######## design 1 ########
Figure 1. I/O pins on the die edge (design 1).
Pins as bars across the die edge, other pins in grey.
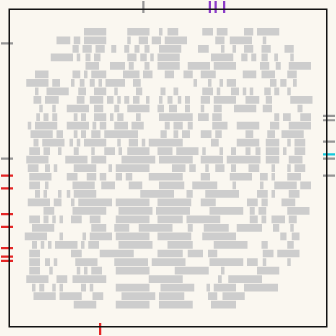

==> config.mk <==
export PLATFORM = sky130hd
export DESIGN_NAME = uart_echo_responder
export DESIGN_NICKNAME = d
export VERILOG_FILES = /design/src/rtl/uart_echo_responder.sv
export SDC_FILE = /design/constraint.sdc
export NUM_CORES = 1
export LEC_CHECK = 0
export CELL_PAD_IN_SITES_DETAIL_PLACEMENT = 1
export CELL_PAD_IN_SITES_GLOBAL_PLACEMENT = 1
export CORE_MARGIN = 4
export CORE_UTILIZATION = 48
export DETAILED_ROUTE_END_ITERATION = 6
export PLACE_DENSITY = 0.75
export SLEW_MARGIN = 0
export SYNTH_ARGS = -nofsm -noshare
export SYNTH_HDL_FRONTEND = slang
export SYNTH_SLANG_ARGS = --single-unit
export TNS_END_PERCENT = 10
==> constraint.sdc <==
create_clock -name i_Clock -period 3.9 [get_ports i_Clock]
set_input_delay 1.17 -clock i_Clock [delete_from_list [all_inputs] [get_ports i_Clock]]
set_output_delay 1.17 -clock i_Clock [all_outputs]
set_load 0.005 [all_outputs]
==> src/rtl/uart_echo_responder.sv <==
// uart_echo_responder: 8N1 UART receiver feeding a small FIFO whose bytes are
// retransmitted unchanged. A hold input pauses retransmission.
// FIFO_DEPTH must be a power of two, at least 2.
module uart_echo_responder #(
  parameter int CLKS_PER_BIT = 87,
  parameter int FIFO_DEPTH   = 4
) (
  input  logic                        i_Clock,
  input  logic                        i_Reset,
  input  logic                        i_Rx_Serial,
  input  logic                        i_Tx_Hold,
  output logic                        o_Tx_Serial,
  output logic                        o_Tx_Active,
  output logic                        o_Rx_DV,
  output logic [7:0]                  o_Rx_Byte,
  output logic                        o_Frame_Err,
  output logic                        o_Overflow,
  output logic [$clog2(FIFO_DEPTH):0] o_Fifo_Count
);
  localparam int CW = $clog2(CLKS_PER_BIT);
  localparam int AW = $clog2(FIFO_DEPTH);
  localparam logic [CW-1:0] BIT_END  = CW'(CLKS_PER_BIT - 1);
  localparam logic [CW-1:0] HALF_CNT = CW'((CLKS_PER_BIT - 1) / 2);
  localparam logic [AW:0]   FULL_CNT = (AW + 1)'(FIFO_DEPTH);

  typedef enum logic [1:0] {RX_IDLE, RX_START, RX_DATA, RX_STOP} rx_state_t;
  typedef enum logic [1:0] {TX_IDLE, TX_START, TX_DATA, TX_STOP} tx_state_t;

  // synchronizer and edge detect
  logic sync_meta, rx_s, rx_prev;

  // receiver state
  rx_state_t     rx_state, rx_state_next;
  logic [CW-1:0] rx_cnt, rx_cnt_next;
  logic [2:0]    rx_bit, rx_bit_next;
  logic [7:0]    rx_shift, rx_shift_next;
  logic [7:0]    rx_byte, rx_byte_next;
  logic          rx_dv, rx_dv_next, frame_err, frame_err_next;
  logic          push;

  // fifo state
  logic [7:0]  mem [FIFO_DEPTH];
  logic [AW-1:0] wr_ptr, rd_ptr;
  logic [AW:0]   fifo_count;
  logic [7:0]    tx_data;
  logic          full, write, pop, overflow, overflow_next;

  // transmitter state
  tx_state_t     tx_state, tx_state_next;
  logic [CW-1:0] tx_cnt, tx_cnt_next;
  logic [2:0]    tx_bit, tx_bit_next;
  logic          tx_serial, tx_serial_next, tx_active, tx_active_next;

  // Two-flop synchronizer plus one extra stage for falling-edge detection
  always_ff @(posedge i_Clock) begin
    if (i_Reset) begin
      sync_meta <= 1'b1;
      rx_s      <= 1'b1;
      rx_prev   <= 1'b1;
    end else begin
      sync_meta <= i_Rx_Serial;
      rx_s      <= sync_meta;
      rx_prev   <= rx_s;
    end
  end

  // RX next-state: the counter starts at 1 on the edge so the start check
  // lands exactly half a bit after the first low synchronized sample
  always_comb begin
    rx_state_next  = rx_state;
    rx_cnt_next    = rx_cnt;
    rx_bit_next    = rx_bit;
    rx_shift_next  = rx_shift;
    rx_byte_next   = rx_byte;
    rx_dv_next     = 1'b0;
    frame_err_next = 1'b0;
    push           = 1'b0;
    case (rx_state)
      RX_IDLE: begin
        if (rx_prev && !rx_s) begin
          rx_state_next = RX_START;
          rx_cnt_next   = CW'(1);
        end
      end
      RX_START: begin
        if (rx_cnt == HALF_CNT) begin
          rx_cnt_next   = '0;
          rx_bit_next   = '0;
          rx_state_next = rx_s ? RX_IDLE : RX_DATA;
        end else begin
          rx_cnt_next = rx_cnt + CW'(1);
        end
      end
      RX_DATA: begin
        if (rx_cnt == BIT_END) begin
          rx_cnt_next   = '0;
          rx_shift_next = {rx_s, rx_shift[7:1]};
          if (rx_bit == 3'd7) rx_state_next = RX_STOP;
          else                rx_bit_next   = rx_bit + 3'd1;
        end else begin
          rx_cnt_next = rx_cnt + CW'(1);
        end
      end
      RX_STOP: begin
        if (rx_cnt == BIT_END) begin
          rx_cnt_next   = '0;
          rx_state_next = RX_IDLE;
          if (rx_s) begin
            rx_byte_next = rx_shift;
            rx_dv_next   = 1'b1;
            push         = 1'b1;
          end else begin
            frame_err_next = 1'b1;
          end
        end else begin
          rx_cnt_next = rx_cnt + CW'(1);
        end
      end
      default: rx_state_next = RX_IDLE;
    endcase
  end

  // RX state register
  always_ff @(posedge i_Clock) begin
    if (i_Reset) begin
      rx_state  <= RX_IDLE;
      rx_cnt    <= '0;
      rx_bit    <= '0;
      rx_shift  <= '0;
      rx_byte   <= '0;
      rx_dv     <= 1'b0;
      frame_err <= 1'b0;
    end else begin
      rx_state  <= rx_state_next;
      rx_cnt    <= rx_cnt_next;
      rx_bit    <= rx_bit_next;
      rx_shift  <= rx_shift_next;
      rx_byte   <= rx_byte_next;
      rx_dv     <= rx_dv_next;
      frame_err <= frame_err_next;
    end
  end

  // A push into a full FIFO still succeeds if a pop frees a slot that cycle
  assign full          = (fifo_count == FULL_CNT);
  assign write         = push && (!full || pop);
  assign overflow_next = push && full && !pop;

  // FIFO storage with registered read; reading the old word when the full
  // FIFO is written and read at the same address is the intended behaviour
  always_ff @(posedge i_Clock) begin
    if (write) mem[wr_ptr] <= rx_shift;
    if (pop)   tx_data     <= mem[rd_ptr];
  end

  // FIFO pointers, occupancy and overflow pulse
  always_ff @(posedge i_Clock) begin
    if (i_Reset) begin
      wr_ptr     <= '0;
      rd_ptr     <= '0;
      fifo_count <= '0;
      overflow   <= 1'b0;
    end else begin
      if (write) wr_ptr <= wr_ptr + AW'(1);
      if (pop)   rd_ptr <= rd_ptr + AW'(1);
      case ({write, pop})
        2'b10:   fifo_count <= fifo_count + (AW + 1)'(1);
        2'b01:   fifo_count <= fifo_count - (AW + 1)'(1);
        default: fifo_count <= fifo_count;
      endcase
      overflow <= overflow_next;
    end
  end

  // TX next-state: pop in IDLE, then start, 8 data bits LSB first, stop
  always_comb begin
    tx_state_next  = tx_state;
    tx_cnt_next    = tx_cnt;
    tx_bit_next    = tx_bit;
    tx_serial_next = tx_serial;
    tx_active_next = tx_active;
    pop            = 1'b0;
    case (tx_state)
      TX_IDLE: begin
        tx_serial_next = 1'b1;
        tx_active_next = 1'b0;
        if (fifo_count != '0 && !i_Tx_Hold) begin
          pop            = 1'b1;
          tx_state_next  = TX_START;
          tx_cnt_next    = '0;
          tx_serial_next = 1'b0;
          tx_active_next = 1'b1;
        end
      end
      TX_START: begin
        if (tx_cnt == BIT_END) begin
          tx_cnt_next    = '0;
          tx_bit_next    = '0;
          tx_state_next  = TX_DATA;
          tx_serial_next = tx_data[0];
        end else begin
          tx_cnt_next = tx_cnt + CW'(1);
        end
      end
      TX_DATA: begin
        if (tx_cnt == BIT_END) begin
          tx_cnt_next = '0;
          if (tx_bit == 3'd7) begin
            tx_state_next  = TX_STOP;
            tx_serial_next = 1'b1;
          end else begin
            tx_bit_next    = tx_bit + 3'd1;
            tx_serial_next = tx_data[tx_bit_next];
          end
        end else begin
          tx_cnt_next = tx_cnt + CW'(1);
        end
      end
      TX_STOP: begin
        if (tx_cnt == BIT_END) begin
          tx_cnt_next    = '0;
          tx_state_next  = TX_IDLE;
          tx_active_next = 1'b0;
        end else begin
          tx_cnt_next = tx_cnt + CW'(1);
        end
      end
      default: tx_state_next = TX_IDLE;
    endcase
  end

  // TX state register
  always_ff @(posedge i_Clock) begin
    if (i_Reset) begin
      tx_state  <= TX_IDLE;
      tx_cnt    <= '0;
      tx_bit    <= '0;
      tx_serial <= 1'b1;
      tx_active <= 1'b0;
    end else begin
      tx_state  <= tx_state_next;
      tx_cnt    <= tx_cnt_next;
      tx_bit    <= tx_bit_next;
      tx_serial <= tx_serial_next;
      tx_active <= tx_active_next;
    end
  end

  assign o_Tx_Serial  = tx_serial;
  assign o_Tx_Active  = tx_active;
  assign o_Rx_DV      = rx_dv;
  assign o_Rx_Byte    = rx_byte;
  assign o_Frame_Err  = frame_err;
  assign o_Overflow   = overflow;
  assign o_Fifo_Count = fifo_count;
endmodule
######## design 2 ########
**src/rtl/stream_downsize_if.sv**
```systemverilog
// Stream bundle for stream_downsize: wide multi-lane input beat and narrow output word.
// The slave modport is the converter's view; the master modport is the producer/consumer view.
interface stream_downsize_if #(
    parameter int unsigned T_DATA_WIDTH = 1,
    parameter int unsigned T_DATA_RATIO = 2
);
    logic [T_DATA_RATIO-1:0][T_DATA_WIDTH-1:0] s_data_i;
    logic [T_DATA_RATIO-1:0]                   s_keep_i;
    logic                                      s_last_i;
    logic                                      s_valid_i;
    logic                                      s_ready_o;
    logic [T_DATA_WIDTH-1:0]                   m_data_o;
    logic                                      m_last_o;
    logic                                      m_valid_o;
    logic                                      m_ready_i;

    modport slave (
        input  s_data_i, s_keep_i, s_last_i, s_valid_i, m_ready_i,
        output s_ready_o, m_data_o, m_last_o, m_valid_o
    );

    modport master (
        output s_data_i, s_keep_i, s_last_i, s_valid_i, m_ready_i,
        input  s_ready_o, m_data_o, m_last_o, m_valid_o
    );
endinterface

```
**src/rtl/stream_downsize.sv**
```systemverilog
// Wide-to-narrow stream converter: emits the kept lanes of each beat one word per cycle, lowest lane first.
// Define STREAM_DOWNSIZE_NULL_LAST_EN to turn a keep==0,last==1 beat into a single null word carrying last.
module stream_downsize #(
    parameter int unsigned T_DATA_WIDTH = 1,
    parameter int unsigned T_DATA_RATIO = 2
) (
    input  logic              clk,
    input  logic              rst_n,
    stream_downsize_if.slave  bus
);
    localparam int unsigned           SEL_W = $clog2(T_DATA_RATIO);
    localparam logic [T_DATA_RATIO-1:0] ONE = T_DATA_RATIO'(1);

    logic [T_DATA_RATIO-1:0][T_DATA_WIDTH-1:0] r_hold;
    logic [T_DATA_RATIO-1:0]                   r_rem_keep;
    logic                                      r_hold_last;

    logic [T_DATA_RATIO-1:0] w_low_bit;
    logic [SEL_W-1:0]        w_sel;
    logic                    w_null;
    logic                    w_busy;
    logic                    w_one_left;
    logic                    w_in_hs;
    logic                    w_out_hs;

`ifdef STREAM_DOWNSIZE_NULL_LAST_EN
    logic r_null;
    assign w_null = r_null;
`else
    assign w_null = 1'b0;
`endif

    // Two's-complement trick isolates the lowest pending lane.
    assign w_low_bit = r_rem_keep & (~r_rem_keep + ONE);

    always_comb begin
        w_sel = '0;
        for (int unsigned i = 0; i < T_DATA_RATIO; i++) begin
            if (w_low_bit[i]) w_sel = SEL_W'(i);
        end
    end

    assign w_busy     = (|r_rem_keep) || w_null;
    assign w_one_left = ((|r_rem_keep) && (w_low_bit == r_rem_keep)) || w_null;
    assign w_out_hs   = w_busy && bus.m_ready_i;
    assign w_in_hs    = bus.s_valid_i && bus.s_ready_o;

    assign bus.m_valid_o = w_busy;
    assign bus.m_last_o  = r_hold_last && w_one_left;
    assign bus.m_data_o  = w_null ? '0 : r_hold[w_sel];
    assign bus.s_ready_o = !w_busy || (bus.m_ready_i && w_one_left);

    // A new beat overwrites the lane being retired in the same cycle.
    always_ff @(posedge clk or negedge rst_n) begin
        if (!rst_n) begin
            r_hold      <= '0;
            r_rem_keep  <= '0;
            r_hold_last <= 1'b0;
`ifdef STREAM_DOWNSIZE_NULL_LAST_EN
            r_null      <= 1'b0;
`endif
        end else if (w_in_hs) begin
            r_hold      <= bus.s_data_i;
            r_rem_keep  <= bus.s_keep_i;
            r_hold_last <= bus.s_last_i;
`ifdef STREAM_DOWNSIZE_NULL_LAST_EN
            r_null      <= (bus.s_keep_i == '0) && bus.s_last_i;
`endif
        end else if (w_out_hs) begin
            r_rem_keep  <= r_rem_keep & ~w_low_bit;
`ifdef STREAM_DOWNSIZE_NULL_LAST_EN
            r_null      <= 1'b0;
`endif
        end
    end
endmodule

```
**src/flat_wrapper.sv**
```systemverilog
// flat-port wrapper written by rule: the top's interface ports become plain ports
module stream_downsize_flat 
#(
    parameter int unsigned T_DATA_WIDTH = 1,
    parameter int unsigned T_DATA_RATIO = 2
)
  (clk, rst_n, bus_s_data_i, bus_s_keep_i, bus_s_last_i, bus_s_valid_i, bus_m_ready_i, bus_s_ready_o, bus_m_data_o, bus_m_last_o, bus_m_valid_o);
  stream_downsize_if #(.T_DATA_WIDTH(T_DATA_WIDTH), .T_DATA_RATIO(T_DATA_RATIO)) bus_i ();
  input  logic clk;
  input  logic rst_n;
  input wire logic [$bits(bus_i.s_data_i)-1:0] bus_s_data_i;
  input wire logic [$bits(bus_i.s_keep_i)-1:0] bus_s_keep_i;
  input wire logic [$bits(bus_i.s_last_i)-1:0] bus_s_last_i;
  input wire logic [$bits(bus_i.s_valid_i)-1:0] bus_s_valid_i;
  input wire logic [$bits(bus_i.m_ready_i)-1:0] bus_m_ready_i;
  output wire logic [$bits(bus_i.s_ready_o)-1:0] bus_s_ready_o;
  output wire logic [$bits(bus_i.m_data_o)-1:0] bus_m_data_o;
  output wire logic [$bits(bus_i.m_last_o)-1:0] bus_m_last_o;
  output wire logic [$bits(bus_i.m_valid_o)-1:0] bus_m_valid_o;
  assign bus_i.s_data_i = bus_s_data_i;
  assign bus_i.s_keep_i = bus_s_keep_i;
  assign bus_i.s_last_i = bus_s_last_i;
  assign bus_i.s_valid_i = bus_s_valid_i;
  assign bus_i.m_ready_i = bus_m_ready_i;
  assign bus_s_ready_o = bus_i.s_ready_o;
  assign bus_m_data_o = bus_i.m_data_o;
  assign bus_m_last_o = bus_i.m_last_o;
  assign bus_m_valid_o = bus_i.m_valid_o;
  stream_downsize #(.T_DATA_WIDTH(T_DATA_WIDTH), .T_DATA_RATIO(T_DATA_RATIO)) u_core (.clk(clk), .rst_n(rst_n), .bus(bus_i));
endmodule
```
**config.mk**
```make
export PLATFORM = sky130hd
export DESIGN_NAME = stream_downsize_flat
export DESIGN_NICKNAME = d
export VERILOG_FILES = /design/src/rtl/stream_downsize_if.sv /design/src/rtl/stream_downsize.sv /design/src/flat_wrapper.sv
export SDC_FILE = /design/constraint.sdc
export NUM_CORES = 1
export LEC_CHECK = 0
export CORE_AREA = 10 10 47 49
export DETAILED_ROUTE_END_ITERATION = 6
export DIE_AREA = 0 0 57 59
export PLACE_DENSITY = 0.6
export RECOVER_POWER = 25
export SLEW_MARGIN = 20
export SYNTH_ARGS = -nofsm -noshare
export SYNTH_HDL_FRONTEND = slang
export SYNTH_SLANG_ARGS = --single-unit
```
**constraint.sdc**
```tcl
create_clock -name clk -period 1.8 [get_ports clk]
set_input_delay 0.36 -clock clk [delete_from_list [all_inputs] [get_ports clk]]
set_output_delay 0.36 -clock clk [all_outputs]
set_load 0.05 [all_outputs]
```
######## design 3 ########
==> config.mk <==
export PLATFORM = sky130hd
export DESIGN_NAME = ci_stream_initiator
export DESIGN_NICKNAME = d
export VERILOG_FILES = /design/src/rtl/ci_stream_initiator.sv
export SDC_FILE = /design/constraint.sdc
export NUM_CORES = 1
export LEC_CHECK = 0
export ABC_CLOCK_PERIOD_IN_PS = 9040
export CAP_MARGIN = 10
export CELL_PAD_IN_SITES_DETAIL_PLACEMENT = 0
export CELL_PAD_IN_SITES_GLOBAL_PLACEMENT = 1
export CORE_MARGIN = 10
export CORE_UTILIZATION = 45
export CTS_BUF_LIST = sky130_fd_sc_hd__clkbuf_16
export CTS_CLUSTER_DIAMETER = 80
export DETAILED_ROUTE_END_ITERATION = 6
export GPL_ROUTABILITY_DRIVEN = 0
export HOLD_SLACK_MARGIN = 0.15
export PLACE_DENSITY_LB_ADDON = 0.25
export SYNTH_ARGS = -nofsm -noshare
export SYNTH_HDL_FRONTEND = slang
export SYNTH_SLANG_ARGS = --single-unit
==> constraint.sdc <==
create_clock -name clk -period 9.04 [get_ports clk]
set_input_delay 1.356 -clock clk [delete_from_list [all_inputs] [get_ports clk]]
set_output_delay 1.356 -clock clk [all_outputs]
set_load 0.02 [all_outputs]
==> src/rtl/ci_stream_initiator.sv <==
// ci_stream_initiator: streams samples to a custom-instruction responder
// (start/done handshake) and queues each returned result in a small FIFO.
// Operations that stay unanswered for TIMEOUT wait cycles are aborted and
// their samples dropped, with a sticky error flag.
module ci_stream_initiator #(
  parameter int TIMEOUT    = 15,
  parameter int FIFO_DEPTH = 4
) (
  input  logic        clk,
  input  logic        reset,
  input  logic [31:0] in_data,
  input  logic        in_valid,
  output logic        in_ready,
  input  logic [31:0] cfg_datab,
  output logic        ci_clk_en,
  output logic        ci_start,
  output logic [31:0] ci_dataa,
  output logic [31:0] ci_datab,
  input  logic [31:0] ci_result,
  input  logic        ci_done,
  output logic [31:0] out_data,
  output logic        out_valid,
  input  logic        out_ready,
  output logic        timeout_err,
  output logic [15:0] done_count
);

  localparam int AW = $clog2(FIFO_DEPTH);
  localparam int CW = AW + 1;
  localparam logic [CW-1:0] DEPTH_C = CW'(FIFO_DEPTH);
  // Last wait-counter value before it reaches TIMEOUT.
  localparam logic [7:0] TO_LAST = 8'(TIMEOUT - 1);

  typedef enum logic [1:0] {
    IDLE  = 2'd0,
    ISSUE = 2'd1,
    WAIT  = 2'd2
  } state_t;

  state_t        state;
  logic [7:0]    wait_cnt;
  logic [31:0]   mem [FIFO_DEPTH];
  logic [AW-1:0] wr_ptr;
  logic [AW-1:0] rd_ptr;
  logic [AW-1:0] rd_ptr_inc;
  logic [CW-1:0] count;
  logic [CW-1:0] count_after_pop;
  logic [CW-1:0] count_next;
  logic [31:0]   head_next;
  logic          pop;
  logic          push;
  logic          in_fire;

  // Handshake decode and next FIFO occupancy/head; a same-cycle pop frees a slot.
  always_comb begin
    pop             = out_valid & out_ready;
    push            = ((state == ISSUE) || (state == WAIT)) && ci_done;
    rd_ptr_inc      = rd_ptr + 1'b1;
    count_after_pop = count - {{(CW-1){1'b0}}, pop};
    count_next      = count_after_pop + {{(CW-1){1'b0}}, push};
    in_ready        = (state == IDLE) && (count_after_pop < DEPTH_C);
    in_fire         = in_valid & in_ready;
    if (count_after_pop == '0) begin
      head_next = ci_result;
    end else if (pop) begin
      head_next = mem[rd_ptr_inc];
    end else begin
      head_next = mem[rd_ptr];
    end
  end

  // Operation sequencer: accept, issue one start pulse, wait for done or timeout.
  always_ff @(posedge clk or posedge reset) begin
    if (reset) begin
      state       <= IDLE;
      ci_start    <= 1'b0;
      ci_clk_en   <= 1'b0;
      ci_dataa    <= 32'd0;
      ci_datab    <= 32'd0;
      wait_cnt    <= 8'd0;
      timeout_err <= 1'b0;
      done_count  <= 16'd0;
    end else begin
      case (state)
        IDLE: begin
          if (in_fire) begin
            ci_dataa  <= in_data;
            ci_datab  <= cfg_datab;
            ci_start  <= 1'b1;
            ci_clk_en <= 1'b1;
            state     <= ISSUE;
          end else begin
            ci_start  <= 1'b0;
            ci_clk_en <= 1'b0;
          end
        end
        ISSUE: begin
          ci_start <= 1'b0;
          wait_cnt <= 8'd0;
          if (ci_done) begin
            done_count <= done_count + 16'd1;
            ci_clk_en  <= 1'b0;
            state      <= IDLE;
          end else begin
            ci_clk_en <= 1'b1;
            state     <= WAIT;
          end
        end
        WAIT: begin
          ci_start <= 1'b0;
          if (ci_done) begin
            // Completion wins even on the cycle the counter would expire.
            done_count <= done_count + 16'd1;
            ci_clk_en  <= 1'b0;
            state      <= IDLE;
          end else if (wait_cnt == TO_LAST) begin
            wait_cnt    <= wait_cnt + 8'd1;
            timeout_err <= 1'b1;
            ci_clk_en   <= 1'b0;
            state       <= IDLE;
          end else begin
            wait_cnt  <= wait_cnt + 8'd1;
            ci_clk_en <= 1'b1;
          end
        end
        default: begin
          ci_start  <= 1'b0;
          ci_clk_en <= 1'b0;
          state     <= IDLE;
        end
      endcase
    end
  end

  // Result storage; contents need no reset since occupancy gates every read.
  always_ff @(posedge clk) begin
    if (push) begin
      mem[wr_ptr] <= ci_result;
    end
  end

  // FIFO pointers, occupancy and the registered head word presented downstream.
  always_ff @(posedge clk or posedge reset) begin
    if (reset) begin
      wr_ptr    <= '0;
      rd_ptr    <= '0;
      count     <= '0;
      out_valid <= 1'b0;
      out_data  <= 32'd0;
    end else begin
      if (push) begin
        wr_ptr <= wr_ptr + 1'b1;
      end
      if (pop) begin
        rd_ptr <= rd_ptr_inc;
      end
      count     <= count_next;
      out_valid <= (count_next != '0);
      if (count_next != '0) begin
        out_data <= head_next;
      end
    end
  end

endmodule

######## design 4 ########
<file path="src/rtl/instr_fetch_unit_pkg.sv">
// Shared types for the instruction fetch unit: XLEN, instruction and
// buffer-entry types, default reset PC and a counter-width helper.
package fetch_pkg;

    localparam int XLEN = 32;

    typedef logic [XLEN-1:0] instr_t;
    typedef logic [XLEN-1:0] addr_t;

    typedef struct packed {
        instr_t instr;
        addr_t  pc;
    } fetch_entry_t;

    localparam addr_t RESET_PC_DEFAULT = 32'h0000_0000;

    // Counters must hold the value DEPTH itself, hence the extra bit.
    function automatic int cnt_width(input int depth);
        return $clog2(depth) + 1;
    endfunction

endpackage

</file>
<file path="src/rtl/instr_fetch_unit_if.sv">
// Fetch unit bus bundle: imem request/response, redirect and decode side.
// master = fetch unit, slave = memory/execute/decode environment.
interface instr_fetch_unit_if;
    import fetch_pkg::*;

    logic   imem_req;
    addr_t  imem_addr;
    logic   imem_gnt;
    logic   imem_rvalid;
    instr_t imem_rdata;
    logic   redirect_valid;
    addr_t  redirect_pc;
    logic   instr_valid;
    logic   instr_ready;
    instr_t instruction;
    addr_t  instr_pc;
`ifdef FETCH_MISALIGN_CHECK_EN
    logic   fetch_fault;
`endif

    modport master (
        output imem_req, imem_addr,
        input  imem_gnt, imem_rvalid, imem_rdata,
        input  redirect_valid, redirect_pc,
        output instr_valid, instruction, instr_pc,
        input  instr_ready
`ifdef FETCH_MISALIGN_CHECK_EN
        , output fetch_fault
`endif
    );

    modport slave (
        input  imem_req, imem_addr,
        output imem_gnt, imem_rvalid, imem_rdata,
        output redirect_valid, redirect_pc,
        input  instr_valid, instruction, instr_pc,
        output instr_ready
`ifdef FETCH_MISALIGN_CHECK_EN
        , input fetch_fault
`endif
    );

endinterface

</file>
<file path="src/rtl/instr_fetch_unit_fifo.sv">
// fetch_fifo: shift-register FIFO of fetch entries; head is entry 0, so the
// head output comes straight from a register. Ports: flush/push/pop, count.
module fetch_fifo import fetch_pkg::*; #(
    parameter  int DEPTH = 2,
    localparam int CW    = cnt_width(DEPTH)
) (
    input  logic          clk,
    input  logic          rst,
    input  logic          flush_i,
    input  logic          push_i,
    input  fetch_entry_t  wdata_i,
    input  logic          pop_i,
    output fetch_entry_t  head_o,
    output logic [CW-1:0] count_o
);

    fetch_entry_t  mem_q [DEPTH];
    fetch_entry_t  mem_d [DEPTH];
    logic [CW-1:0] cnt_q, cnt_d;
    logic [CW-1:0] wr_idx;

    // Write slot accounts for the shift caused by a same-cycle pop.
    assign wr_idx = cnt_q - CW'(pop_i);

    always_comb begin
        mem_d = mem_q;
        cnt_d = cnt_q;
        if (flush_i) begin
            cnt_d = '0;
        end else begin
            if (pop_i) begin
                for (int i = 0; i < DEPTH - 1; i++) begin
                    mem_d[i] = mem_q[i+1];
                end
            end
            if (push_i) begin
                for (int i = 0; i < DEPTH; i++) begin
                    if (wr_idx == CW'(i)) begin
                        mem_d[i] = wdata_i;
                    end
                end
            end
            cnt_d = cnt_q + CW'(push_i) - CW'(pop_i);
        end
    end

    always_ff @(posedge clk) begin
        if (!rst) begin
            cnt_q <= '0;
            for (int i = 0; i < DEPTH; i++) begin
                mem_q[i] <= '0;
            end
        end else begin
            cnt_q <= cnt_d;
            mem_q <= mem_d;
        end
    end

    assign head_o  = mem_q[0];
    assign count_o = cnt_q;

endmodule

</file>
<file path="src/rtl/instr_fetch_unit.sv">
// Instruction fetch unit: issues sequential imem fetches, buffers in-order
// responses, handles redirects. Ports: clk, rst (sync, active-low), bus.
// Optional macro FETCH_MISALIGN_CHECK_EN adds fetch_fault on misaligned redirect.
module instr_fetch_unit import fetch_pkg::*; #(
    parameter addr_t RESET_PC   = RESET_PC_DEFAULT,
    parameter int    FIFO_DEPTH = 2
) (
    input  logic               clk,
    input  logic               rst,
    instr_fetch_unit_if.master bus
);

    localparam int CW = cnt_width(FIFO_DEPTH);

    addr_t         pc_q, pc_d;
    addr_t         resp_pc_q, resp_pc_d;
    logic [CW-1:0] outstanding_q, outstanding_d;
    logic [CW-1:0] discard_q, discard_d;
    logic [CW-1:0] fifo_cnt;
    logic [CW:0]   occ;
    addr_t         tgt_pc;
    logic          redir, faulted;
    logic          gnt_ok, rsp, push, pop;
    fetch_entry_t  head, wentry;

`ifdef FETCH_MISALIGN_CHECK_EN
    logic fault_q, fault_d;

    assign tgt_pc  = bus.redirect_pc;
    assign fault_d = redir ? (tgt_pc[1:0] != 2'b00) : fault_q;
    assign faulted = fault_q;

    always_ff @(posedge clk) begin
        if (!rst) fault_q <= 1'b0;
        else      fault_q <= fault_d;
    end

    assign bus.fetch_fault = fault_q;
    // resp_pc_q holds the faulting target while faulted.
    assign bus.instr_pc    = fault_q ? resp_pc_q : head.pc;
`else
    assign tgt_pc       = bus.redirect_pc & ~addr_t'(3);
    assign faulted      = 1'b0;
    assign bus.instr_pc = head.pc;
`endif

    assign redir = bus.redirect_valid;
    assign pop   = bus.instr_valid & bus.instr_ready;

    assign bus.instr_valid = rst & ~redir & ~faulted
                           & (fifo_cnt != '0);

    // Reserve a buffer slot for every in-flight fetch.
    assign occ = {1'b0, fifo_cnt} + {1'b0, outstanding_q}
               - (CW+1)'(pop);

    assign bus.imem_req  = rst & ~redir & ~faulted
                         & (occ < (CW+1)'(FIFO_DEPTH));
    assign bus.imem_addr = pc_q;

    assign gnt_ok = bus.imem_req & bus.imem_gnt;
    assign rsp    = bus.imem_rvalid & (outstanding_q != '0);
    assign push   = rsp & (discard_q == '0) & ~redir;

    assign wentry = '{instr: bus.imem_rdata, pc: resp_pc_q};

    always_comb begin
        pc_d          = pc_q;
        resp_pc_d     = resp_pc_q;
        discard_d     = discard_q;
        outstanding_d = outstanding_q + CW'(gnt_ok) - CW'(rsp);
        if (redir) begin
            pc_d      = tgt_pc;
            resp_pc_d = tgt_pc;
            // A response returning this cycle is already accounted for.
            discard_d = outstanding_q - CW'(rsp);
        end else begin
            if (gnt_ok) pc_d = pc_q + 32'd4;
            if (push)   resp_pc_d = resp_pc_q + 32'd4;
            if (rsp && (discard_q != '0)) begin
                discard_d = discard_q - CW'(1);
            end
        end
    end

    always_ff @(posedge clk) begin
        if (!rst) begin
            pc_q          <= RESET_PC;
            resp_pc_q     <= RESET_PC;
            outstanding_q <= '0;
            discard_q     <= '0;
        end else begin
            pc_q          <= pc_d;
            resp_pc_q     <= resp_pc_d;
            outstanding_q <= outstanding_d;
            discard_q     <= discard_d;
        end
    end

    fetch_fifo #(
        .DEPTH (FIFO_DEPTH)
    ) u_fifo (
        .clk     (clk),
        .rst     (rst),
        .flush_i (redir),
        .push_i  (push),
        .wdata_i (wentry),
        .pop_i   (pop),
        .head_o  (head),
        .count_o (fifo_cnt)
    );

    assign bus.instruction = head.instr;

endmodule
</file>
<file path="src/flat_wrapper.sv">
// flat-port wrapper written by rule: the top's interface ports become plain ports
module instr_fetch_unit_flat import fetch_pkg::*;
#(
    parameter addr_t RESET_PC   = RESET_PC_DEFAULT,
    parameter int    FIFO_DEPTH = 2
)
  (clk, rst, bus_imem_req, bus_imem_addr, bus_imem_gnt, bus_imem_rvalid, bus_imem_rdata, bus_redirect_valid, bus_redirect_pc, bus_instr_valid, bus_instruction, bus_instr_pc, bus_instr_ready);
  instr_fetch_unit_if bus_i ();
  input  logic clk;
  input  logic rst;
  output wire logic [$bits(bus_i.imem_req)-1:0] bus_imem_req;
  output wire logic [$bits(bus_i.imem_addr)-1:0] bus_imem_addr;
  input wire logic [$bits(bus_i.imem_gnt)-1:0] bus_imem_gnt;
  input wire logic [$bits(bus_i.imem_rvalid)-1:0] bus_imem_rvalid;
  input wire logic [$bits(bus_i.imem_rdata)-1:0] bus_imem_rdata;
  input wire logic [$bits(bus_i.redirect_valid)-1:0] bus_redirect_valid;
  input wire logic [$bits(bus_i.redirect_pc)-1:0] bus_redirect_pc;
  output wire logic [$bits(bus_i.instr_valid)-1:0] bus_instr_valid;
  output wire logic [$bits(bus_i.instruction)-1:0] bus_instruction;
  output wire logic [$bits(bus_i.instr_pc)-1:0] bus_instr_pc;
  input wire logic [$bits(bus_i.instr_ready)-1:0] bus_instr_ready;
  assign bus_imem_req = bus_i.imem_req;
  assign bus_imem_addr = bus_i.imem_addr;
  assign bus_i.imem_gnt = bus_imem_gnt;
  assign bus_i.imem_rvalid = bus_imem_rvalid;
  assign bus_i.imem_rdata = bus_imem_rdata;
  assign bus_i.redirect_valid = bus_redirect_valid;
  assign bus_i.redirect_pc = bus_redirect_pc;
  assign bus_instr_valid = bus_i.instr_valid;
  assign bus_instruction = bus_i.instruction;
  assign bus_instr_pc = bus_i.instr_pc;
  assign bus_i.instr_ready = bus_instr_ready;
  instr_fetch_unit #(.RESET_PC(RESET_PC), .FIFO_DEPTH(FIFO_DEPTH)) u_core (.clk(clk), .rst(rst), .bus(bus_i));
endmodule
</file>
<file path="config.mk">
export PLATFORM = sky130hd
export DESIGN_NAME = instr_fetch_unit_flat
export DESIGN_NICKNAME = d
export VERILOG_FILES = /design/src/rtl/instr_fetch_unit_pkg.sv /design/src/rtl/instr_fetch_unit_if.sv /design/src/rtl/instr_fetch_unit_fifo.sv /design/src/rtl/instr_fetch_unit.sv /design/src/flat_wrapper.sv
export SDC_FILE = /design/constraint.sdc
export NUM_CORES = 1
export LEC_CHECK = 0
export ABC_AREA = 0
export CORE_MARGIN = 5
export CORE_UTILIZATION = 43
export DETAILED_ROUTE_END_ITERATION = 6
export GPL_TIMING_DRIVEN = 0
export HOLD_SLACK_MARGIN = 0.12
export PLACE_DENSITY = 0.75
export SYNTH_ARGS = -nofsm -noshare
export SYNTH_HDL_FRONTEND = slang
export SYNTH_SLANG_ARGS = --single-unit
</file>
<file path="constraint.sdc">
create_clock -name clk -period 3.75 [get_ports clk]
set_input_delay 0.75 -clock clk [delete_from_list [all_inputs] [get_ports clk]]
set_output_delay 0.75 -clock clk [all_outputs]
set_load 0.02 [all_outputs]
</file>
Figure 2. Routed metal, one colour a layer (design 1).
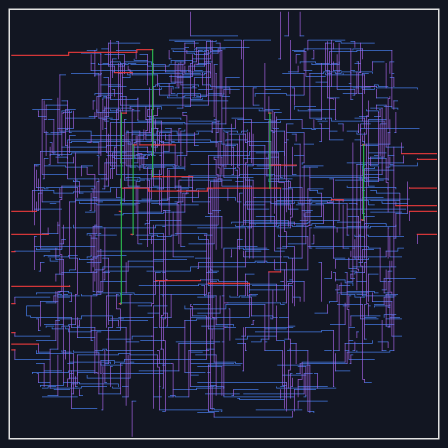
Red is M3, wire length 206 um. Blue is M1, wire length 3,970 um. Green is M4, wire length 131 um. Purple is M2, wire length 4,020 um.

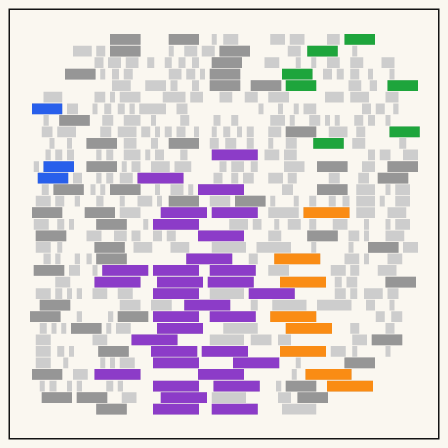
Figure 3: design 1, where the registers sit.
Blue is rx_bit, flops 3. Orange is tx_data, flops 8. Green is tx_cnt, flops 7, where top right. Purple is mem, flops 32.
Another 45 sequential cells are not coloured.

About Figure 1:
Cyan is i_Tx_Hold, pins 1, direction input, edge right. Purple is o_Fifo_Count, pins 3, direction output, edge top. Red is o_Rx_Byte, pins 8, direction output, edge 7 left, 1 bottom.
All pins by edge: 9 left, 6 right, 4 top, 1 bottom.

==> reports/results.tsv, design 1 <==
stage	metric	value	unit
grt	grt_first_pass_wirelength	14300	um
floorplan	rows	33	
synthesis	yosysChipArea	4131	um^2
detailed_routing	drc	0	
detailed_routing	initialDrtViolationCount	74	
synthesis	synthTopCellsByArea	edfxtp_1 29%, dfxtp_1 27%, ha_1 5.1%	
synthesis	synthesis.nets	378	
power	clkPwrFrac	26.0	%
final_layout	clock_cell_area_share	4.025	%
grt	grt_usage	17.97	%
worst_setup_path	critPathLaunch	i_Tx_Hold	
detailed_routing	postRouteAntennaNets	0	
worst_setup_path	worst-path-buf-inv	1	
detailed_routing	highest_layer	met4	
place	dp_hpwl	5983	um
power	p_seq	1.19	mW
worst_setup_path	slowest_delay	0.51	ns
cts	clockRootBuffer	clkbuf_8	
status	status	finished clean	
detailed_routing	drt_wl_total	8329	um
power	cell_internal_pwr	1.621	mW
grt	antenna_found_initial	0	
grt	grt_overflow_total	0	
cts	cts_hold_repair.buffers	0	
synthesis	xor_area_share	2.120	%
worst_setup_path	crit_required	4.17	ns
synthesis	synthFlopType	dfxtp_1	
final_layout	comb_cells	233	
sta	fmax	321.1	MHz
sta	worst_pin_slew	0.7364	ns
final_layout	final_nets	396	
worst_setup_path	worstSetupEndpoint	o_Fifo_Count[2]	
power	pg_comb	587	uW
synthesis	syn_inst	356	
sta	postLayoutSetupSlackWorst	0.7854	ns
final_layout	post-route-util	55.06	%
sta	rsz0062_at_grt	false	
worst_setup_path	reg2reg_to	o_Fifo_Count[2]	
floorplan	tapCellCount	105	
cts	clock-sinks	95	
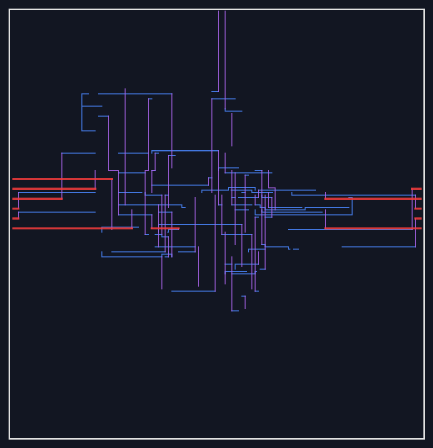
Figure 4: design 2, routed metal, one colour a layer.
Purple is M2, wire length 326 um. Blue is M1, wire length 320 um. Red is M3, wire length 81.7 um.

==> reports/results.tsv, design 2 <==
stage	metric	value	unit
status	status	finished clean	
synthesis	logic_family	multiplexers	
worst_setup_path	crit_chain	inv_1 > ha_1 > a21o_4 > buf_12	
grt	grtUsageMet3	3.433	%
worst_setup_path	cp_num_cells	4	
final_layout	diodes	0	
power	seq_power_share	16.2	%
detailed_routing	met1Wirelength	319	um
power	netSwitchingPower	541.3	uW
synthesis	yosysTopAreaCell	dfrtp_1	
worst_setup_path	crit_required	1.44	ns
detailed_routing	dr.pass1.iters	2	
worst_setup_path	worstSetupEndpoint	bus_s_ready_o	
grt	grt_use_met1	4.665	%
power	power.total	1.247	mW
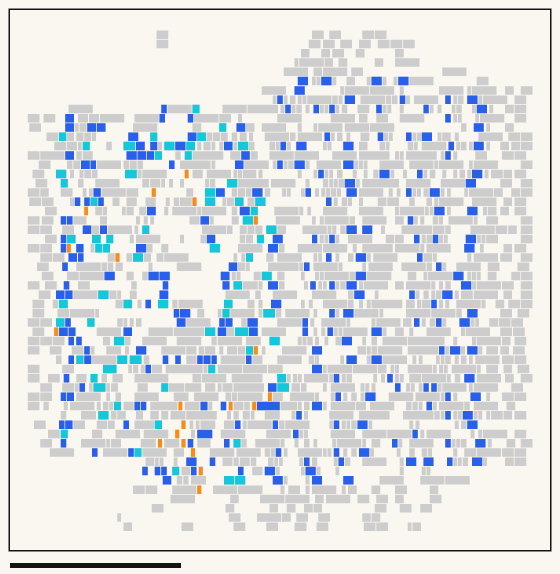
Figure 5: design 4, logic cells by family.
Bar = 50 um.
Orange is inv cells, cells 20, most used inv_1. Cyan is and/or cells, cells 69, most used and4_1. Blue is aoi and oai cells, cells 237, most used a21oi_1.

==> reports/results.tsv, design 4 <==
stage	metric	value	unit
worst_setup_path	worst_setup_path_end_kind	primary output	
detailed_routing	drt_wl_total	29650	um
grt	grt_overflow_total	0	
sta	worst_pin_slew	1.079	ns
sta	whs	0.4558	ns
power	powerDensity	477.0	nW/um^2
final_layout	design.seq.count	192	
sta	min_period	3.593	ns
cts	clockBufferDepth	2	
worst_setup_path	crit_required	3.00	ns
grt	antenna_found_initial	0	
final_layout	lay_top_cells	221 x nand2_1, 192 x dfxtp_1, 159 x clkdlybuf4s50_1, 81 x nor2_1, 81 x nand3_1	
worst_setup_path	crit-reg2reg-launch	u_core.u_fifo.count_o[0]	
status	status	finished clean	
floorplan	rows	54	
sta	slew_headroom	27.41	%
power	p_clk	1.90	mW
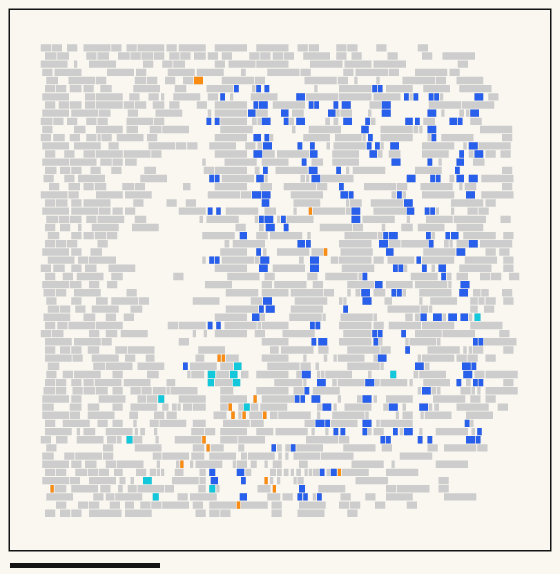
Figure 6: design 3, logic cells by family.
Bar = 50 um.
Blue is aoi and oai cells, cells 198, most used a21oi_1. Orange is inv cells, cells 18, most used inv_1. Cyan is and/or cells, cells 13.

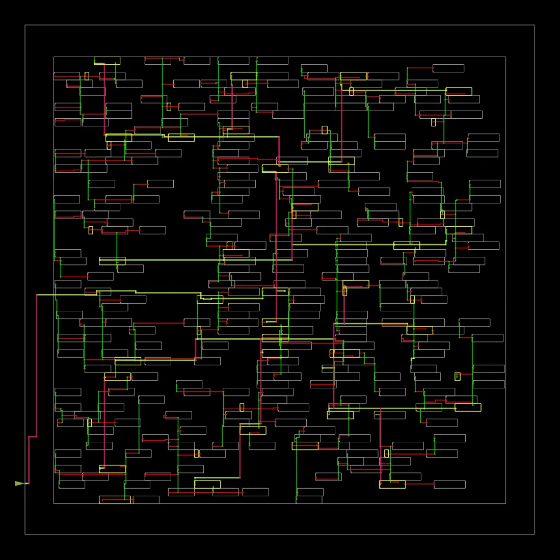
Figure 7: design 3, clock nets.
Flops: 261
clk latency of the worst-skew pair: 0.53 ns

==> reports/results.tsv, design 3 <==
stage	metric	value	unit
status	status	finished clean	
sta	fin_crit_sh	67.12	%
synthesis	synth.avg_cell_area	12.94	um^2
synthesis	syn_inst	889	
worst_setup_path	r2r_slack	4.37	ns
floorplan	fp.dieH	179.9	um
synthesis	synth-warning-count	0	
worst_hold_path	whs_endpoint	done_count[15]	
worst_hold_path	holdCritStartpoint	done_count[15]	
synthesis	yosysChipArea	11500	um^2
cts	clockBufferDepth	3	
detailed_routing	drt_wl_total	30690	um
power	seq_power_share	34.9	%
worst_setup_path	rr_worst_depth	14	
synthesis	ys_sh_aoi	11.38	%
worst_setup_path	crit_path_top_delay_cell	buf_4	
place	dp_hpwl	19400	um
worst_setup_path	worstSetupEndpoint	in_ready	
place	dpl.cell_count	1388	
sta	drv_slew	0	
power	swShare	37.23	%
sta	fin_tns_setup	0	ns
synthesis	xor_area_share	1.729	%
worst_setup_path	crit-reg2reg-launch	out_valid	
final_layout	final_nets	1206	
sta	final-setup-viol-count	0	
synthesis	ys_top_cells_by_count	133 x dfrtp_1, 128 x edfxtp_1, 88 x mux2_2, 81 x nor2_1, 76 x a21oi_1	
grt	grt_first_pass_wirelength	48380	um
final_layout	buffers	227	
final_layout	largest_class	sequential cells	
worst_setup_path	cp_top_family	buffers and inverters	
cts	cts_resized	0	
power	maxPowerGroup	combinational logic	
synthesis	top_cell	dfrtp_1	
power	pg_comb	2.39	mW
floorplan	initCoreUtil	45.68	%
sta	whs	0.4793	ns
synthesis	ys_types	45	
place	pre_cts_ws	2.980	ns
synthesis	synthesis.nets	1006	
detailed_routing	wl_met3	3612	um
final_layout	comb_share	26.87	%
synthesis	ys_seq_share	62.35	%
synthesis	logic_family	multiplexers	
worst_setup_path	worst-setup-path-type	in -> out	

######## design 5 ########
Figure 8. Logic cells by family (design 5).
Bar = 20 um.
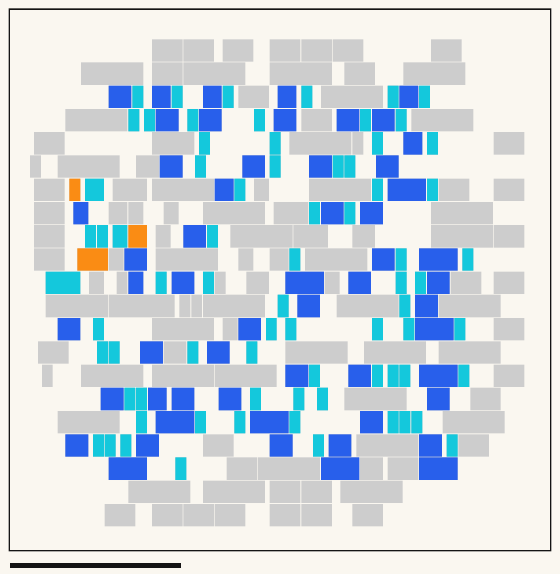

--- config.mk ---
export PLATFORM = sky130hd
export DESIGN_NAME = id_pipe
export DESIGN_NICKNAME = d
export VERILOG_FILES = /design/src/rtl/id_pipe.sv
export SDC_FILE = /design/constraint.sdc
export NUM_CORES = 1
export LEC_CHECK = 0
export CAP_MARGIN = 20
export CORE_MARGIN = 2
export CORE_UTILIZATION = 46
export DETAILED_ROUTE_END_ITERATION = 6
export GPL_TIMING_DRIVEN = 0
export PLACE_DENSITY = 0.78
export SYNTH_ARGS = -nofsm -noshare
export SYNTH_HDL_FRONTEND = slang
export SYNTH_SLANG_ARGS = --single-unit
--- constraint.sdc ---
create_clock -name clk -period 1.6 [get_ports clk]
set_input_delay 0.24 -clock clk [delete_from_list [all_inputs] [get_ports clk]]
set_output_delay 0.24 -clock clk [all_outputs]
set_load 0.005 [all_outputs]
--- src/rtl/id_pipe.sv ---
// id_pipe: instruction decode stage, splits an instruction into opcode, two sources and a destination.
// Latency: 1 cycle from accept to out_valid/mem_read when the output register is free or draining.
// Backpressure: a skid register absorbs one extra instruction; in_ready drops while it is full or on a hazard.
// Optional feature macro: ID_SCOREBOARD_EN (destination scoreboard with RAW/WAW hazard stall).
// INST_LEN must equal OP_LEN + 3*ADDR_LEN; any other value is not a legal configuration.

module id_pipe #(
    parameter int OP_LEN   = 2,
    parameter int ADDR_LEN = 5,
    parameter int INST_LEN = OP_LEN + 3 * ADDR_LEN
) (
    input  logic                clk,
    input  logic                rst_n,
    input  logic                in_valid,
    input  logic [INST_LEN-1:0] inst,
    output logic                in_ready,
    output logic                out_valid,
    input  logic                out_ready,
    output logic [OP_LEN-1:0]   alu_sig,
    output logic [ADDR_LEN-1:0] oper1,
    output logic [ADDR_LEN-1:0] oper2,
    output logic [ADDR_LEN-1:0] dest,
    output logic                mem_read,
    input  logic                wb_valid,
    input  logic [ADDR_LEN-1:0] wb_addr
);

    localparam int NREG = 1 << ADDR_LEN;

    // One decoded instruction as held in either buffer slot.
    typedef struct packed {
        logic [OP_LEN-1:0]   op;
        logic [ADDR_LEN-1:0] o1;
        logic [ADDR_LEN-1:0] o2;
        logic [ADDR_LEN-1:0] d;
    } dec_t;

    // Output register (OR) and skid register (SR), each with its own valid bit.
    dec_t r_or;
    logic r_or_vld;
    dec_t r_sr;
    logic r_sr_vld;
    logic r_mem_read;

    dec_t w_in;
    logic w_hazard;
    logic w_accept;
    logic w_drain;
    logic w_load_or_in;
    logic w_load_or_sr;

    // Field split: opcode on top, then oper1, oper2, and dest in the low bits.
    assign w_in.op = inst[INST_LEN-1 -: OP_LEN];
    assign w_in.o1 = inst[3*ADDR_LEN-1 -: ADDR_LEN];
    assign w_in.o2 = inst[2*ADDR_LEN-1 -: ADDR_LEN];
    assign w_in.d  = inst[ADDR_LEN-1:0];

    assign w_accept = in_valid && in_ready;
    assign w_drain  = r_or_vld && out_ready;

    // A new instruction goes straight to OR when OR is free (or freeing) and nothing waits in SR.
    // in_ready already requires SR empty, so an accept never collides with an SR->OR move.
    assign w_load_or_in = w_accept && (!r_or_vld || (w_drain && !r_sr_vld));
    assign w_load_or_sr = w_drain && r_sr_vld;

`ifdef ID_SCOREBOARD_EN
    logic [NREG-1:0] r_busy;
    logic [NREG-1:0] w_set;
    logic [NREG-1:0] w_clr;
    logic [NREG-1:0] w_busy_eff;

    assign w_set = w_accept ? (NREG'(1) << w_in.d) : '0;
    assign w_clr = wb_valid ? (NREG'(1) << wb_addr) : '0;

    // A write-back in this cycle already frees its register for the hazard check.
    assign w_busy_eff = r_busy & ~w_clr;

    assign w_hazard = in_valid &&
                      (w_busy_eff[w_in.o1] || w_busy_eff[w_in.o2] || w_busy_eff[w_in.d]);

    // Scoreboard update: clear on write-back, then set on accept so a same-address set wins.
    always_ff @(posedge clk) begin
        if (!rst_n) begin
            r_busy <= '0;
        end else begin
            r_busy <= (r_busy & ~w_clr) | w_set;
        end
    end
`else
    logic w_unused_wb;

    // Write-back inputs have no effect without the scoreboard.
    assign w_unused_wb = wb_valid ^ (^wb_addr);
    assign w_hazard    = 1'b0;
`endif

    assign in_ready = !r_sr_vld && !w_hazard;

    // Output register: load from input or from SR, or empty when drained with nothing behind.
    always_ff @(posedge clk) begin
        if (!rst_n) begin
            r_or_vld <= 1'b0;
            r_or     <= '0;
        end else if (w_load_or_in) begin
            r_or_vld <= 1'b1;
            r_or     <= w_in;
        end else if (w_load_or_sr) begin
            r_or_vld <= 1'b1;
            r_or     <= r_sr;
        end else if (w_drain) begin
            r_or_vld <= 1'b0;
        end
    end

    // Skid register: catches the instruction accepted while OR is stalled, released when OR drains.
    always_ff @(posedge clk) begin
        if (!rst_n) begin
            r_sr_vld <= 1'b0;
            r_sr     <= '0;
        end else if (w_accept && !w_load_or_in) begin
            r_sr_vld <= 1'b1;
            r_sr     <= w_in;
        end else if (w_load_or_sr) begin
            r_sr_vld <= 1'b0;
        end
    end

    // Register-file read strobe: one cycle for every instruction that lands in OR.
    always_ff @(posedge clk) begin
        if (!rst_n) begin
            r_mem_read <= 1'b0;
        end else begin
            r_mem_read <= w_load_or_in || w_load_or_sr;
        end
    end

    assign out_valid = r_or_vld;
    assign alu_sig   = r_or.op;
    assign oper1     = r_or.o1;
    assign oper2     = r_or.o2;
    assign dest      = r_or.d;
    assign mem_read  = r_mem_read;

endmodule

######## design 6 ########
### config.mk
export PLATFORM = sky130hd
export DESIGN_NAME = trig_capture
export DESIGN_NICKNAME = d
export VERILOG_FILES = /design/src/rtl/trig_capture.sv
export SDC_FILE = /design/constraint.sdc
export NUM_CORES = 2
export LEC_CHECK = 0
export CORE_UTILIZATION = 38
export DETAILED_ROUTE_END_ITERATION = 8
export PLACE_DENSITY = 0.59
export SYNTH_ARGS = -nofsm -noshare
export SYNTH_HDL_FRONTEND = slang
export SYNTH_SLANG_ARGS = --single-unit
### constraint.sdc
create_clock -name clk -period 3.9 [get_ports clk]
set_input_delay 0.39 -clock clk [delete_from_list [all_inputs] [get_ports clk]]
set_output_delay 0.39 -clock clk [all_outputs]
set_load 0.01 [all_outputs]
### src/rtl/trig_capture.sv
// trig_capture: triggered waveform capture buffer.
//   Arms on a single-cycle pulse, keeps PRE_TRIG samples ahead of the
//   trigger, then waits for a signed level crossing.  After the crossing it
//   fills the rest of the DEPTH-sample circular buffer and holds it for
//   display readout.
// Parameters: DEPTH (power of two), PRE_TRIG (1..DEPTH-2), AUTO_TIMEOUT.
// Ports:
//   clk, rst_n            clock, asynchronous active-low reset
//   sample_in/valid       12-bit signed waveform sample and its qualifier
//   trig_level/trig_edge  signed threshold, 0 = rising, 1 = falling
//   arm                   pulse that starts or restarts a capture
//   rd_addr/rd_data       read index (0 = oldest sample), registered data
//   busy/done/trig_auto   capture status
// Build option: define AUTO_TRIG_EN to force a trigger after AUTO_TIMEOUT
//   accepted samples in WAIT_TRIG; otherwise trig_auto is tied 0.
module trig_capture #(
   parameter int unsigned DEPTH        = 256,
   parameter int unsigned PRE_TRIG     = 64,
   parameter int unsigned AUTO_TIMEOUT = 65535,
   localparam int unsigned ADDR_W      = $clog2(DEPTH)
) (
   input  logic                clk,
   input  logic                rst_n,
   input  logic signed [11:0]  sample_in,
   input  logic                sample_valid,
   input  logic signed [11:0]  trig_level,
   input  logic                trig_edge,
   input  logic                arm,
   input  logic [ADDR_W-1:0]   rd_addr,
   output logic signed [11:0]  rd_data,
   output logic                busy,
   output logic                done,
   output logic                trig_auto
);

   typedef enum logic [2:0] {
      S_IDLE,
      S_PRE,
      S_WAIT_TRIG,
      S_POST,
      S_DONE
   } state_t;

   state_t              state;
   logic [ADDR_W-1:0]   wr_ptr;
   logic [ADDR_W-1:0]   start_ptr;
   logic [ADDR_W-1:0]   cnt;
   logic signed [11:0]  prev;
   logic                prev_valid;
   logic                accept;
   logic                level_hit;
   logic                auto_hit;
   logic [ADDR_W-1:0]   rd_idx;

   logic signed [11:0]  mem [DEPTH];

   // arm takes priority: the sample offered alongside it is dropped
   assign accept = sample_valid && !arm &&
                   (state == S_PRE || state == S_WAIT_TRIG || state == S_POST);

   assign level_hit = prev_valid &&
                      (trig_edge ? (prev > trig_level && sample_in <= trig_level)
                                 : (prev < trig_level && sample_in >= trig_level));

   // read index wraps naturally in ADDR_W bits
   assign rd_idx = start_ptr + rd_addr;

`ifdef AUTO_TRIG_EN
   localparam int unsigned TO_W = $clog2(AUTO_TIMEOUT + 1);
   logic [TO_W-1:0] tcnt;
   assign auto_hit = (tcnt == TO_W'(AUTO_TIMEOUT - 1));
`else
   assign auto_hit  = 1'b0;
   assign trig_auto = 1'b0;
`endif

   always_ff @(posedge clk or negedge rst_n) begin
      if (!rst_n) begin
         state      <= S_IDLE;
         wr_ptr     <= '0;
         start_ptr  <= '0;
         cnt        <= '0;
         prev       <= '0;
         prev_valid <= 1'b0;
         busy       <= 1'b0;
         done       <= 1'b0;
`ifdef AUTO_TRIG_EN
         tcnt       <= '0;
         trig_auto  <= 1'b0;
`endif
      end else if (arm) begin
         state      <= S_PRE;
         wr_ptr     <= '0;
         cnt        <= '0;
         prev_valid <= 1'b0;
         busy       <= 1'b1;
         done       <= 1'b0;
`ifdef AUTO_TRIG_EN
         tcnt       <= '0;
         trig_auto  <= 1'b0;
`endif
      end else if (accept) begin
         wr_ptr     <= wr_ptr + 1'b1;
         prev       <= sample_in;
         prev_valid <= 1'b1;
         case (state)
            S_PRE: begin
               if (cnt == ADDR_W'(PRE_TRIG - 1)) begin
                  state <= S_WAIT_TRIG;
                  cnt   <= '0;
               end else begin
                  cnt <= cnt + 1'b1;
               end
            end
            S_WAIT_TRIG: begin
               if (level_hit || auto_hit) begin
                  // trigger sample lands at wr_ptr; buffer starts PRE_TRIG earlier
                  start_ptr <= wr_ptr - ADDR_W'(PRE_TRIG);
                  state     <= S_POST;
                  cnt       <= '0;
`ifdef AUTO_TRIG_EN
                  trig_auto <= !level_hit;
`endif
               end
`ifdef AUTO_TRIG_EN
               else begin
                  tcnt <= tcnt + 1'b1;
               end
`endif
            end
            S_POST: begin
               if (cnt == ADDR_W'(DEPTH - PRE_TRIG - 2)) begin
                  state <= S_DONE;
                  busy  <= 1'b0;
                  done  <= 1'b1;
               end else begin
                  cnt <= cnt + 1'b1;
               end
            end
            default: ;
         endcase
      end
   end

   always_ff @(posedge clk) begin
      if (accept)
         mem[wr_ptr] <= sample_in;
   end

   always_ff @(posedge clk or negedge rst_n) begin
      if (!rst_n)
         rd_data <= '0;
      else
         rd_data <= mem[rd_idx];
   end

endmodule
######## design 7 ########
==> src/rtl/data_mem_ctrl_if.sv <==
// Request/response bundle between the MEM pipeline stage and data_mem_ctrl.
// The master drives requests, and the slave returns a one-cycle response strobe.
interface data_mem_ctrl_if #(
  parameter int unsigned ADDR_WIDTH = 8
);
  logic                  req_valid;
  logic                  req_ready;
  logic                  req_write;
  logic [1:0]            req_size;
  logic                  req_unsigned;
  logic [ADDR_WIDTH-1:0] req_addr;
  logic [31:0]           req_wdata;
  logic                  rsp_valid;
  logic [31:0]           rsp_rdata;
  logic                  rsp_misaligned;

  modport master (
    output req_valid, req_write, req_size, req_unsigned, req_addr, req_wdata,
    input  req_ready, rsp_valid, rsp_rdata, rsp_misaligned
  );

  modport slave (
    input  req_valid, req_write, req_size, req_unsigned, req_addr, req_wdata,
    output req_ready, rsp_valid, rsp_rdata, rsp_misaligned
  );
endinterface

==> src/rtl/data_mem_ctrl.sv <==
// Handshaked byte-addressed little-endian data memory for the RISC-V MEM stage.
// Supports a configurable access latency, byte/half/word stores and sign/zero-extended loads.
module data_mem_ctrl #(
  parameter int unsigned ADDR_WIDTH = 8,
  parameter int unsigned LATENCY    = 2
) (
  input  logic           clk,
  input  logic           rst_n,
  data_mem_ctrl_if.slave bus
);
  localparam int unsigned DEPTH    = 2 ** (ADDR_WIDTH - 2);
  localparam logic [3:0]  CNT_INIT = 4'(LATENCY - 1);

  typedef enum logic [1:0] {
    IDLE = 2'd0,
    WAIT = 2'd1,
    RESP = 2'd2
  } state_t;

  state_t                state_q, state_d;
  logic [3:0]            cnt_q, cnt_d;
  logic                  wr_q, wr_d;
  logic [1:0]            size_q, size_d;
  logic                  uns_q, uns_d;
  logic [ADDR_WIDTH-1:0] addr_q, addr_d;
  logic [31:0]           wdata_q, wdata_d;
  logic                  ready_q, ready_d;
  logic                  rsp_valid_q, rsp_valid_d;
  logic [31:0]           rdata_q, rdata_d;
  logic                  mis_q, mis_d;

  logic [31:0]           mem_q [DEPTH];

  logic                  accept;
  logic                  req_mis;
  logic                  mem_we;
  logic [ADDR_WIDTH-3:0] widx;
  logic [3:0]            be;
  logic [31:0]           bmask;
  logic [31:0]           wword;
  logic [31:0]           rword;
  logic [7:0]            lbyte;
  logic [15:0]           lhalf;
  logic [31:0]           load_data;

  assign accept = bus.req_valid && ready_q && (state_q == IDLE);

  always_comb begin
    req_mis = 1'b0;
    case (bus.req_size)
      2'b00:   req_mis = 1'b0;
      2'b01:   req_mis = bus.req_addr[0];
      2'b10:   req_mis = (bus.req_addr[1:0] != 2'b00);
      default: req_mis = 1'b1;
    endcase
  end

  assign widx   = addr_q[ADDR_WIDTH-1:2];
  assign rword  = mem_q[widx];
  assign mem_we = (state_q == WAIT) && (cnt_q == 4'd0) && wr_q;

  // Replicating the store data across lanes lets the byte enables alone pick the target lanes.
  always_comb begin
    be    = 4'b0000;
    wword = wdata_q;
    case (size_q)
      2'b00: begin
        be    = 4'b0001 << addr_q[1:0];
        wword = {4{wdata_q[7:0]}};
      end
      2'b01: begin
        be    = addr_q[1] ? 4'b1100 : 4'b0011;
        wword = {2{wdata_q[15:0]}};
      end
      2'b10: begin
        be    = 4'b1111;
        wword = wdata_q;
      end
      default: begin
        be    = 4'b0000;
        wword = wdata_q;
      end
    endcase
    bmask = {{8{be[3]}}, {8{be[2]}}, {8{be[1]}}, {8{be[0]}}};
  end

  always_comb begin
    lbyte = rword[7:0];
    case (addr_q[1:0])
      2'b00: lbyte = rword[7:0];
      2'b01: lbyte = rword[15:8];
      2'b10: lbyte = rword[23:16];
      2'b11: lbyte = rword[31:24];
      default: lbyte = rword[7:0];
    endcase
    lhalf     = addr_q[1] ? rword[31:16] : rword[15:0];
    load_data = rword;
    case (size_q)
      2'b00:   load_data = {{24{lbyte[7] & ~uns_q}}, lbyte};
      2'b01:   load_data = {{16{lhalf[15] & ~uns_q}}, lhalf};
      default: load_data = rword;
    endcase
  end

  always_comb begin
    state_d     = state_q;
    cnt_d       = cnt_q;
    wr_d        = wr_q;
    size_d      = size_q;
    uns_d       = uns_q;
    addr_d      = addr_q;
    wdata_d     = wdata_q;
    ready_d     = 1'b0;
    rsp_valid_d = 1'b0;
    rdata_d     = '0;
    mis_d       = 1'b0;
    case (state_q)
      IDLE: begin
        ready_d = 1'b1;
        if (accept) begin
          wr_d    = bus.req_write;
          size_d  = bus.req_size;
          uns_d   = bus.req_unsigned;
          addr_d  = bus.req_addr;
          wdata_d = bus.req_wdata;
          ready_d = 1'b0;
          if (req_mis) begin
            state_d     = RESP;
            rsp_valid_d = 1'b1;
            mis_d       = 1'b1;
          end else begin
            state_d = WAIT;
            cnt_d   = CNT_INIT;
          end
        end
      end
      WAIT: begin
        if (cnt_q == 4'd0) begin
          state_d     = RESP;
          rsp_valid_d = 1'b1;
          rdata_d     = wr_q ? '0 : load_data;
        end else begin
          cnt_d = cnt_q - 4'd1;
        end
      end
      RESP: begin
        state_d = IDLE;
        ready_d = 1'b1;
      end
      default: begin
        state_d = IDLE;
      end
    endcase
  end

  // Outputs are registered from next-state values, so each strobe lines up with its state.
  always_ff @(posedge clk or negedge rst_n) begin
    if (!rst_n) begin
      state_q     <= IDLE;
      cnt_q       <= '0;
      wr_q        <= 1'b0;
      size_q      <= '0;
      uns_q       <= 1'b0;
      addr_q      <= '0;
      wdata_q     <= '0;
      ready_q     <= 1'b0;
      rsp_valid_q <= 1'b0;
      rdata_q     <= '0;
      mis_q       <= 1'b0;
    end else begin
      state_q     <= state_d;
      cnt_q       <= cnt_d;
      wr_q        <= wr_d;
      size_q      <= size_d;
      uns_q       <= uns_d;
      addr_q      <= addr_d;
      wdata_q     <= wdata_d;
      ready_q     <= ready_d;
      rsp_valid_q <= rsp_valid_d;
      rdata_q     <= rdata_d;
      mis_q       <= mis_d;
    end
  end

  // The array is never cleared. A reset forces IDLE asynchronously, which blocks any pending write.
  always_ff @(posedge clk) begin
    if (mem_we) begin
      mem_q[widx] <= (rword & ~bmask) | (wword & bmask);
    end
  end

  assign bus.req_ready      = ready_q;
  assign bus.rsp_valid      = rsp_valid_q;
  assign bus.rsp_rdata      = rdata_q;
  assign bus.rsp_misaligned = mis_q;
endmodule

==> src/flat_wrapper.sv <==
// flat-port wrapper written by rule: the top's interface ports become plain ports
module data_mem_ctrl_flat 
#(
  parameter int unsigned ADDR_WIDTH = 8,
  parameter int unsigned LATENCY    = 2
)
  (clk, rst_n, bus_req_valid, bus_req_write, bus_req_size, bus_req_unsigned, bus_req_addr, bus_req_wdata, bus_req_ready, bus_rsp_valid, bus_rsp_rdata, bus_rsp_misaligned);
  data_mem_ctrl_if #(.ADDR_WIDTH(ADDR_WIDTH)) bus_i ();
  input  logic clk;
  input  logic rst_n;
  input wire logic [$bits(bus_i.req_valid)-1:0] bus_req_valid;
  input wire logic [$bits(bus_i.req_write)-1:0] bus_req_write;
  input wire logic [$bits(bus_i.req_size)-1:0] bus_req_size;
  input wire logic [$bits(bus_i.req_unsigned)-1:0] bus_req_unsigned;
  input wire logic [$bits(bus_i.req_addr)-1:0] bus_req_addr;
  input wire logic [$bits(bus_i.req_wdata)-1:0] bus_req_wdata;
  output wire logic [$bits(bus_i.req_ready)-1:0] bus_req_ready;
  output wire logic [$bits(bus_i.rsp_valid)-1:0] bus_rsp_valid;
  output wire logic [$bits(bus_i.rsp_rdata)-1:0] bus_rsp_rdata;
  output wire logic [$bits(bus_i.rsp_misaligned)-1:0] bus_rsp_misaligned;
  assign bus_i.req_valid = bus_req_valid;
  assign bus_i.req_write = bus_req_write;
  assign bus_i.req_size = bus_req_size;
  assign bus_i.req_unsigned = bus_req_unsigned;
  assign bus_i.req_addr = bus_req_addr;
  assign bus_i.req_wdata = bus_req_wdata;
  assign bus_req_ready = bus_i.req_ready;
  assign bus_rsp_valid = bus_i.rsp_valid;
  assign bus_rsp_rdata = bus_i.rsp_rdata;
  assign bus_rsp_misaligned = bus_i.rsp_misaligned;
  data_mem_ctrl #(.ADDR_WIDTH(ADDR_WIDTH), .LATENCY(LATENCY)) u_core (.clk(clk), .rst_n(rst_n), .bus(bus_i));
endmodule
==> config.mk <==
export PLATFORM = sky130hd
export DESIGN_NAME = data_mem_ctrl_flat
export DESIGN_NICKNAME = d
export VERILOG_FILES = /design/src/rtl/data_mem_ctrl_if.sv /design/src/rtl/data_mem_ctrl.sv /design/src/flat_wrapper.sv
export SDC_FILE = /design/constraint.sdc
export NUM_CORES = 2
export LEC_CHECK = 0
export CAP_MARGIN = 30
export CORE_AREA = 2 2 462 326
export DETAILED_ROUTE_END_ITERATION = 6
export DIE_AREA = 0 0 464 328
export PLACE_DENSITY = 0.71
export SLEW_MARGIN = 20
export SYNTH_ARGS = -nofsm -noshare
export SYNTH_HDL_FRONTEND = slang
export SYNTH_SLANG_ARGS = --single-unit
==> constraint.sdc <==
create_clock -name clk -period 6.6 [get_ports clk]
set_clock_uncertainty 0.15 [all_clocks]
set_input_delay 0.99 -clock clk [delete_from_list [all_inputs] [get_ports clk]]
set_output_delay 0.99 -clock clk [all_outputs]
set_load 0.1 [all_outputs]
Figure 9. Clock nets (design 7).
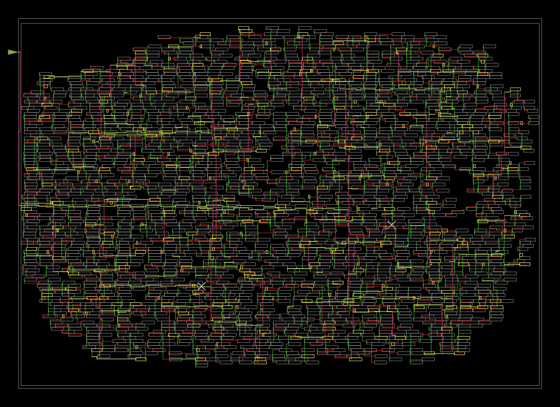
Clock group: 10.8 mW
CTS Sinks: 2,133
Flops: 2,133
Num CTS Buffers: 186

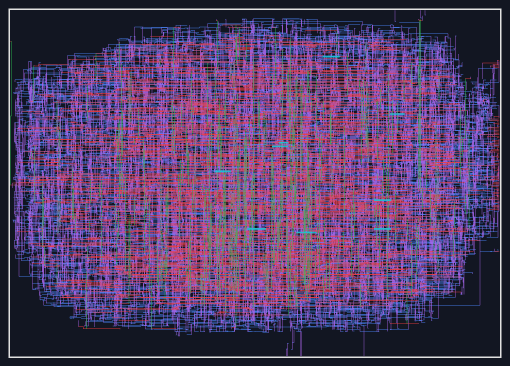
Figure 10: design 7, routed metal, one colour a layer.
Blue is M1, wire length 98.2 mm. Green is M4, wire length 12,600 um. Purple is M2, wire length 112 mm. Red is M3, wire length 56.2 mm. Cyan is M5, wire length 126 um.

==> reports/results.tsv, design 7 <==
stage	metric	value	unit
status	status	complete, but fails checks	
status	violations	design-rule violations	
power	powerDensity	570.5	nW/um^2
detailed_routing	drc	7	
sta	min_period	5.677	ns
synthesis	yosysTopAreaCell	edfxtp_1	
power	netSwitchingPower	20.87	mW
floorplan	initCoreUtil	54.84	%
worst_setup_path	crit_required	7.03	ns
synthesis	synthTopCellsByArea	edfxtp_1 76%, a22oi_1 4.0%, dfrtp_1 2.6%	
sta	drv_slew	0	
detailed_routing	post_drt_via_cell_ratio	7.401	
synthesis	synth_simple_gate_area_share	3.242	%
detailed_routing	dr.pass1.iters	7	
grt	grt_overflow_total	0	
worst_setup_path	crit_path_frequent_cell	buf_4	
synthesis	logic_family	AND-OR/OR-AND gates	
grt	antenna_found_initial	13	
synthesis	synth.avg_cell_area	18.00	um^2
cts	path_clk_slew	0.06	ns
final_layout	post-route-cell-area	92150	um^2
synthesis	ys_seq_share	78.65	%
detailed_routing	met1Wirelength	98190	um
grt	grt-busiest-layer	met1	
final_layout	diodes	9	
grt	grt_usage	36.15	%
worst_setup_path	worst_setup_path_end_kind	register	
detailed_routing	vias	50860	
synthesis	synthesis.nets	4542	
grt	grt_first_pass_wirelength	379600	um
worst_setup_path	rr_worst_depth	11	
synthesis	ys_top_cells_by_count	2,048 x edfxtp_1, 427 x a22oi_1, 177 x mux2i_1, 155 x nor2_1, 143 x a221oi_1	
synthesis	xor_area_share	0	%
final_layout	largest_class	sequential cells	
cts	clockRootBuffer	clkbuf_16	
place	dp_hpwl	164100	um
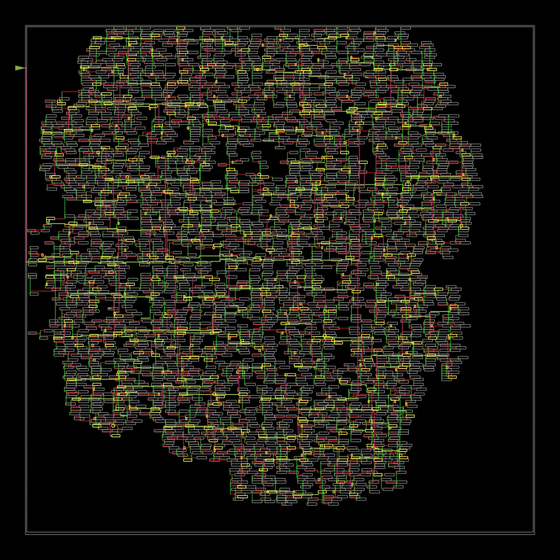
Figure 11: design 6, clock nets.
CTS Sinks: 3,126
Setup Skew: 0.04620 ns
Num CTS Buffers: 327
Clock group: 30.3 mW

==> reports/results.tsv, design 6 <==
stage	metric	value	unit
synthesis	syn_inst	5112	
synthesis	yosysTopAreaCell	edfxtp_1	
synthesis	async_reset_ff_share	1.727	%
sta	final-setup-viol-count	12	
synthesis	ys_types	63	
final_layout	largest_class	sequential cells	
place	pre_cts_ws	-1.198	ns
floorplan	tapCellCount	4180	
detailed_routing	met1Wirelength	127500	um
floorplan	die_w	567.2	um
final_layout	inverters	26	
place	dpl.cell_count	9717	
final_layout	diodes	9	
grt	grt_use_met1	26.52	%
status	status	complete, but fails checks	
power	netSwitchingPower	15.13	mW
status	violations	negative setup slack	
sta	postLayoutSetupSlackWorst	-0.1401	ns
synthesis	top_cell	edfxtp_1	
worst_setup_path	crit-reg2reg-launch	start_ptr[0]	
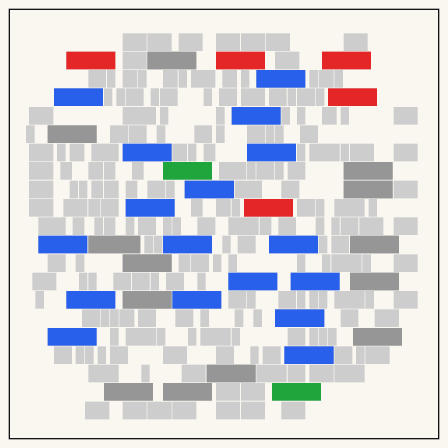
Figure 12: design 5, where the registers sit.
Green is alu_sig, flops 2. Blue is r_sr, flops 17. Red is dest, flops 5.
Another 13 sequential cells are not coloured.

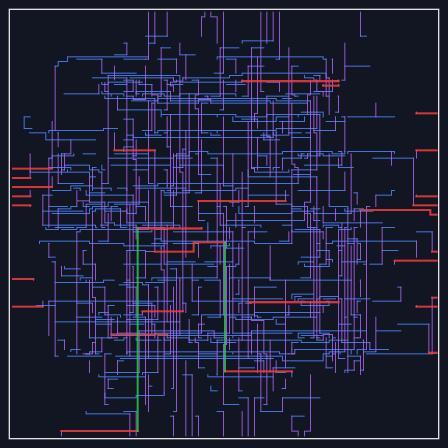
Figure 13: design 5, routed metal, one colour a layer.
Green is M4, wire length 49.0 um. Blue is M1, wire length 1,650 um. Red is M3, wire length 168 um. Purple is M2, wire length 1,700 um.

## Picture notes: Figure 8
Orange is nor cells, cells 3. Cyan is nand cells, cells 73, most used nand2_1. Blue is aoi and oai cells, cells 55.

==> reports/results.tsv, design 5 <==
stage	metric	value	unit
power	peakVddDrop	535.3	uV
synthesis	synth.avg_cell_area	8.533	um^2
final_layout	layout_top_cell	nand2_1	
final_layout	sh_seq_area	35.11	%
place	dpl.cell_count	274	
flow_run	cap_violations	0	
flow_run	openroad.warnings	32	
sta	fin_crit_sh	95.70	%
grt	antenna_found_initial	0	
floorplan	tapCellCount	46	
synthesis	ys_top_cells_by_count	70 x nand2_1, 37 x dfxtp_1, 17 x a21boi_0, 17 x o31ai_1, 10 x a31oi_2	
grt	grt.met2_usage	32.31	%
power	pg_comb	327	uW
power	seq_power_share	55.0	%
cts	cts_hold_repair.buffers	0	
detailed_routing	post_drt_via_cell_ratio	5.093	
place	port_buffers	39	
worst_setup_path	crit_path_max_fanout	8	
sta	min_period	1.531	ns
worst_setup_path	crit_required	1.36	ns
worst_setup_path	cp_top_family	buffers and inverters	
synthesis	ys_seq_share	45.93	%
synthesis	async_reset_ff_share	0	%
sta	fin_tns_setup	0	ns
cts	path_clk_slew	0.10	ns
synthesis	synthTopCellsByArea	dfxtp_1 46%, nand2_1 16%, a21boi_0 7.9%	
synthesis	ys_types	21	
status	status	finished clean	

######## design 8 ########
<file path="config.mk">
export PLATFORM = sky130hd
export DESIGN_NAME = hazard_stall_ctrl_flat
export DESIGN_NICKNAME = d
export VERILOG_FILES = /design/src/rtl/hazard_stall_ctrl_if.sv /design/src/rtl/hazard_stall_ctrl.sv /design/src/flat_wrapper.sv
export SDC_FILE = /design/constraint.sdc
export NUM_CORES = 1
export LEC_CHECK = 0
export CAP_MARGIN = 20
export CORE_MARGIN = 2
export CORE_UTILIZATION = 34
export DETAILED_ROUTE_END_ITERATION = 6
export GPL_TIMING_DRIVEN = 0
export PLACE_DENSITY_LB_ADDON = 0.25
export SYNTH_ARGS = -nofsm -noshare
export SYNTH_HDL_FRONTEND = slang
export SYNTH_SLANG_ARGS = --single-unit
</file>
<file path="constraint.sdc">
create_clock -name clk -period 2.55 [get_ports clk]
set_clock_uncertainty 0.05 [all_clocks]
set_input_delay 0.765 -clock clk [delete_from_list [all_inputs] [get_ports clk]]
set_output_delay 0.765 -clock clk [all_outputs]
set_load 0.005 [all_outputs]
</file>
<file path="src/rtl/hazard_stall_ctrl_if.sv">
// Pipeline-to-hazard-controller bundle: D/E/M operand info in, stall controls out.
// STALL_STAT_EN adds the stall statistic counters to the bundle.
interface hazard_stall_ctrl_if;
  logic [4:0] D_rs_addr;
  logic [4:0] D_rt_addr;
  logic [1:0] D_tuse_rs;
  logic [1:0] D_tuse_rt;
  logic       D_md;
  logic [4:0] E_wa;
  logic [1:0] E_tnew;
  logic [4:0] M_wa;
  logic [1:0] M_tnew;
  logic       E_start;
  logic       E_is_div;
  logic       F_pause;
  logic       D_pause;
  logic       E_flush;
  logic       md_busy;
`ifdef STALL_STAT_EN
  logic [31:0] stall_data_cnt;
  logic [31:0] stall_md_cnt;
`endif

  modport master (
    output D_rs_addr, D_rt_addr, D_tuse_rs, D_tuse_rt, D_md,
    output E_wa, E_tnew, M_wa, M_tnew, E_start, E_is_div,
`ifdef STALL_STAT_EN
    input  stall_data_cnt, stall_md_cnt,
`endif
    input  F_pause, D_pause, E_flush, md_busy
  );

  modport slave (
    input  D_rs_addr, D_rt_addr, D_tuse_rs, D_tuse_rt, D_md,
    input  E_wa, E_tnew, M_wa, M_tnew, E_start, E_is_div,
`ifdef STALL_STAT_EN
    output stall_data_cnt, stall_md_cnt,
`endif
    output F_pause, D_pause, E_flush, md_busy
  );
endinterface

</file>
<file path="src/rtl/hazard_stall_ctrl.sv">
// Stall/bubble controller for the 5-stage MIPS core with multiply/divide busy sequencer.
// Optional macro STALL_STAT_EN adds saturating data/md stall cycle counters.
module hazard_stall_ctrl #(
  parameter int unsigned MULT_CYCLES = 5,
  parameter int unsigned DIV_CYCLES  = 10,
  parameter int unsigned CNT_W       = 4
) (
  input logic           clk,
  input logic           reset,
  hazard_stall_ctrl_if.slave bus
);

  logic             rsStall;
  logic             rtStall;
  logic             dataStall;
  logic             mdBusy;
  logic             mdStall;
  logic             stall;
  logic [CNT_W-1:0] cnt_q;
  logic [CNT_W-1:0] cnt_d;

  // A producer stalls the reader only when its result arrives later than the reader needs it.
  assign rsStall = (bus.D_rs_addr != 5'd0) &&
                   (((bus.D_rs_addr == bus.E_wa) && (bus.E_tnew > bus.D_tuse_rs)) ||
                    ((bus.D_rs_addr == bus.M_wa) && (bus.M_tnew > bus.D_tuse_rs)));
  assign rtStall = (bus.D_rt_addr != 5'd0) &&
                   (((bus.D_rt_addr == bus.E_wa) && (bus.E_tnew > bus.D_tuse_rt)) ||
                    ((bus.D_rt_addr == bus.M_wa) && (bus.M_tnew > bus.D_tuse_rt)));
  assign dataStall = rsStall | rtStall;

  assign mdBusy  = (cnt_q != '0);
  assign mdStall = bus.D_md && (bus.E_start || mdBusy);
  assign stall   = dataStall | mdStall;

  assign bus.F_pause = stall;
  assign bus.D_pause = stall;
  assign bus.E_flush = stall;
  assign bus.md_busy = mdBusy;

  // A start that arrives while the unit is busy is dropped rather than restarting the count.
  always_comb begin
    cnt_d = cnt_q;
    if (!mdBusy && bus.E_start) begin
      cnt_d = bus.E_is_div ? CNT_W'(DIV_CYCLES) : CNT_W'(MULT_CYCLES);
    end else if (mdBusy) begin
      cnt_d = cnt_q - CNT_W'(1);
    end
  end

  always_ff @(posedge clk or negedge reset) begin
    if (!reset) begin
      cnt_q <= '0;
    end else begin
      cnt_q <= cnt_d;
    end
  end

`ifdef STALL_STAT_EN
  logic [31:0] dataCnt_q;
  logic [31:0] mdCnt_q;

  // Cycles with both stall causes are charged to the data counter only.
  always_ff @(posedge clk or negedge reset) begin
    if (!reset) begin
      dataCnt_q <= '0;
      mdCnt_q   <= '0;
    end else begin
      if (dataStall && (dataCnt_q != 32'hFFFF_FFFF)) begin
        dataCnt_q <= dataCnt_q + 32'd1;
      end
      if (mdStall && !dataStall && (mdCnt_q != 32'hFFFF_FFFF)) begin
        mdCnt_q <= mdCnt_q + 32'd1;
      end
    end
  end

  assign bus.stall_data_cnt = dataCnt_q;
  assign bus.stall_md_cnt   = mdCnt_q;
`endif

endmodule

</file>
<file path="src/flat_wrapper.sv">
// flat-port wrapper written by rule: the top's interface ports become plain ports
module hazard_stall_ctrl_flat 
#(
  parameter int unsigned MULT_CYCLES = 5,
  parameter int unsigned DIV_CYCLES  = 10,
  parameter int unsigned CNT_W       = 4
)
  (clk, reset, bus_D_rs_addr, bus_D_rt_addr, bus_D_tuse_rs, bus_D_tuse_rt, bus_D_md, bus_E_wa, bus_E_tnew, bus_M_wa, bus_M_tnew, bus_E_start, bus_E_is_div, bus_F_pause, bus_D_pause, bus_E_flush, bus_md_busy);
  hazard_stall_ctrl_if bus_i ();
  input logic clk;
  input logic reset;
  input wire logic [$bits(bus_i.D_rs_addr)-1:0] bus_D_rs_addr;
  input wire logic [$bits(bus_i.D_rt_addr)-1:0] bus_D_rt_addr;
  input wire logic [$bits(bus_i.D_tuse_rs)-1:0] bus_D_tuse_rs;
  input wire logic [$bits(bus_i.D_tuse_rt)-1:0] bus_D_tuse_rt;
  input wire logic [$bits(bus_i.D_md)-1:0] bus_D_md;
  input wire logic [$bits(bus_i.E_wa)-1:0] bus_E_wa;
  input wire logic [$bits(bus_i.E_tnew)-1:0] bus_E_tnew;
  input wire logic [$bits(bus_i.M_wa)-1:0] bus_M_wa;
  input wire logic [$bits(bus_i.M_tnew)-1:0] bus_M_tnew;
  input wire logic [$bits(bus_i.E_start)-1:0] bus_E_start;
  input wire logic [$bits(bus_i.E_is_div)-1:0] bus_E_is_div;
  output wire logic [$bits(bus_i.F_pause)-1:0] bus_F_pause;
  output wire logic [$bits(bus_i.D_pause)-1:0] bus_D_pause;
  output wire logic [$bits(bus_i.E_flush)-1:0] bus_E_flush;
  output wire logic [$bits(bus_i.md_busy)-1:0] bus_md_busy;
  assign bus_i.D_rs_addr = bus_D_rs_addr;
  assign bus_i.D_rt_addr = bus_D_rt_addr;
  assign bus_i.D_tuse_rs = bus_D_tuse_rs;
  assign bus_i.D_tuse_rt = bus_D_tuse_rt;
  assign bus_i.D_md = bus_D_md;
  assign bus_i.E_wa = bus_E_wa;
  assign bus_i.E_tnew = bus_E_tnew;
  assign bus_i.M_wa = bus_M_wa;
  assign bus_i.M_tnew = bus_M_tnew;
  assign bus_i.E_start = bus_E_start;
  assign bus_i.E_is_div = bus_E_is_div;
  assign bus_F_pause = bus_i.F_pause;
  assign bus_D_pause = bus_i.D_pause;
  assign bus_E_flush = bus_i.E_flush;
  assign bus_md_busy = bus_i.md_busy;
  hazard_stall_ctrl #(.MULT_CYCLES(MULT_CYCLES), .DIV_CYCLES(DIV_CYCLES), .CNT_W(CNT_W)) u_core (.clk(clk), .reset(reset), .bus(bus_i));
endmodule
</file>
######## design 9 ########
## src/rtl/dsp_pkg.sv

```systemverilog
// Shared definitions for the saturating fixed-point add/sub datapath.
// The datapath operates on Q15.16 values.
package dsp_pkg;

    localparam int NB_DATA  = 32;
    localparam int NBF_DATA = 16;

    typedef enum logic {
        OP_ADD = 1'b0,
        OP_SUB = 1'b1
    } op_e;

    localparam logic [31:0] SAT_MAX = 32'h7FFF_FFFF;
    localparam logic [31:0] SAT_MIN = 32'h8000_0000;

endpackage

```

## src/rtl/dsp_sat_addsub.sv

```systemverilog
// Combinational saturating two's-complement add/sub.
// Overflow is detected from one guard bit above the result width.
module dsp_sat_addsub #(
    parameter int NB_DATA = 32
) (
    input  logic [NB_DATA-1:0] i_a,
    input  logic [NB_DATA-1:0] i_b,
    input  logic               i_op,
    output logic [NB_DATA-1:0] o_result,
    output logic               o_sat
);
    import dsp_pkg::*;

    logic [NB_DATA:0] w_ext_a;
    logic [NB_DATA:0] w_ext_b;
    logic [NB_DATA:0] w_sum;

    always_comb begin
        w_ext_a = {i_a[NB_DATA-1], i_a};
        w_ext_b = {i_b[NB_DATA-1], i_b};
        w_sum   = (i_op == OP_SUB) ? (w_ext_a - w_ext_b) : (w_ext_a + w_ext_b);
        o_result = w_sum[NB_DATA-1:0];
        o_sat    = 1'b0;
        // Differing top two bits mean the true result left the signed range
        if (w_sum[NB_DATA] != w_sum[NB_DATA-1]) begin
            o_sat    = 1'b1;
            o_result = w_sum[NB_DATA] ? {1'b1, {(NB_DATA-1){1'b0}}}
                                      : {1'b0, {(NB_DATA-1){1'b1}}};
        end
    end

endmodule

```

## src/rtl/dsp_addsub_arbiter.sv

```systemverilog
// Round-robin arbiter sharing one saturating add/sub unit among N_REQ requesters,
// with a one-deep registered response stage and per-requester sticky saturation flags.
module dsp_addsub_arbiter #(
    parameter int N_REQ    = 4,
    parameter int NB_DATA  = 32,
    parameter int NBF_DATA = 16,
    localparam int ID_W    = (N_REQ > 1) ? $clog2(N_REQ) : 1
) (
    input  logic                     clk,
    input  logic                     rst_n,
    input  logic [N_REQ-1:0]         req_valid,
    output logic [N_REQ-1:0]         req_ready,
    input  logic [N_REQ-1:0]         req_op,
    input  logic [N_REQ*NB_DATA-1:0] req_a,
    input  logic [N_REQ*NB_DATA-1:0] req_b,
    output logic                     rsp_valid,
    input  logic                     rsp_ready,
    output logic [NB_DATA-1:0]       rsp_data,
    output logic [ID_W-1:0]          rsp_id,
    output logic                     rsp_sat,
    output logic [N_REQ-1:0]         sat_sticky,
    input  logic [N_REQ-1:0]         sat_clr
);
    import dsp_pkg::*;

    if (NBF_DATA >= NB_DATA) begin : g_bad_format
        $error("NBF_DATA must be smaller than NB_DATA");
    end

    logic [ID_W-1:0]    r_rr_ptr;
    logic               r_rsp_valid;
    logic [NB_DATA-1:0] r_rsp_data;
    logic [ID_W-1:0]    r_rsp_id;
    logic               r_rsp_sat;
    logic [N_REQ-1:0]   r_sticky;

    logic [ID_W-1:0]    w_grant;
    logic               w_found;
    logic               w_can_issue;
    logic               w_fire;
    int unsigned        w_idx;
    logic [NB_DATA-1:0] w_a;
    logic [NB_DATA-1:0] w_b;
    logic               w_op;
    logic [NB_DATA-1:0] w_result;
    logic               w_sat;
    logic [N_REQ-1:0]   w_set;

    assign w_can_issue = !r_rsp_valid || rsp_ready;

    // Cyclic scan starting at the pointer; index wraps explicitly for any N_REQ
    always_comb begin
        w_found = 1'b0;
        w_grant = '0;
        w_idx   = 0;
        for (int unsigned k = 0; k < N_REQ; k++) begin
            w_idx = 32'(r_rr_ptr) + k;
            if (w_idx >= N_REQ) w_idx = w_idx - N_REQ;
            if (!w_found && req_valid[w_idx]) begin
                w_found = 1'b1;
                w_grant = ID_W'(w_idx);
            end
        end
    end

    assign w_fire = w_found && w_can_issue;

    always_comb begin
        req_ready = '0;
        if (w_fire) req_ready[w_grant] = 1'b1;
    end

    assign w_a  = req_a[32'(w_grant)*NB_DATA +: NB_DATA];
    assign w_b  = req_b[32'(w_grant)*NB_DATA +: NB_DATA];
    assign w_op = req_op[w_grant];

    dsp_sat_addsub #(
        .NB_DATA (NB_DATA)
    ) u_addsub (
        .i_a      (w_a),
        .i_b      (w_b),
        .i_op     (w_op),
        .o_result (w_result),
        .o_sat    (w_sat)
    );

    // req_ready is one-hot on a fire, so it doubles as the sticky set mask
    assign w_set = req_ready & {N_REQ{w_sat}};

    always_ff @(posedge clk) begin
        if (!rst_n) begin
            r_rr_ptr    <= '0;
            r_rsp_valid <= 1'b0;
            r_rsp_data  <= '0;
            r_rsp_id    <= '0;
            r_rsp_sat   <= 1'b0;
            r_sticky    <= '0;
        end else begin
            if (w_fire) begin
                r_rsp_valid <= 1'b1;
                r_rsp_data  <= w_result;
                r_rsp_id    <= w_grant;
                r_rsp_sat   <= w_sat;
                r_rr_ptr    <= (w_grant == ID_W'(N_REQ - 1)) ? '0 : w_grant + 1'b1;
            end else if (rsp_ready) begin
                r_rsp_valid <= 1'b0;
            end
            r_sticky <= (r_sticky & ~sat_clr) | w_set;
        end
    end

    assign rsp_valid  = r_rsp_valid;
    assign rsp_data   = r_rsp_data;
    assign rsp_id     = r_rsp_id;
    assign rsp_sat    = r_rsp_sat;
    assign sat_sticky = r_sticky;

endmodule

```

## config.mk

```make
export PLATFORM = sky130hd
export DESIGN_NAME = dsp_addsub_arbiter
export DESIGN_NICKNAME = d
export VERILOG_FILES = /design/src/rtl/dsp_pkg.sv /design/src/rtl/dsp_sat_addsub.sv /design/src/rtl/dsp_addsub_arbiter.sv
export SDC_FILE = /design/constraint.sdc
export NUM_CORES = 1
export LEC_CHECK = 0
export CORE_MARGIN = 2
export CORE_UTILIZATION = 46
export DETAILED_ROUTE_END_ITERATION = 12
export PLACE_DENSITY_LB_ADDON = 0.05
export REMOVE_ABC_BUFFERS = 1
export SYNTH_ARGS = -nofsm -noshare
export SYNTH_HDL_FRONTEND = slang
export SYNTH_SLANG_ARGS = --single-unit
```

## constraint.sdc

```tcl
create_clock -name clk -period 11.29 [get_ports clk]
set_clock_uncertainty 0.2 [all_clocks]
set_input_delay 2.8225 -clock clk [delete_from_list [all_inputs] [get_ports clk]]
set_output_delay 2.8225 -clock clk [all_outputs]
set_load 0.1 [all_outputs]
```

######## design 10 ########
==> src/rtl/riscv_pkg.sv <==
// Shared encodings for the multicycle RV32I control path: opcodes, FSM states, datapath mux selects.
// Latency: none (declarations and one combinational helper only).
// Backpressure: not applicable. Build option: MULTICYCLE_CTRL_ILLEGAL_TRAP_EN adds the S_TRAP state.
package riscv_pkg;

    localparam logic [6:0] OP_LW   = 7'b0000011;
    localparam logic [6:0] OP_SW   = 7'b0100011;
    localparam logic [6:0] OP_R    = 7'b0110011;
    localparam logic [6:0] OP_I    = 7'b0010011;
    localparam logic [6:0] OP_BEQ  = 7'b1100011;
    localparam logic [6:0] OP_JAL  = 7'b1101111;

    typedef enum logic [3:0] {
        S_FETCH    = 4'd0,
        S_DECODE   = 4'd1,
        S_MEMADR   = 4'd2,
        S_MEMREAD  = 4'd3,
        S_MEMWB    = 4'd4,
        S_MEMWRITE = 4'd5,
        S_EXECUTER = 4'd6,
        S_EXECUTEI = 4'd7,
        S_ALUWB    = 4'd8,
        S_BEQ      = 4'd9,
        S_JAL      = 4'd10
`ifdef MULTICYCLE_CTRL_ILLEGAL_TRAP_EN
        ,
        S_TRAP     = 4'd11
`endif
    } state_t;

    typedef enum logic [2:0] {
        ALU_ADD = 3'b000,
        ALU_SUB = 3'b001,
        ALU_AND = 3'b010,
        ALU_OR  = 3'b011,
        ALU_SLT = 3'b101
    } alu_ctrl_t;

    // Coarse ALU request from the FSM; the decoder refines ALUOP_FUNCT.
    typedef enum logic [1:0] {
        ALUOP_ADD   = 2'b00,
        ALUOP_SUB   = 2'b01,
        ALUOP_FUNCT = 2'b10
    } alu_op_t;

    typedef enum logic [1:0] {
        SRCA_PC    = 2'b00,
        SRCA_OLDPC = 2'b01,
        SRCA_RD1   = 2'b10
    } alu_src_a_t;

    typedef enum logic [1:0] {
        SRCB_RD2  = 2'b00,
        SRCB_IMM  = 2'b01,
        SRCB_FOUR = 2'b10
    } alu_src_b_t;

    typedef enum logic [1:0] {
        RES_ALUOUT    = 2'b00,
        RES_MEMDATA   = 2'b01,
        RES_ALURESULT = 2'b10
    } result_src_t;

    typedef enum logic [1:0] {
        IMM_I = 2'b00,
        IMM_S = 2'b01,
        IMM_B = 2'b10,
        IMM_J = 2'b11
    } imm_src_t;

    // Extender select depends only on the opcode, so it is valid in every state.
    function automatic imm_src_t imm_src_of(input logic [6:0] op);
        imm_src_t sel;
        sel = IMM_I;
        case (op)
            OP_SW:   sel = IMM_S;
            OP_BEQ:  sel = IMM_B;
            OP_JAL:  sel = IMM_J;
            default: sel = IMM_I;
        endcase
        return sel;
    endfunction

endpackage

==> src/rtl/alu_decoder.sv <==
// Maps the FSM's coarse ALU request plus funct fields onto the ALU operation select.
// Latency: purely combinational, zero cycles.
// Backpressure: none; output follows inputs every cycle.
module alu_decoder
    import riscv_pkg::*;
(
    input  logic [1:0] alu_op,
    input  logic [2:0] funct3,
    input  logic       funct7b5,
    input  logic       op5,
    output logic [2:0] alu_control
);

    // Only R-type (op[5]=1) may select sub; addi with a set imm bit 10 stays add.
    always_comb begin
        alu_control = ALU_ADD;
        case (alu_op)
            ALUOP_ADD: alu_control = ALU_ADD;
            ALUOP_SUB: alu_control = ALU_SUB;
            ALUOP_FUNCT: begin
                case (funct3)
                    3'b000:  alu_control = (op5 & funct7b5) ? ALU_SUB : ALU_ADD;
                    3'b010:  alu_control = ALU_SLT;
                    3'b110:  alu_control = ALU_OR;
                    3'b111:  alu_control = ALU_AND;
                    default: alu_control = ALU_ADD;
                endcase
            end
            default: alu_control = ALU_ADD;
        endcase
    end

endmodule

==> src/rtl/multicycle_ctrl.sv <==
// Moore control FSM sequencing a shared RV32I datapath through fetch/decode/execute/mem/writeback.
// Latency: lw 5, sw/R/I/jal 4, beq 3 cycles, plus one per cycle mem_ready is low in FETCH/MEMREAD/MEMWRITE.
// Backpressure: mem_ready low holds the FSM in its memory state; MULTICYCLE_CTRL_ILLEGAL_TRAP_EN traps unknown ops.
module multicycle_ctrl
    import riscv_pkg::*;
#(
    parameter state_t RESET_STATE = S_FETCH
) (
    input  logic       clk,
    input  logic       srst,
    input  logic [6:0] op,
    input  logic [2:0] funct3,
    input  logic       funct7b5,
    input  logic       zero,
    input  logic       mem_ready,
    output logic       mem_req,
    output logic       pc_write,
    output logic       adr_src,
    output logic       mem_write,
    output logic       ir_write,
    output logic [1:0] result_src,
    output logic [1:0] alu_src_a,
    output logic [1:0] alu_src_b,
    output logic [2:0] alu_control,
    output logic [1:0] imm_src,
    output logic       reg_write,
    output logic       illegal_instr
);

    state_t     state;
    state_t     next_state;
    logic [1:0] alu_op;

    // Raw enables before the reset gate.
    logic       mem_req_raw;
    logic       pc_write_raw;
    logic       mem_write_raw;
    logic       ir_write_raw;
    logic       reg_write_raw;

    // State register.
    always_ff @(posedge clk) begin
        if (srst) begin
            state <= RESET_STATE;
        end else begin
            state <= next_state;
        end
    end

    // Next-state and per-state datapath controls.
    always_comb begin
        next_state    = state;
        mem_req_raw   = 1'b0;
        pc_write_raw  = 1'b0;
        mem_write_raw = 1'b0;
        ir_write_raw  = 1'b0;
        reg_write_raw = 1'b0;
        adr_src       = 1'b0;
        result_src    = RES_ALUOUT;
        alu_src_a     = SRCA_PC;
        alu_src_b     = SRCB_RD2;
        alu_op        = ALUOP_ADD;

        case (state)
            S_FETCH: begin
                mem_req_raw  = 1'b1;
                alu_src_a    = SRCA_PC;
                alu_src_b    = SRCB_FOUR;
                result_src   = RES_ALURESULT;
                ir_write_raw = mem_ready;
                pc_write_raw = mem_ready;
                next_state   = mem_ready ? S_DECODE : S_FETCH;
            end
            S_DECODE: begin
                // ALU precomputes the branch target from OldPC + imm.
                alu_src_a = SRCA_OLDPC;
                alu_src_b = SRCB_IMM;
                case (op)
                    OP_LW, OP_SW: next_state = S_MEMADR;
                    OP_R:         next_state = S_EXECUTER;
                    OP_I:         next_state = S_EXECUTEI;
                    OP_BEQ:       next_state = S_BEQ;
                    OP_JAL:       next_state = S_JAL;
`ifdef MULTICYCLE_CTRL_ILLEGAL_TRAP_EN
                    default:      next_state = S_TRAP;
`else
                    default:      next_state = S_FETCH;
`endif
                endcase
            end
            S_MEMADR: begin
                alu_src_a  = SRCA_RD1;
                alu_src_b  = SRCB_IMM;
                next_state = (op == OP_SW) ? S_MEMWRITE : S_MEMREAD;
            end
            S_MEMREAD: begin
                mem_req_raw = 1'b1;
                adr_src     = 1'b1;
                result_src  = RES_ALUOUT;
                next_state  = mem_ready ? S_MEMWB : S_MEMREAD;
            end
            S_MEMWB: begin
                result_src    = RES_MEMDATA;
                reg_write_raw = 1'b1;
                next_state    = S_FETCH;
            end
            S_MEMWRITE: begin
                mem_req_raw   = 1'b1;
                adr_src       = 1'b1;
                result_src    = RES_ALUOUT;
                mem_write_raw = 1'b1;
                next_state    = mem_ready ? S_FETCH : S_MEMWRITE;
            end
            S_EXECUTER: begin
                alu_src_a  = SRCA_RD1;
                alu_src_b  = SRCB_RD2;
                alu_op     = ALUOP_FUNCT;
                next_state = S_ALUWB;
            end
            S_EXECUTEI: begin
                alu_src_a  = SRCA_RD1;
                alu_src_b  = SRCB_IMM;
                alu_op     = ALUOP_FUNCT;
                next_state = S_ALUWB;
            end
            S_ALUWB: begin
                result_src    = RES_ALUOUT;
                reg_write_raw = 1'b1;
                next_state    = S_FETCH;
            end
            S_BEQ: begin
                // ALUOut holds the target from DECODE; take it only when rs1 == rs2.
                alu_src_a    = SRCA_RD1;
                alu_src_b    = SRCB_RD2;
                alu_op       = ALUOP_SUB;
                result_src   = RES_ALUOUT;
                pc_write_raw = zero;
                next_state   = S_FETCH;
            end
            S_JAL: begin
                // Redirect PC to the target while computing the link value OldPC + 4.
                alu_src_a    = SRCA_OLDPC;
                alu_src_b    = SRCB_FOUR;
                result_src   = RES_ALUOUT;
                pc_write_raw = 1'b1;
                next_state   = S_ALUWB;
            end
`ifdef MULTICYCLE_CTRL_ILLEGAL_TRAP_EN
            S_TRAP: begin
                next_state = S_TRAP;
            end
`endif
            default: begin
                next_state = S_FETCH;
            end
        endcase
    end

    // Reset blocks every side effect in the same cycle it is asserted.
    always_comb begin
        mem_req   = mem_req_raw   & ~srst;
        pc_write  = pc_write_raw  & ~srst;
        mem_write = mem_write_raw & ~srst;
        ir_write  = ir_write_raw  & ~srst;
        reg_write = reg_write_raw & ~srst;
        imm_src   = imm_src_of(op);
    end

    alu_decoder u_alu_decoder (
        .alu_op      (alu_op),
        .funct3      (funct3),
        .funct7b5    (funct7b5),
        .op5         (op[5]),
        .alu_control (alu_control)
    );

`ifdef MULTICYCLE_CTRL_ILLEGAL_TRAP_EN
    logic illegal_q;

    // Sticky flag, set on the way into TRAP and cleared only by reset.
    always_ff @(posedge clk) begin
        if (srst) begin
            illegal_q <= 1'b0;
        end else if (next_state == S_TRAP) begin
            illegal_q <= 1'b1;
        end
    end

    assign illegal_instr = illegal_q;
`else
    assign illegal_instr = 1'b0;
`endif

endmodule

==> config.mk <==
export PLATFORM = sky130hd
export DESIGN_NAME = multicycle_ctrl
export DESIGN_NICKNAME = d
export VERILOG_FILES = /design/src/rtl/riscv_pkg.sv /design/src/rtl/alu_decoder.sv /design/src/rtl/multicycle_ctrl.sv
export SDC_FILE = /design/constraint.sdc
export NUM_CORES = 1
export LEC_CHECK = 0
export ABC_CLOCK_PERIOD_IN_PS = 4000
export CORE_MARGIN = 3
export CORE_UTILIZATION = 45
export DETAILED_ROUTE_END_ITERATION = 8
export MAX_ROUTING_LAYER = met4
export PLACE_DENSITY = 0.92
export SYNTH_ARGS = -nofsm -noshare
export SYNTH_HDL_FRONTEND = slang
export SYNTH_SLANG_ARGS = --single-unit
==> constraint.sdc <==
create_clock -name clk -period 4 [get_ports clk]
set_input_delay 0.8 -clock clk [delete_from_list [all_inputs] [get_ports clk]]
set_output_delay 0.8 -clock clk [all_outputs]
set_load 0.005 [all_outputs]
######## design 11 ########
`config.mk`:
```
export PLATFORM = sky130hd
export DESIGN_NAME = snake_body
export DESIGN_NICKNAME = d
export VERILOG_FILES = /design/src/rtl/snake_body.sv
export SDC_FILE = /design/constraint.sdc
export NUM_CORES = 1
export LEC_CHECK = 0
export ABC_CLOCK_PERIOD_IN_PS = 11500
export CAP_MARGIN = 0
export CORE_MARGIN = 5
export CORE_UTILIZATION = 57
export CTS_BUF_LIST = sky130_fd_sc_hd__clkbuf_16
export CTS_CLUSTER_SIZE = 10
export DETAILED_ROUTE_END_ITERATION = 10
export PLACE_DENSITY = 0.86
export SYNTH_ARGS = -nofsm -noshare
export SYNTH_HDL_FRONTEND = slang
export SYNTH_SLANG_ARGS = --single-unit
```
`constraint.sdc`:
```
create_clock -name clk -period 11.5 [get_ports clk]
set_clock_uncertainty 0.2 [all_clocks]
set_input_delay 1.725 -clock clk [delete_from_list [all_inputs] [get_ports clk]]
set_output_delay 1.725 -clock clk [all_outputs]
set_load 0.02 [all_outputs]
```
`src/rtl/snake_body.sv`:
```
// Snake body store and segment streamer: head, length and a ring of link directions,
// walked head-to-tail one segment per clock, with move/grow and collision handling.
module snake_body #(
    parameter int GAME_WIDTH  = 18,
    parameter int GAME_HEIGHT = 13,
    parameter int MAX_LENGTH  = 64
) (
    input  logic       clk,
    input  logic       rst_n,
    input  logic       game_rst_n,
    input  logic       step,
    input  logic [1:0] step_dir,
    input  logic       grow,
    output logic [4:0] snake_head_x,
    output logic [3:0] snake_head_y,
    output logic [4:0] snake_x,
    output logic [3:0] snake_y,
    output logic [1:0] snake_dir,
    output logic       snake_first,
    output logic       snake_last,
    output logic       snake_valid,
    output logic [6:0] length,
    output logic       failure,
    output logic       success
);
    localparam int              PW = $clog2(MAX_LENGTH);
    localparam logic [4:0]      GW = 5'(GAME_WIDTH);
    localparam logic [3:0]      GH = 4'(GAME_HEIGHT);
    localparam logic [6:0]      ML = 7'(MAX_LENGTH);
    localparam logic [MAX_LENGTH-1:0][1:0] LINK_INIT = {{(MAX_LENGTH-2){2'b00}}, 2'b10, 2'b10};

    typedef enum logic {IDLE, WALK} state_t;

    state_t                       state_q, state_d;
    logic [4:0]                   hx_q, hx_d, sx_q, sx_d, nx;
    logic [3:0]                   hy_q, hy_d, sy_q, sy_d, ny;
    logic [6:0]                   len_q, len_d, k_q, k_d;
    logic [PW-1:0]                hp_q, hp_d;
    logic [MAX_LENGTH-1:0][1:0]   link_q, link_d;
    logic [1:0]                   pdir_q, pdir_d, sdir_q, sdir_d, heading, dir_in;
    logic                         pend_q, pend_d, pgrow_q, pgrow_d;
    logic                         fail_q, fail_d, succ_q, succ_d, hit_q, hit_d;
    logic                         first_q, first_d, last_q, last_d, vld_q, vld_d;
    logic                         walk_end, do_apply, in_bounds, cur_match;

    function automatic logic [1:0] opp(input logic [1:0] d);
        return {d[1], ~d[0]};
    endfunction

    function automatic logic [8:0] mv(input logic [4:0] x, input logic [3:0] y, input logic [1:0] d);
        case (d)
            2'd0:    return {x, y - 4'd1};
            2'd1:    return {x, y + 4'd1};
            2'd2:    return {x - 5'd1, y};
            default: return {x + 5'd1, y};
        endcase
    endfunction

    always_comb begin
        state_d = state_q; hx_d = hx_q; hy_d = hy_q; len_d = len_q; hp_d = hp_q;
        link_d = link_q; pend_d = pend_q; pdir_d = pdir_q; pgrow_d = pgrow_q;
        fail_d = fail_q; succ_d = succ_q; hit_d = hit_q; k_d = k_q;
        sx_d = sx_q; sy_d = sy_q; sdir_d = sdir_q; first_d = first_q; last_d = last_q; vld_d = vld_q;

        heading   = opp(link_q[hp_q]);
        dir_in    = (step_dir == opp(heading)) ? heading : step_dir;
        {nx, ny}  = mv(hx_q, hy_q, pdir_q);
        in_bounds = (nx >= 5'd1) && (nx <= GW) && (ny >= 4'd1) && (ny <= GH);
        walk_end  = (state_q == WALK) && last_q;
        do_apply  = walk_end && pend_q && !fail_q;
        cur_match = vld_q && !first_q && (sx_q == hx_q) && (sy_q == hy_q);

        // Self-hit accumulates over one walk and is judged on its last word.
        hit_d = hit_q | cur_match;
        if (walk_end) begin
            hit_d = 1'b0;
            if (hit_q || cur_match) fail_d = 1'b1;
        end

        if (do_apply) begin
            pend_d  = 1'b0;
            pgrow_d = 1'b0;
            if (!in_bounds) begin
                fail_d = 1'b1;
            end else begin
                hp_d         = hp_q - 1'b1;
                link_d[hp_d] = opp(pdir_q);
                hx_d         = nx;
                hy_d         = ny;
                if (pgrow_q && (len_q < ML)) begin
                    len_d = len_q + 7'd1;
                    if (len_d == ML) succ_d = 1'b1;
                end
            end
        end

        // A step on the apply edge lands in the freshly cleared pending slot.
        if (step && !fail_q) begin
            pend_d  = 1'b1;
            pdir_d  = dir_in;
            pgrow_d = pgrow_d | grow;
        end

        if (state_q == IDLE) begin
            state_d = WALK; k_d = 7'd0; vld_d = 1'b1;
            sx_d = hx_q; sy_d = hy_q; sdir_d = link_q[hp_q];
            first_d = 1'b1; last_d = (len_q == 7'd1);
        end else if (last_q) begin
            k_d = 7'd0;
            sx_d = hx_d; sy_d = hy_d; sdir_d = link_d[hp_d];
            first_d = 1'b1; last_d = (len_d == 7'd1);
        end else begin
            k_d = k_q + 7'd1;
            {sx_d, sy_d} = mv(sx_q, sy_q, sdir_q);
            sdir_d  = link_q[hp_q + k_d[PW-1:0]];
            first_d = 1'b0;
            last_d  = (k_d == len_q - 7'd1);
        end

        if (!game_rst_n) begin
            state_d = IDLE; hx_d = 5'd4; hy_d = 4'd7; len_d = 7'd3; hp_d = '0;
            link_d = LINK_INIT; pend_d = 1'b0; pdir_d = 2'd0; pgrow_d = 1'b0;
            fail_d = 1'b0; succ_d = 1'b0; hit_d = 1'b0; k_d = 7'd0;
            sx_d = 5'd0; sy_d = 4'd0; sdir_d = 2'd0; first_d = 1'b0; last_d = 1'b0; vld_d = 1'b0;
        end
    end

    always_ff @(posedge clk or negedge rst_n) begin
        if (!rst_n) begin
            state_q <= IDLE; hx_q <= 5'd4; hy_q <= 4'd7; len_q <= 7'd3; hp_q <= '0;
            link_q <= LINK_INIT; pend_q <= 1'b0; pdir_q <= 2'd0; pgrow_q <= 1'b0;
            fail_q <= 1'b0; succ_q <= 1'b0; hit_q <= 1'b0; k_q <= 7'd0;
            sx_q <= 5'd0; sy_q <= 4'd0; sdir_q <= 2'd0; first_q <= 1'b0; last_q <= 1'b0; vld_q <= 1'b0;
        end else begin
            state_q <= state_d; hx_q <= hx_d; hy_q <= hy_d; len_q <= len_d; hp_q <= hp_d;
            link_q <= link_d; pend_q <= pend_d; pdir_q <= pdir_d; pgrow_q <= pgrow_d;
            fail_q <= fail_d; succ_q <= succ_d; hit_q <= hit_d; k_q <= k_d;
            sx_q <= sx_d; sy_q <= sy_d; sdir_q <= sdir_d; first_q <= first_d; last_q <= last_d; vld_q <= vld_d;
        end
    end

    assign snake_head_x = hx_q;
    assign snake_head_y = hy_q;
    assign snake_x      = sx_q;
    assign snake_y      = sy_q;
    assign snake_dir    = sdir_q;
    assign snake_first  = first_q;
    assign snake_last   = last_q;
    assign snake_valid  = vld_q;
    assign length       = len_q;
    assign failure      = fail_q;
    assign success      = succ_q;
endmodule

```
Figure 14. Where the registers sit (design 11).
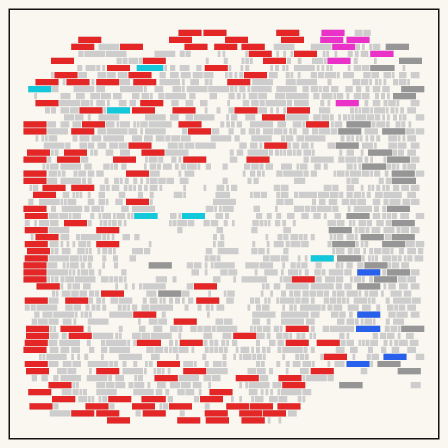
Red is link_q, flops 128. Cyan is hp_q, flops 6. Blue is snake_head_x, flops 5, where bottom right. Magenta is k_q, flops 7, where top right.
Another 33 sequential cells are not coloured.

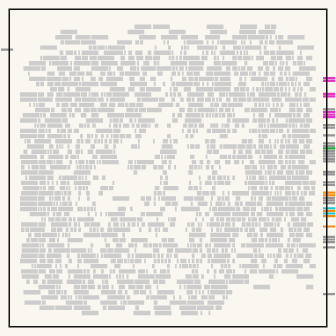
Figure 15: design 11, I/O pins on the die edge.
Pins as bars across the die edge, other pins in grey.
Orange is snake_x, pins 5, direction output, edge right. Magenta is length, pins 7, direction output, edge right. Green is step, pins 1, direction input, edge right. Cyan is snake_dir, pins 2, direction output, edge right.
All pins by edge: 38 right, 1 left.

==> reports/results.tsv, design 11 <==
stage	metric	value	unit
status	status	finished clean	
detailed_routing	wl_per_cell	27.86	um
final_layout	largest_class	logic gates	
final_layout	diodes	0	
detailed_routing	highest_layer	met5	
place	dpl.cell_count	1737	
grt	grt_overflow_total	0	
worst_setup_path	cp_num_cells	15	
worst_hold_path	min_path_type	reg -> reg	
cts	clock-sinks	179	
floorplan	io_pins	39	
synthesis	ys_sh_aoi	15.56	%
power	cell_internal_pwr	991.5	uW
cts	cts_resized	0	
sta	fmax	157.7	MHz
synthesis	synth_simple_gate_area_share	19.35	%
synthesis	synthTopCellsByArea	dfrtp_1 31%, mux4_2 11%, mux2i_1 7.1%	
worst_hold_path	whs_endpoint	hit_q	
sta	postLayoutSetupSlackWorst	5.158	ns
cts	cts_buffers	17	
synthesis	top_cell	nor2_1	
flow_run	cap_violations	0	
grt	grt_max_degree	67	
final_layout	buffers	70	
final_layout	num-clock-buffers	17	
flow_run	openroad.warnings	28	
worst_setup_path	worstSetupEndpoint	snake_dir[1]	
synthesis	syn_inst	1469	
synthesis	logic_family	multiplexers	
floorplan	die_w	165.2	um
detailed_routing	met1Wirelength	18070	um
worst_setup_path	crit_path_max_fanout	58	
final_layout	clock_cell_area_share	3.990	%
synthesis	synth.avg_cell_area	9.344	um^2
worst_hold_path	holdCritStartpoint	hit_q	
synthesis	synthesis.nets	1498	
place	pre_cts_ws	5.466	ns
final_layout	final-comb-area	8615	um^2
power	swShare	29.87	%
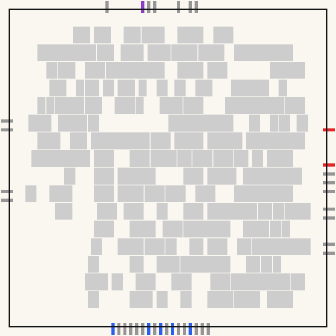
Figure 16: design 8, I/O pins on the die edge.
Pins as bars across the die edge, other pins in grey.
Purple is reset, pins 1, direction input, edge top. Red is bus_D_tuse_rt, pins 2, direction input, edge right. Blue is bus_D_rs_addr, pins 5, direction input, edge bottom.
All pins by edge: 17 bottom, 9 right, 7 top, 4 left.

==> reports/results.tsv, design 8 <==
stage	metric	value	unit
sta	fin_tns_setup	-0.7290	ns
final_layout	comb_cells	66	
detailed_routing	wl_met3	66	um
sta	final-setup-viol-count	3	
final_layout	layout_top_cell	xnor2_1	
synthesis	synthFlopType	dfrtp_1	
worst_setup_path	crit_chain	buf_8 > inv_12 > ha_4 > nor2b_2 > o21ai_2 > a2111oi_4 > o22ai_2 > nand3_2 > buf_6 > buf_6	
grt	grt.met2_usage	31.74	%
detailed_routing	post_drt_via_cell_ratio	5.046	
final_layout	top_regs	u_core.cnt_q: 4 flops	
status	status	complete, but fails checks	
final_layout	design.seq.count	4	
synthesis	yosysTopAreaCell	ha_1	
synthesis	ys_seq_share	14.71	%
status	violations	negative setup slack	
power	power.total	574.1	uW
synthesis	async_reset_ff_share	100.0	%
final_layout	bufAreaShareNonClock	27.77	%
sta	postLayoutSetupSlackWorst	-0.2656	ns
sta	fin_crit_sh	110.4	%
power	netSwitchingPower	224.3	uW
synthesis	syn_inst	83	
final_layout	inverters	10	
synthesis	ys_sh_mux	1.471	%
cts	clockRootBuffer	clkbuf_4	
worst_setup_path	r2r_slack	1.28	ns
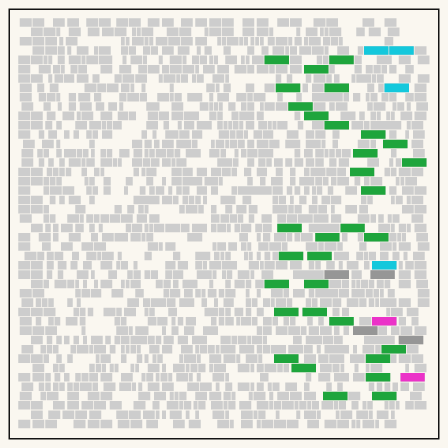
Figure 17: design 9, where the registers sit.
Magenta is rsp_id, flops 2. Green is rsp_data, flops 32, where a column on the right. Cyan is sat_sticky, flops 4, where top right.
Another 4 sequential cells are not coloured.

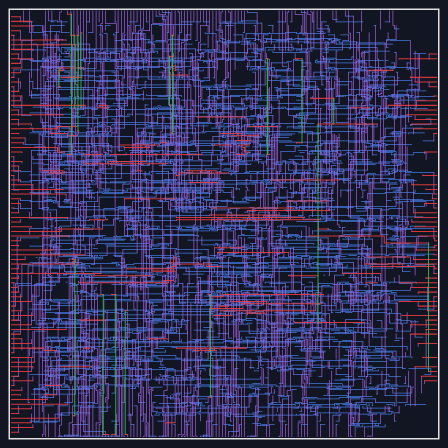
Figure 18: design 9, routed metal, one colour a layer.
Purple is M2, wire length 11,300 um. Blue is M1, wire length 10,900 um. Red is M3, wire length 1,750 um. Green is M4, wire length 508 um.

==> reports/results.tsv, design 9 <==
stage	metric	value	unit
sta	worst_pin_slew	1.123	ns
detailed_routing	initialDrtViolationCount	646	
place	placed_area	9882	um^2
floorplan	coreArea	14370	um^2
final_layout	layout_top_cell	clkdlybuf4s50_1	
final_layout	buffers	327	
sta	whs	0.2671	ns
final_layout	final_nets	1585	
worst_setup_path	slowest_delay	0.73	ns
synthesis	ys_seq_share	12.55	%
detailed_routing	dr_wl_met2	11260	um
worst_setup_path	rr_worst_depth	25	
cts	path_clk_slew	0.06	ns
status	status	finished clean	
worst_setup_path	worst-setup-path-type	in -> reg	
detailed_routing	highest_layer	met4	
synthesis	yosysTopAreaCell	dfxtp_1	
floorplan	rows	44	
synthesis	ys_top_cells_by_count	191 x nand2_1, 87 x nand3_1, 77 x a21oi_1, 72 x o21ai_0, 59 x clkbuf_1	
synthesis	adder_share	11.84	%
grt	grt-busiest-layer	met2	
synthesis	ys.flops	42	
power	seq_power_share	9.1	%
floorplan	fp.dieH	124.7	um
worst_setup_path	crit-reg2reg-launch	r_rr_ptr[1]	
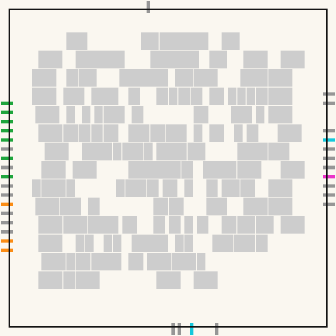
Figure 19: design 10, I/O pins on the die edge.
Pins as bars across the die edge, other pins in grey.
Magenta is srst, pins 1, direction input, edge right. Cyan is alu_src_a, pins 2, direction output, edge 1 right, 1 bottom. Green is op, pins 7, direction input, edge left. Orange is alu_control, pins 3, direction output, edge left.
All pins by edge: 17 left, 11 right, 4 bottom, 1 top.

==> reports/results.tsv, design 10 <==
stage	metric	value	unit
grt	grt.met2_usage	31.44	%
final_layout	seq_area	80.08	um^2
power	swShare	26.94	%
status	status	finished clean	
sta	skew	0.002379	ns
cts	postCtsSetupBuffers	0	
sta	postLayoutSetupSlackWorst	0.8092	ns
synthesis	ys_top_cells_by_count	13 x nor2_1, 8 x nand2b_1, 7 x a21oi_1, 6 x nand2_1	
cts	clockBufferDepth	2	
sta	final-setup-viol-count	0	
floorplan	die_w	46.78	um
power	p_comb_share	38.0	%
synthesis	top_cell	nor2_1	
worst_hold_path	min_path_cells	3	
sta	fmax	313.4	MHz
final_layout	top_regs	state: 4 flops	
power	p_seq	41.6	uW
final_layout	diodes	0	
synthesis	synthesis.nets	118	
synthesis	ys_seq_share	10.70	%
synthesis	synth.avg_cell_area	7.408	um^2
grt	grt_overflow_total	0	
grt	grt-busiest-layer	met2	
worst_setup_path	slowest_delay	0.77	ns
floorplan	coreArea	1541	um^2
grt	grt_usage	17.60	%
detailed_routing	highest_layer	met3	
detailed_routing	drc	0	
grt	grt_first_pass_wirelength	2829	um
worst_setup_path	crit_required	3.20	ns
sta	whs	0.7652	ns
detailed_routing	wl_per_cell	12.19	um
detailed_routing	wl_met3	141	um
synthesis	edf_count	0	
flow_run	openroad.warnings	27	
power	powerDensity	142.5	nW/um^2
worst_setup_path	cp_num_cells	6	
synthesis	ys_sh_aoi	22.24	%
final_layout	clock_cell_area_share	2.200	%
final_layout	inverters	5	


==> notes/layouts.md <==
Pictures saved along the way, in no particular order.

I/O pins on the die edge.
Pins as bars across the die edge, other pins in grey.
picture 1
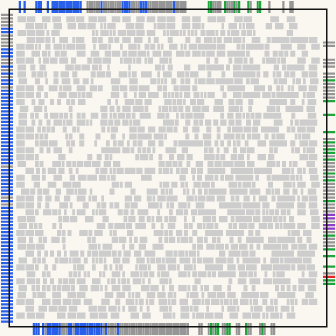
picture 2
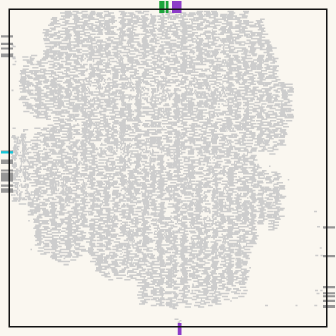
picture 3
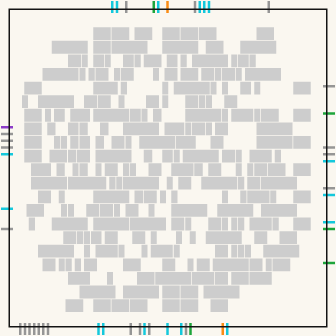
picture 4
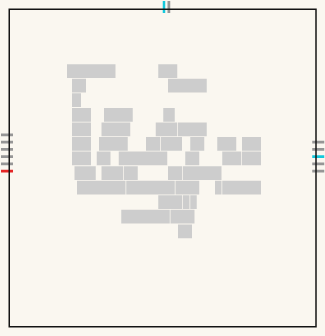
picture 5
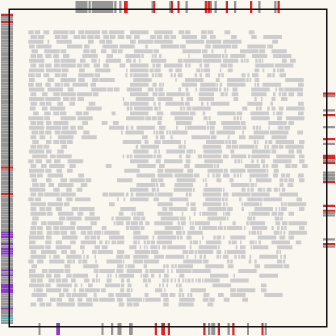
picture 6
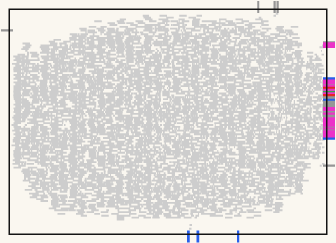
For design 3, see picture 5.
For design 6, see picture 2.
For design 7, see picture 6.
For design 2, see picture 4.
For design 5, see picture 3.
For design 9, see picture 1.
Of these, most pins: picture 1
Of these, fewest pins: picture 4


## Gallery

Routed metal, one colour a layer.
image #1
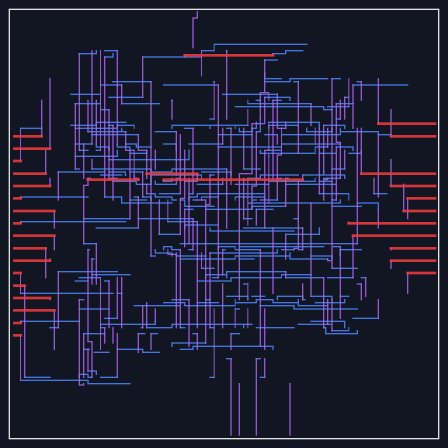
image #2
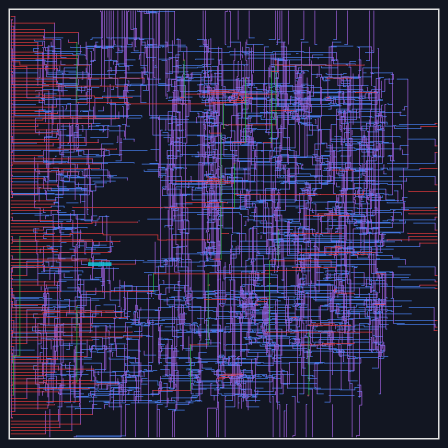
image #3
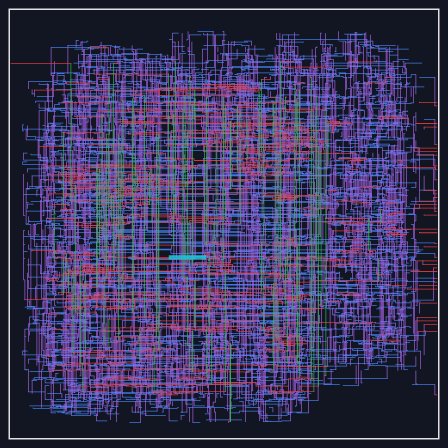
image #4
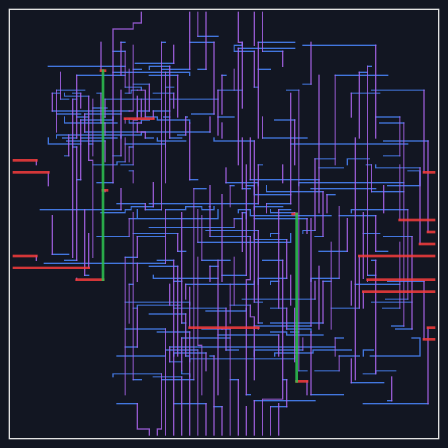
image #5
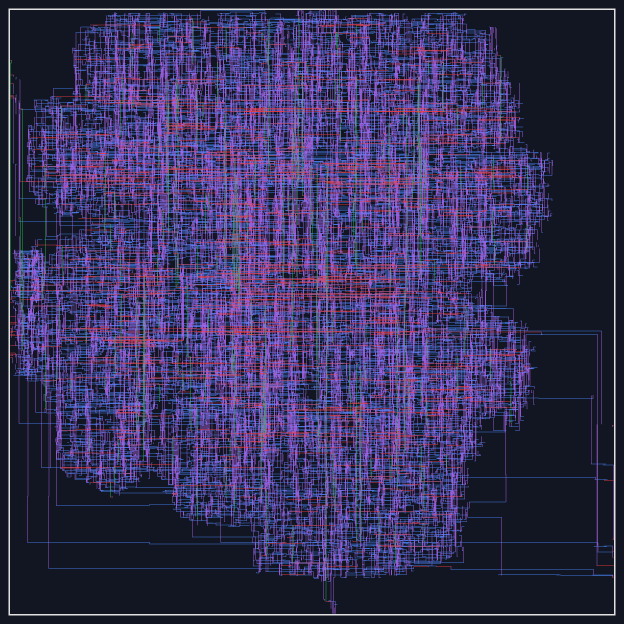
image #6
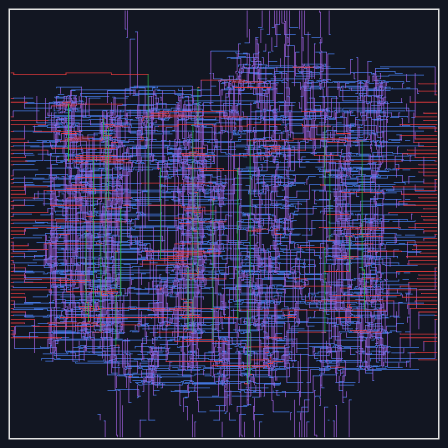
design 11: image #3
design 6: image #5
design 4: image #6
design 3: image #2
design 8: image #4
design 10: image #1

Power figures rest on the tool's default switching activity, not on a simulated workload.
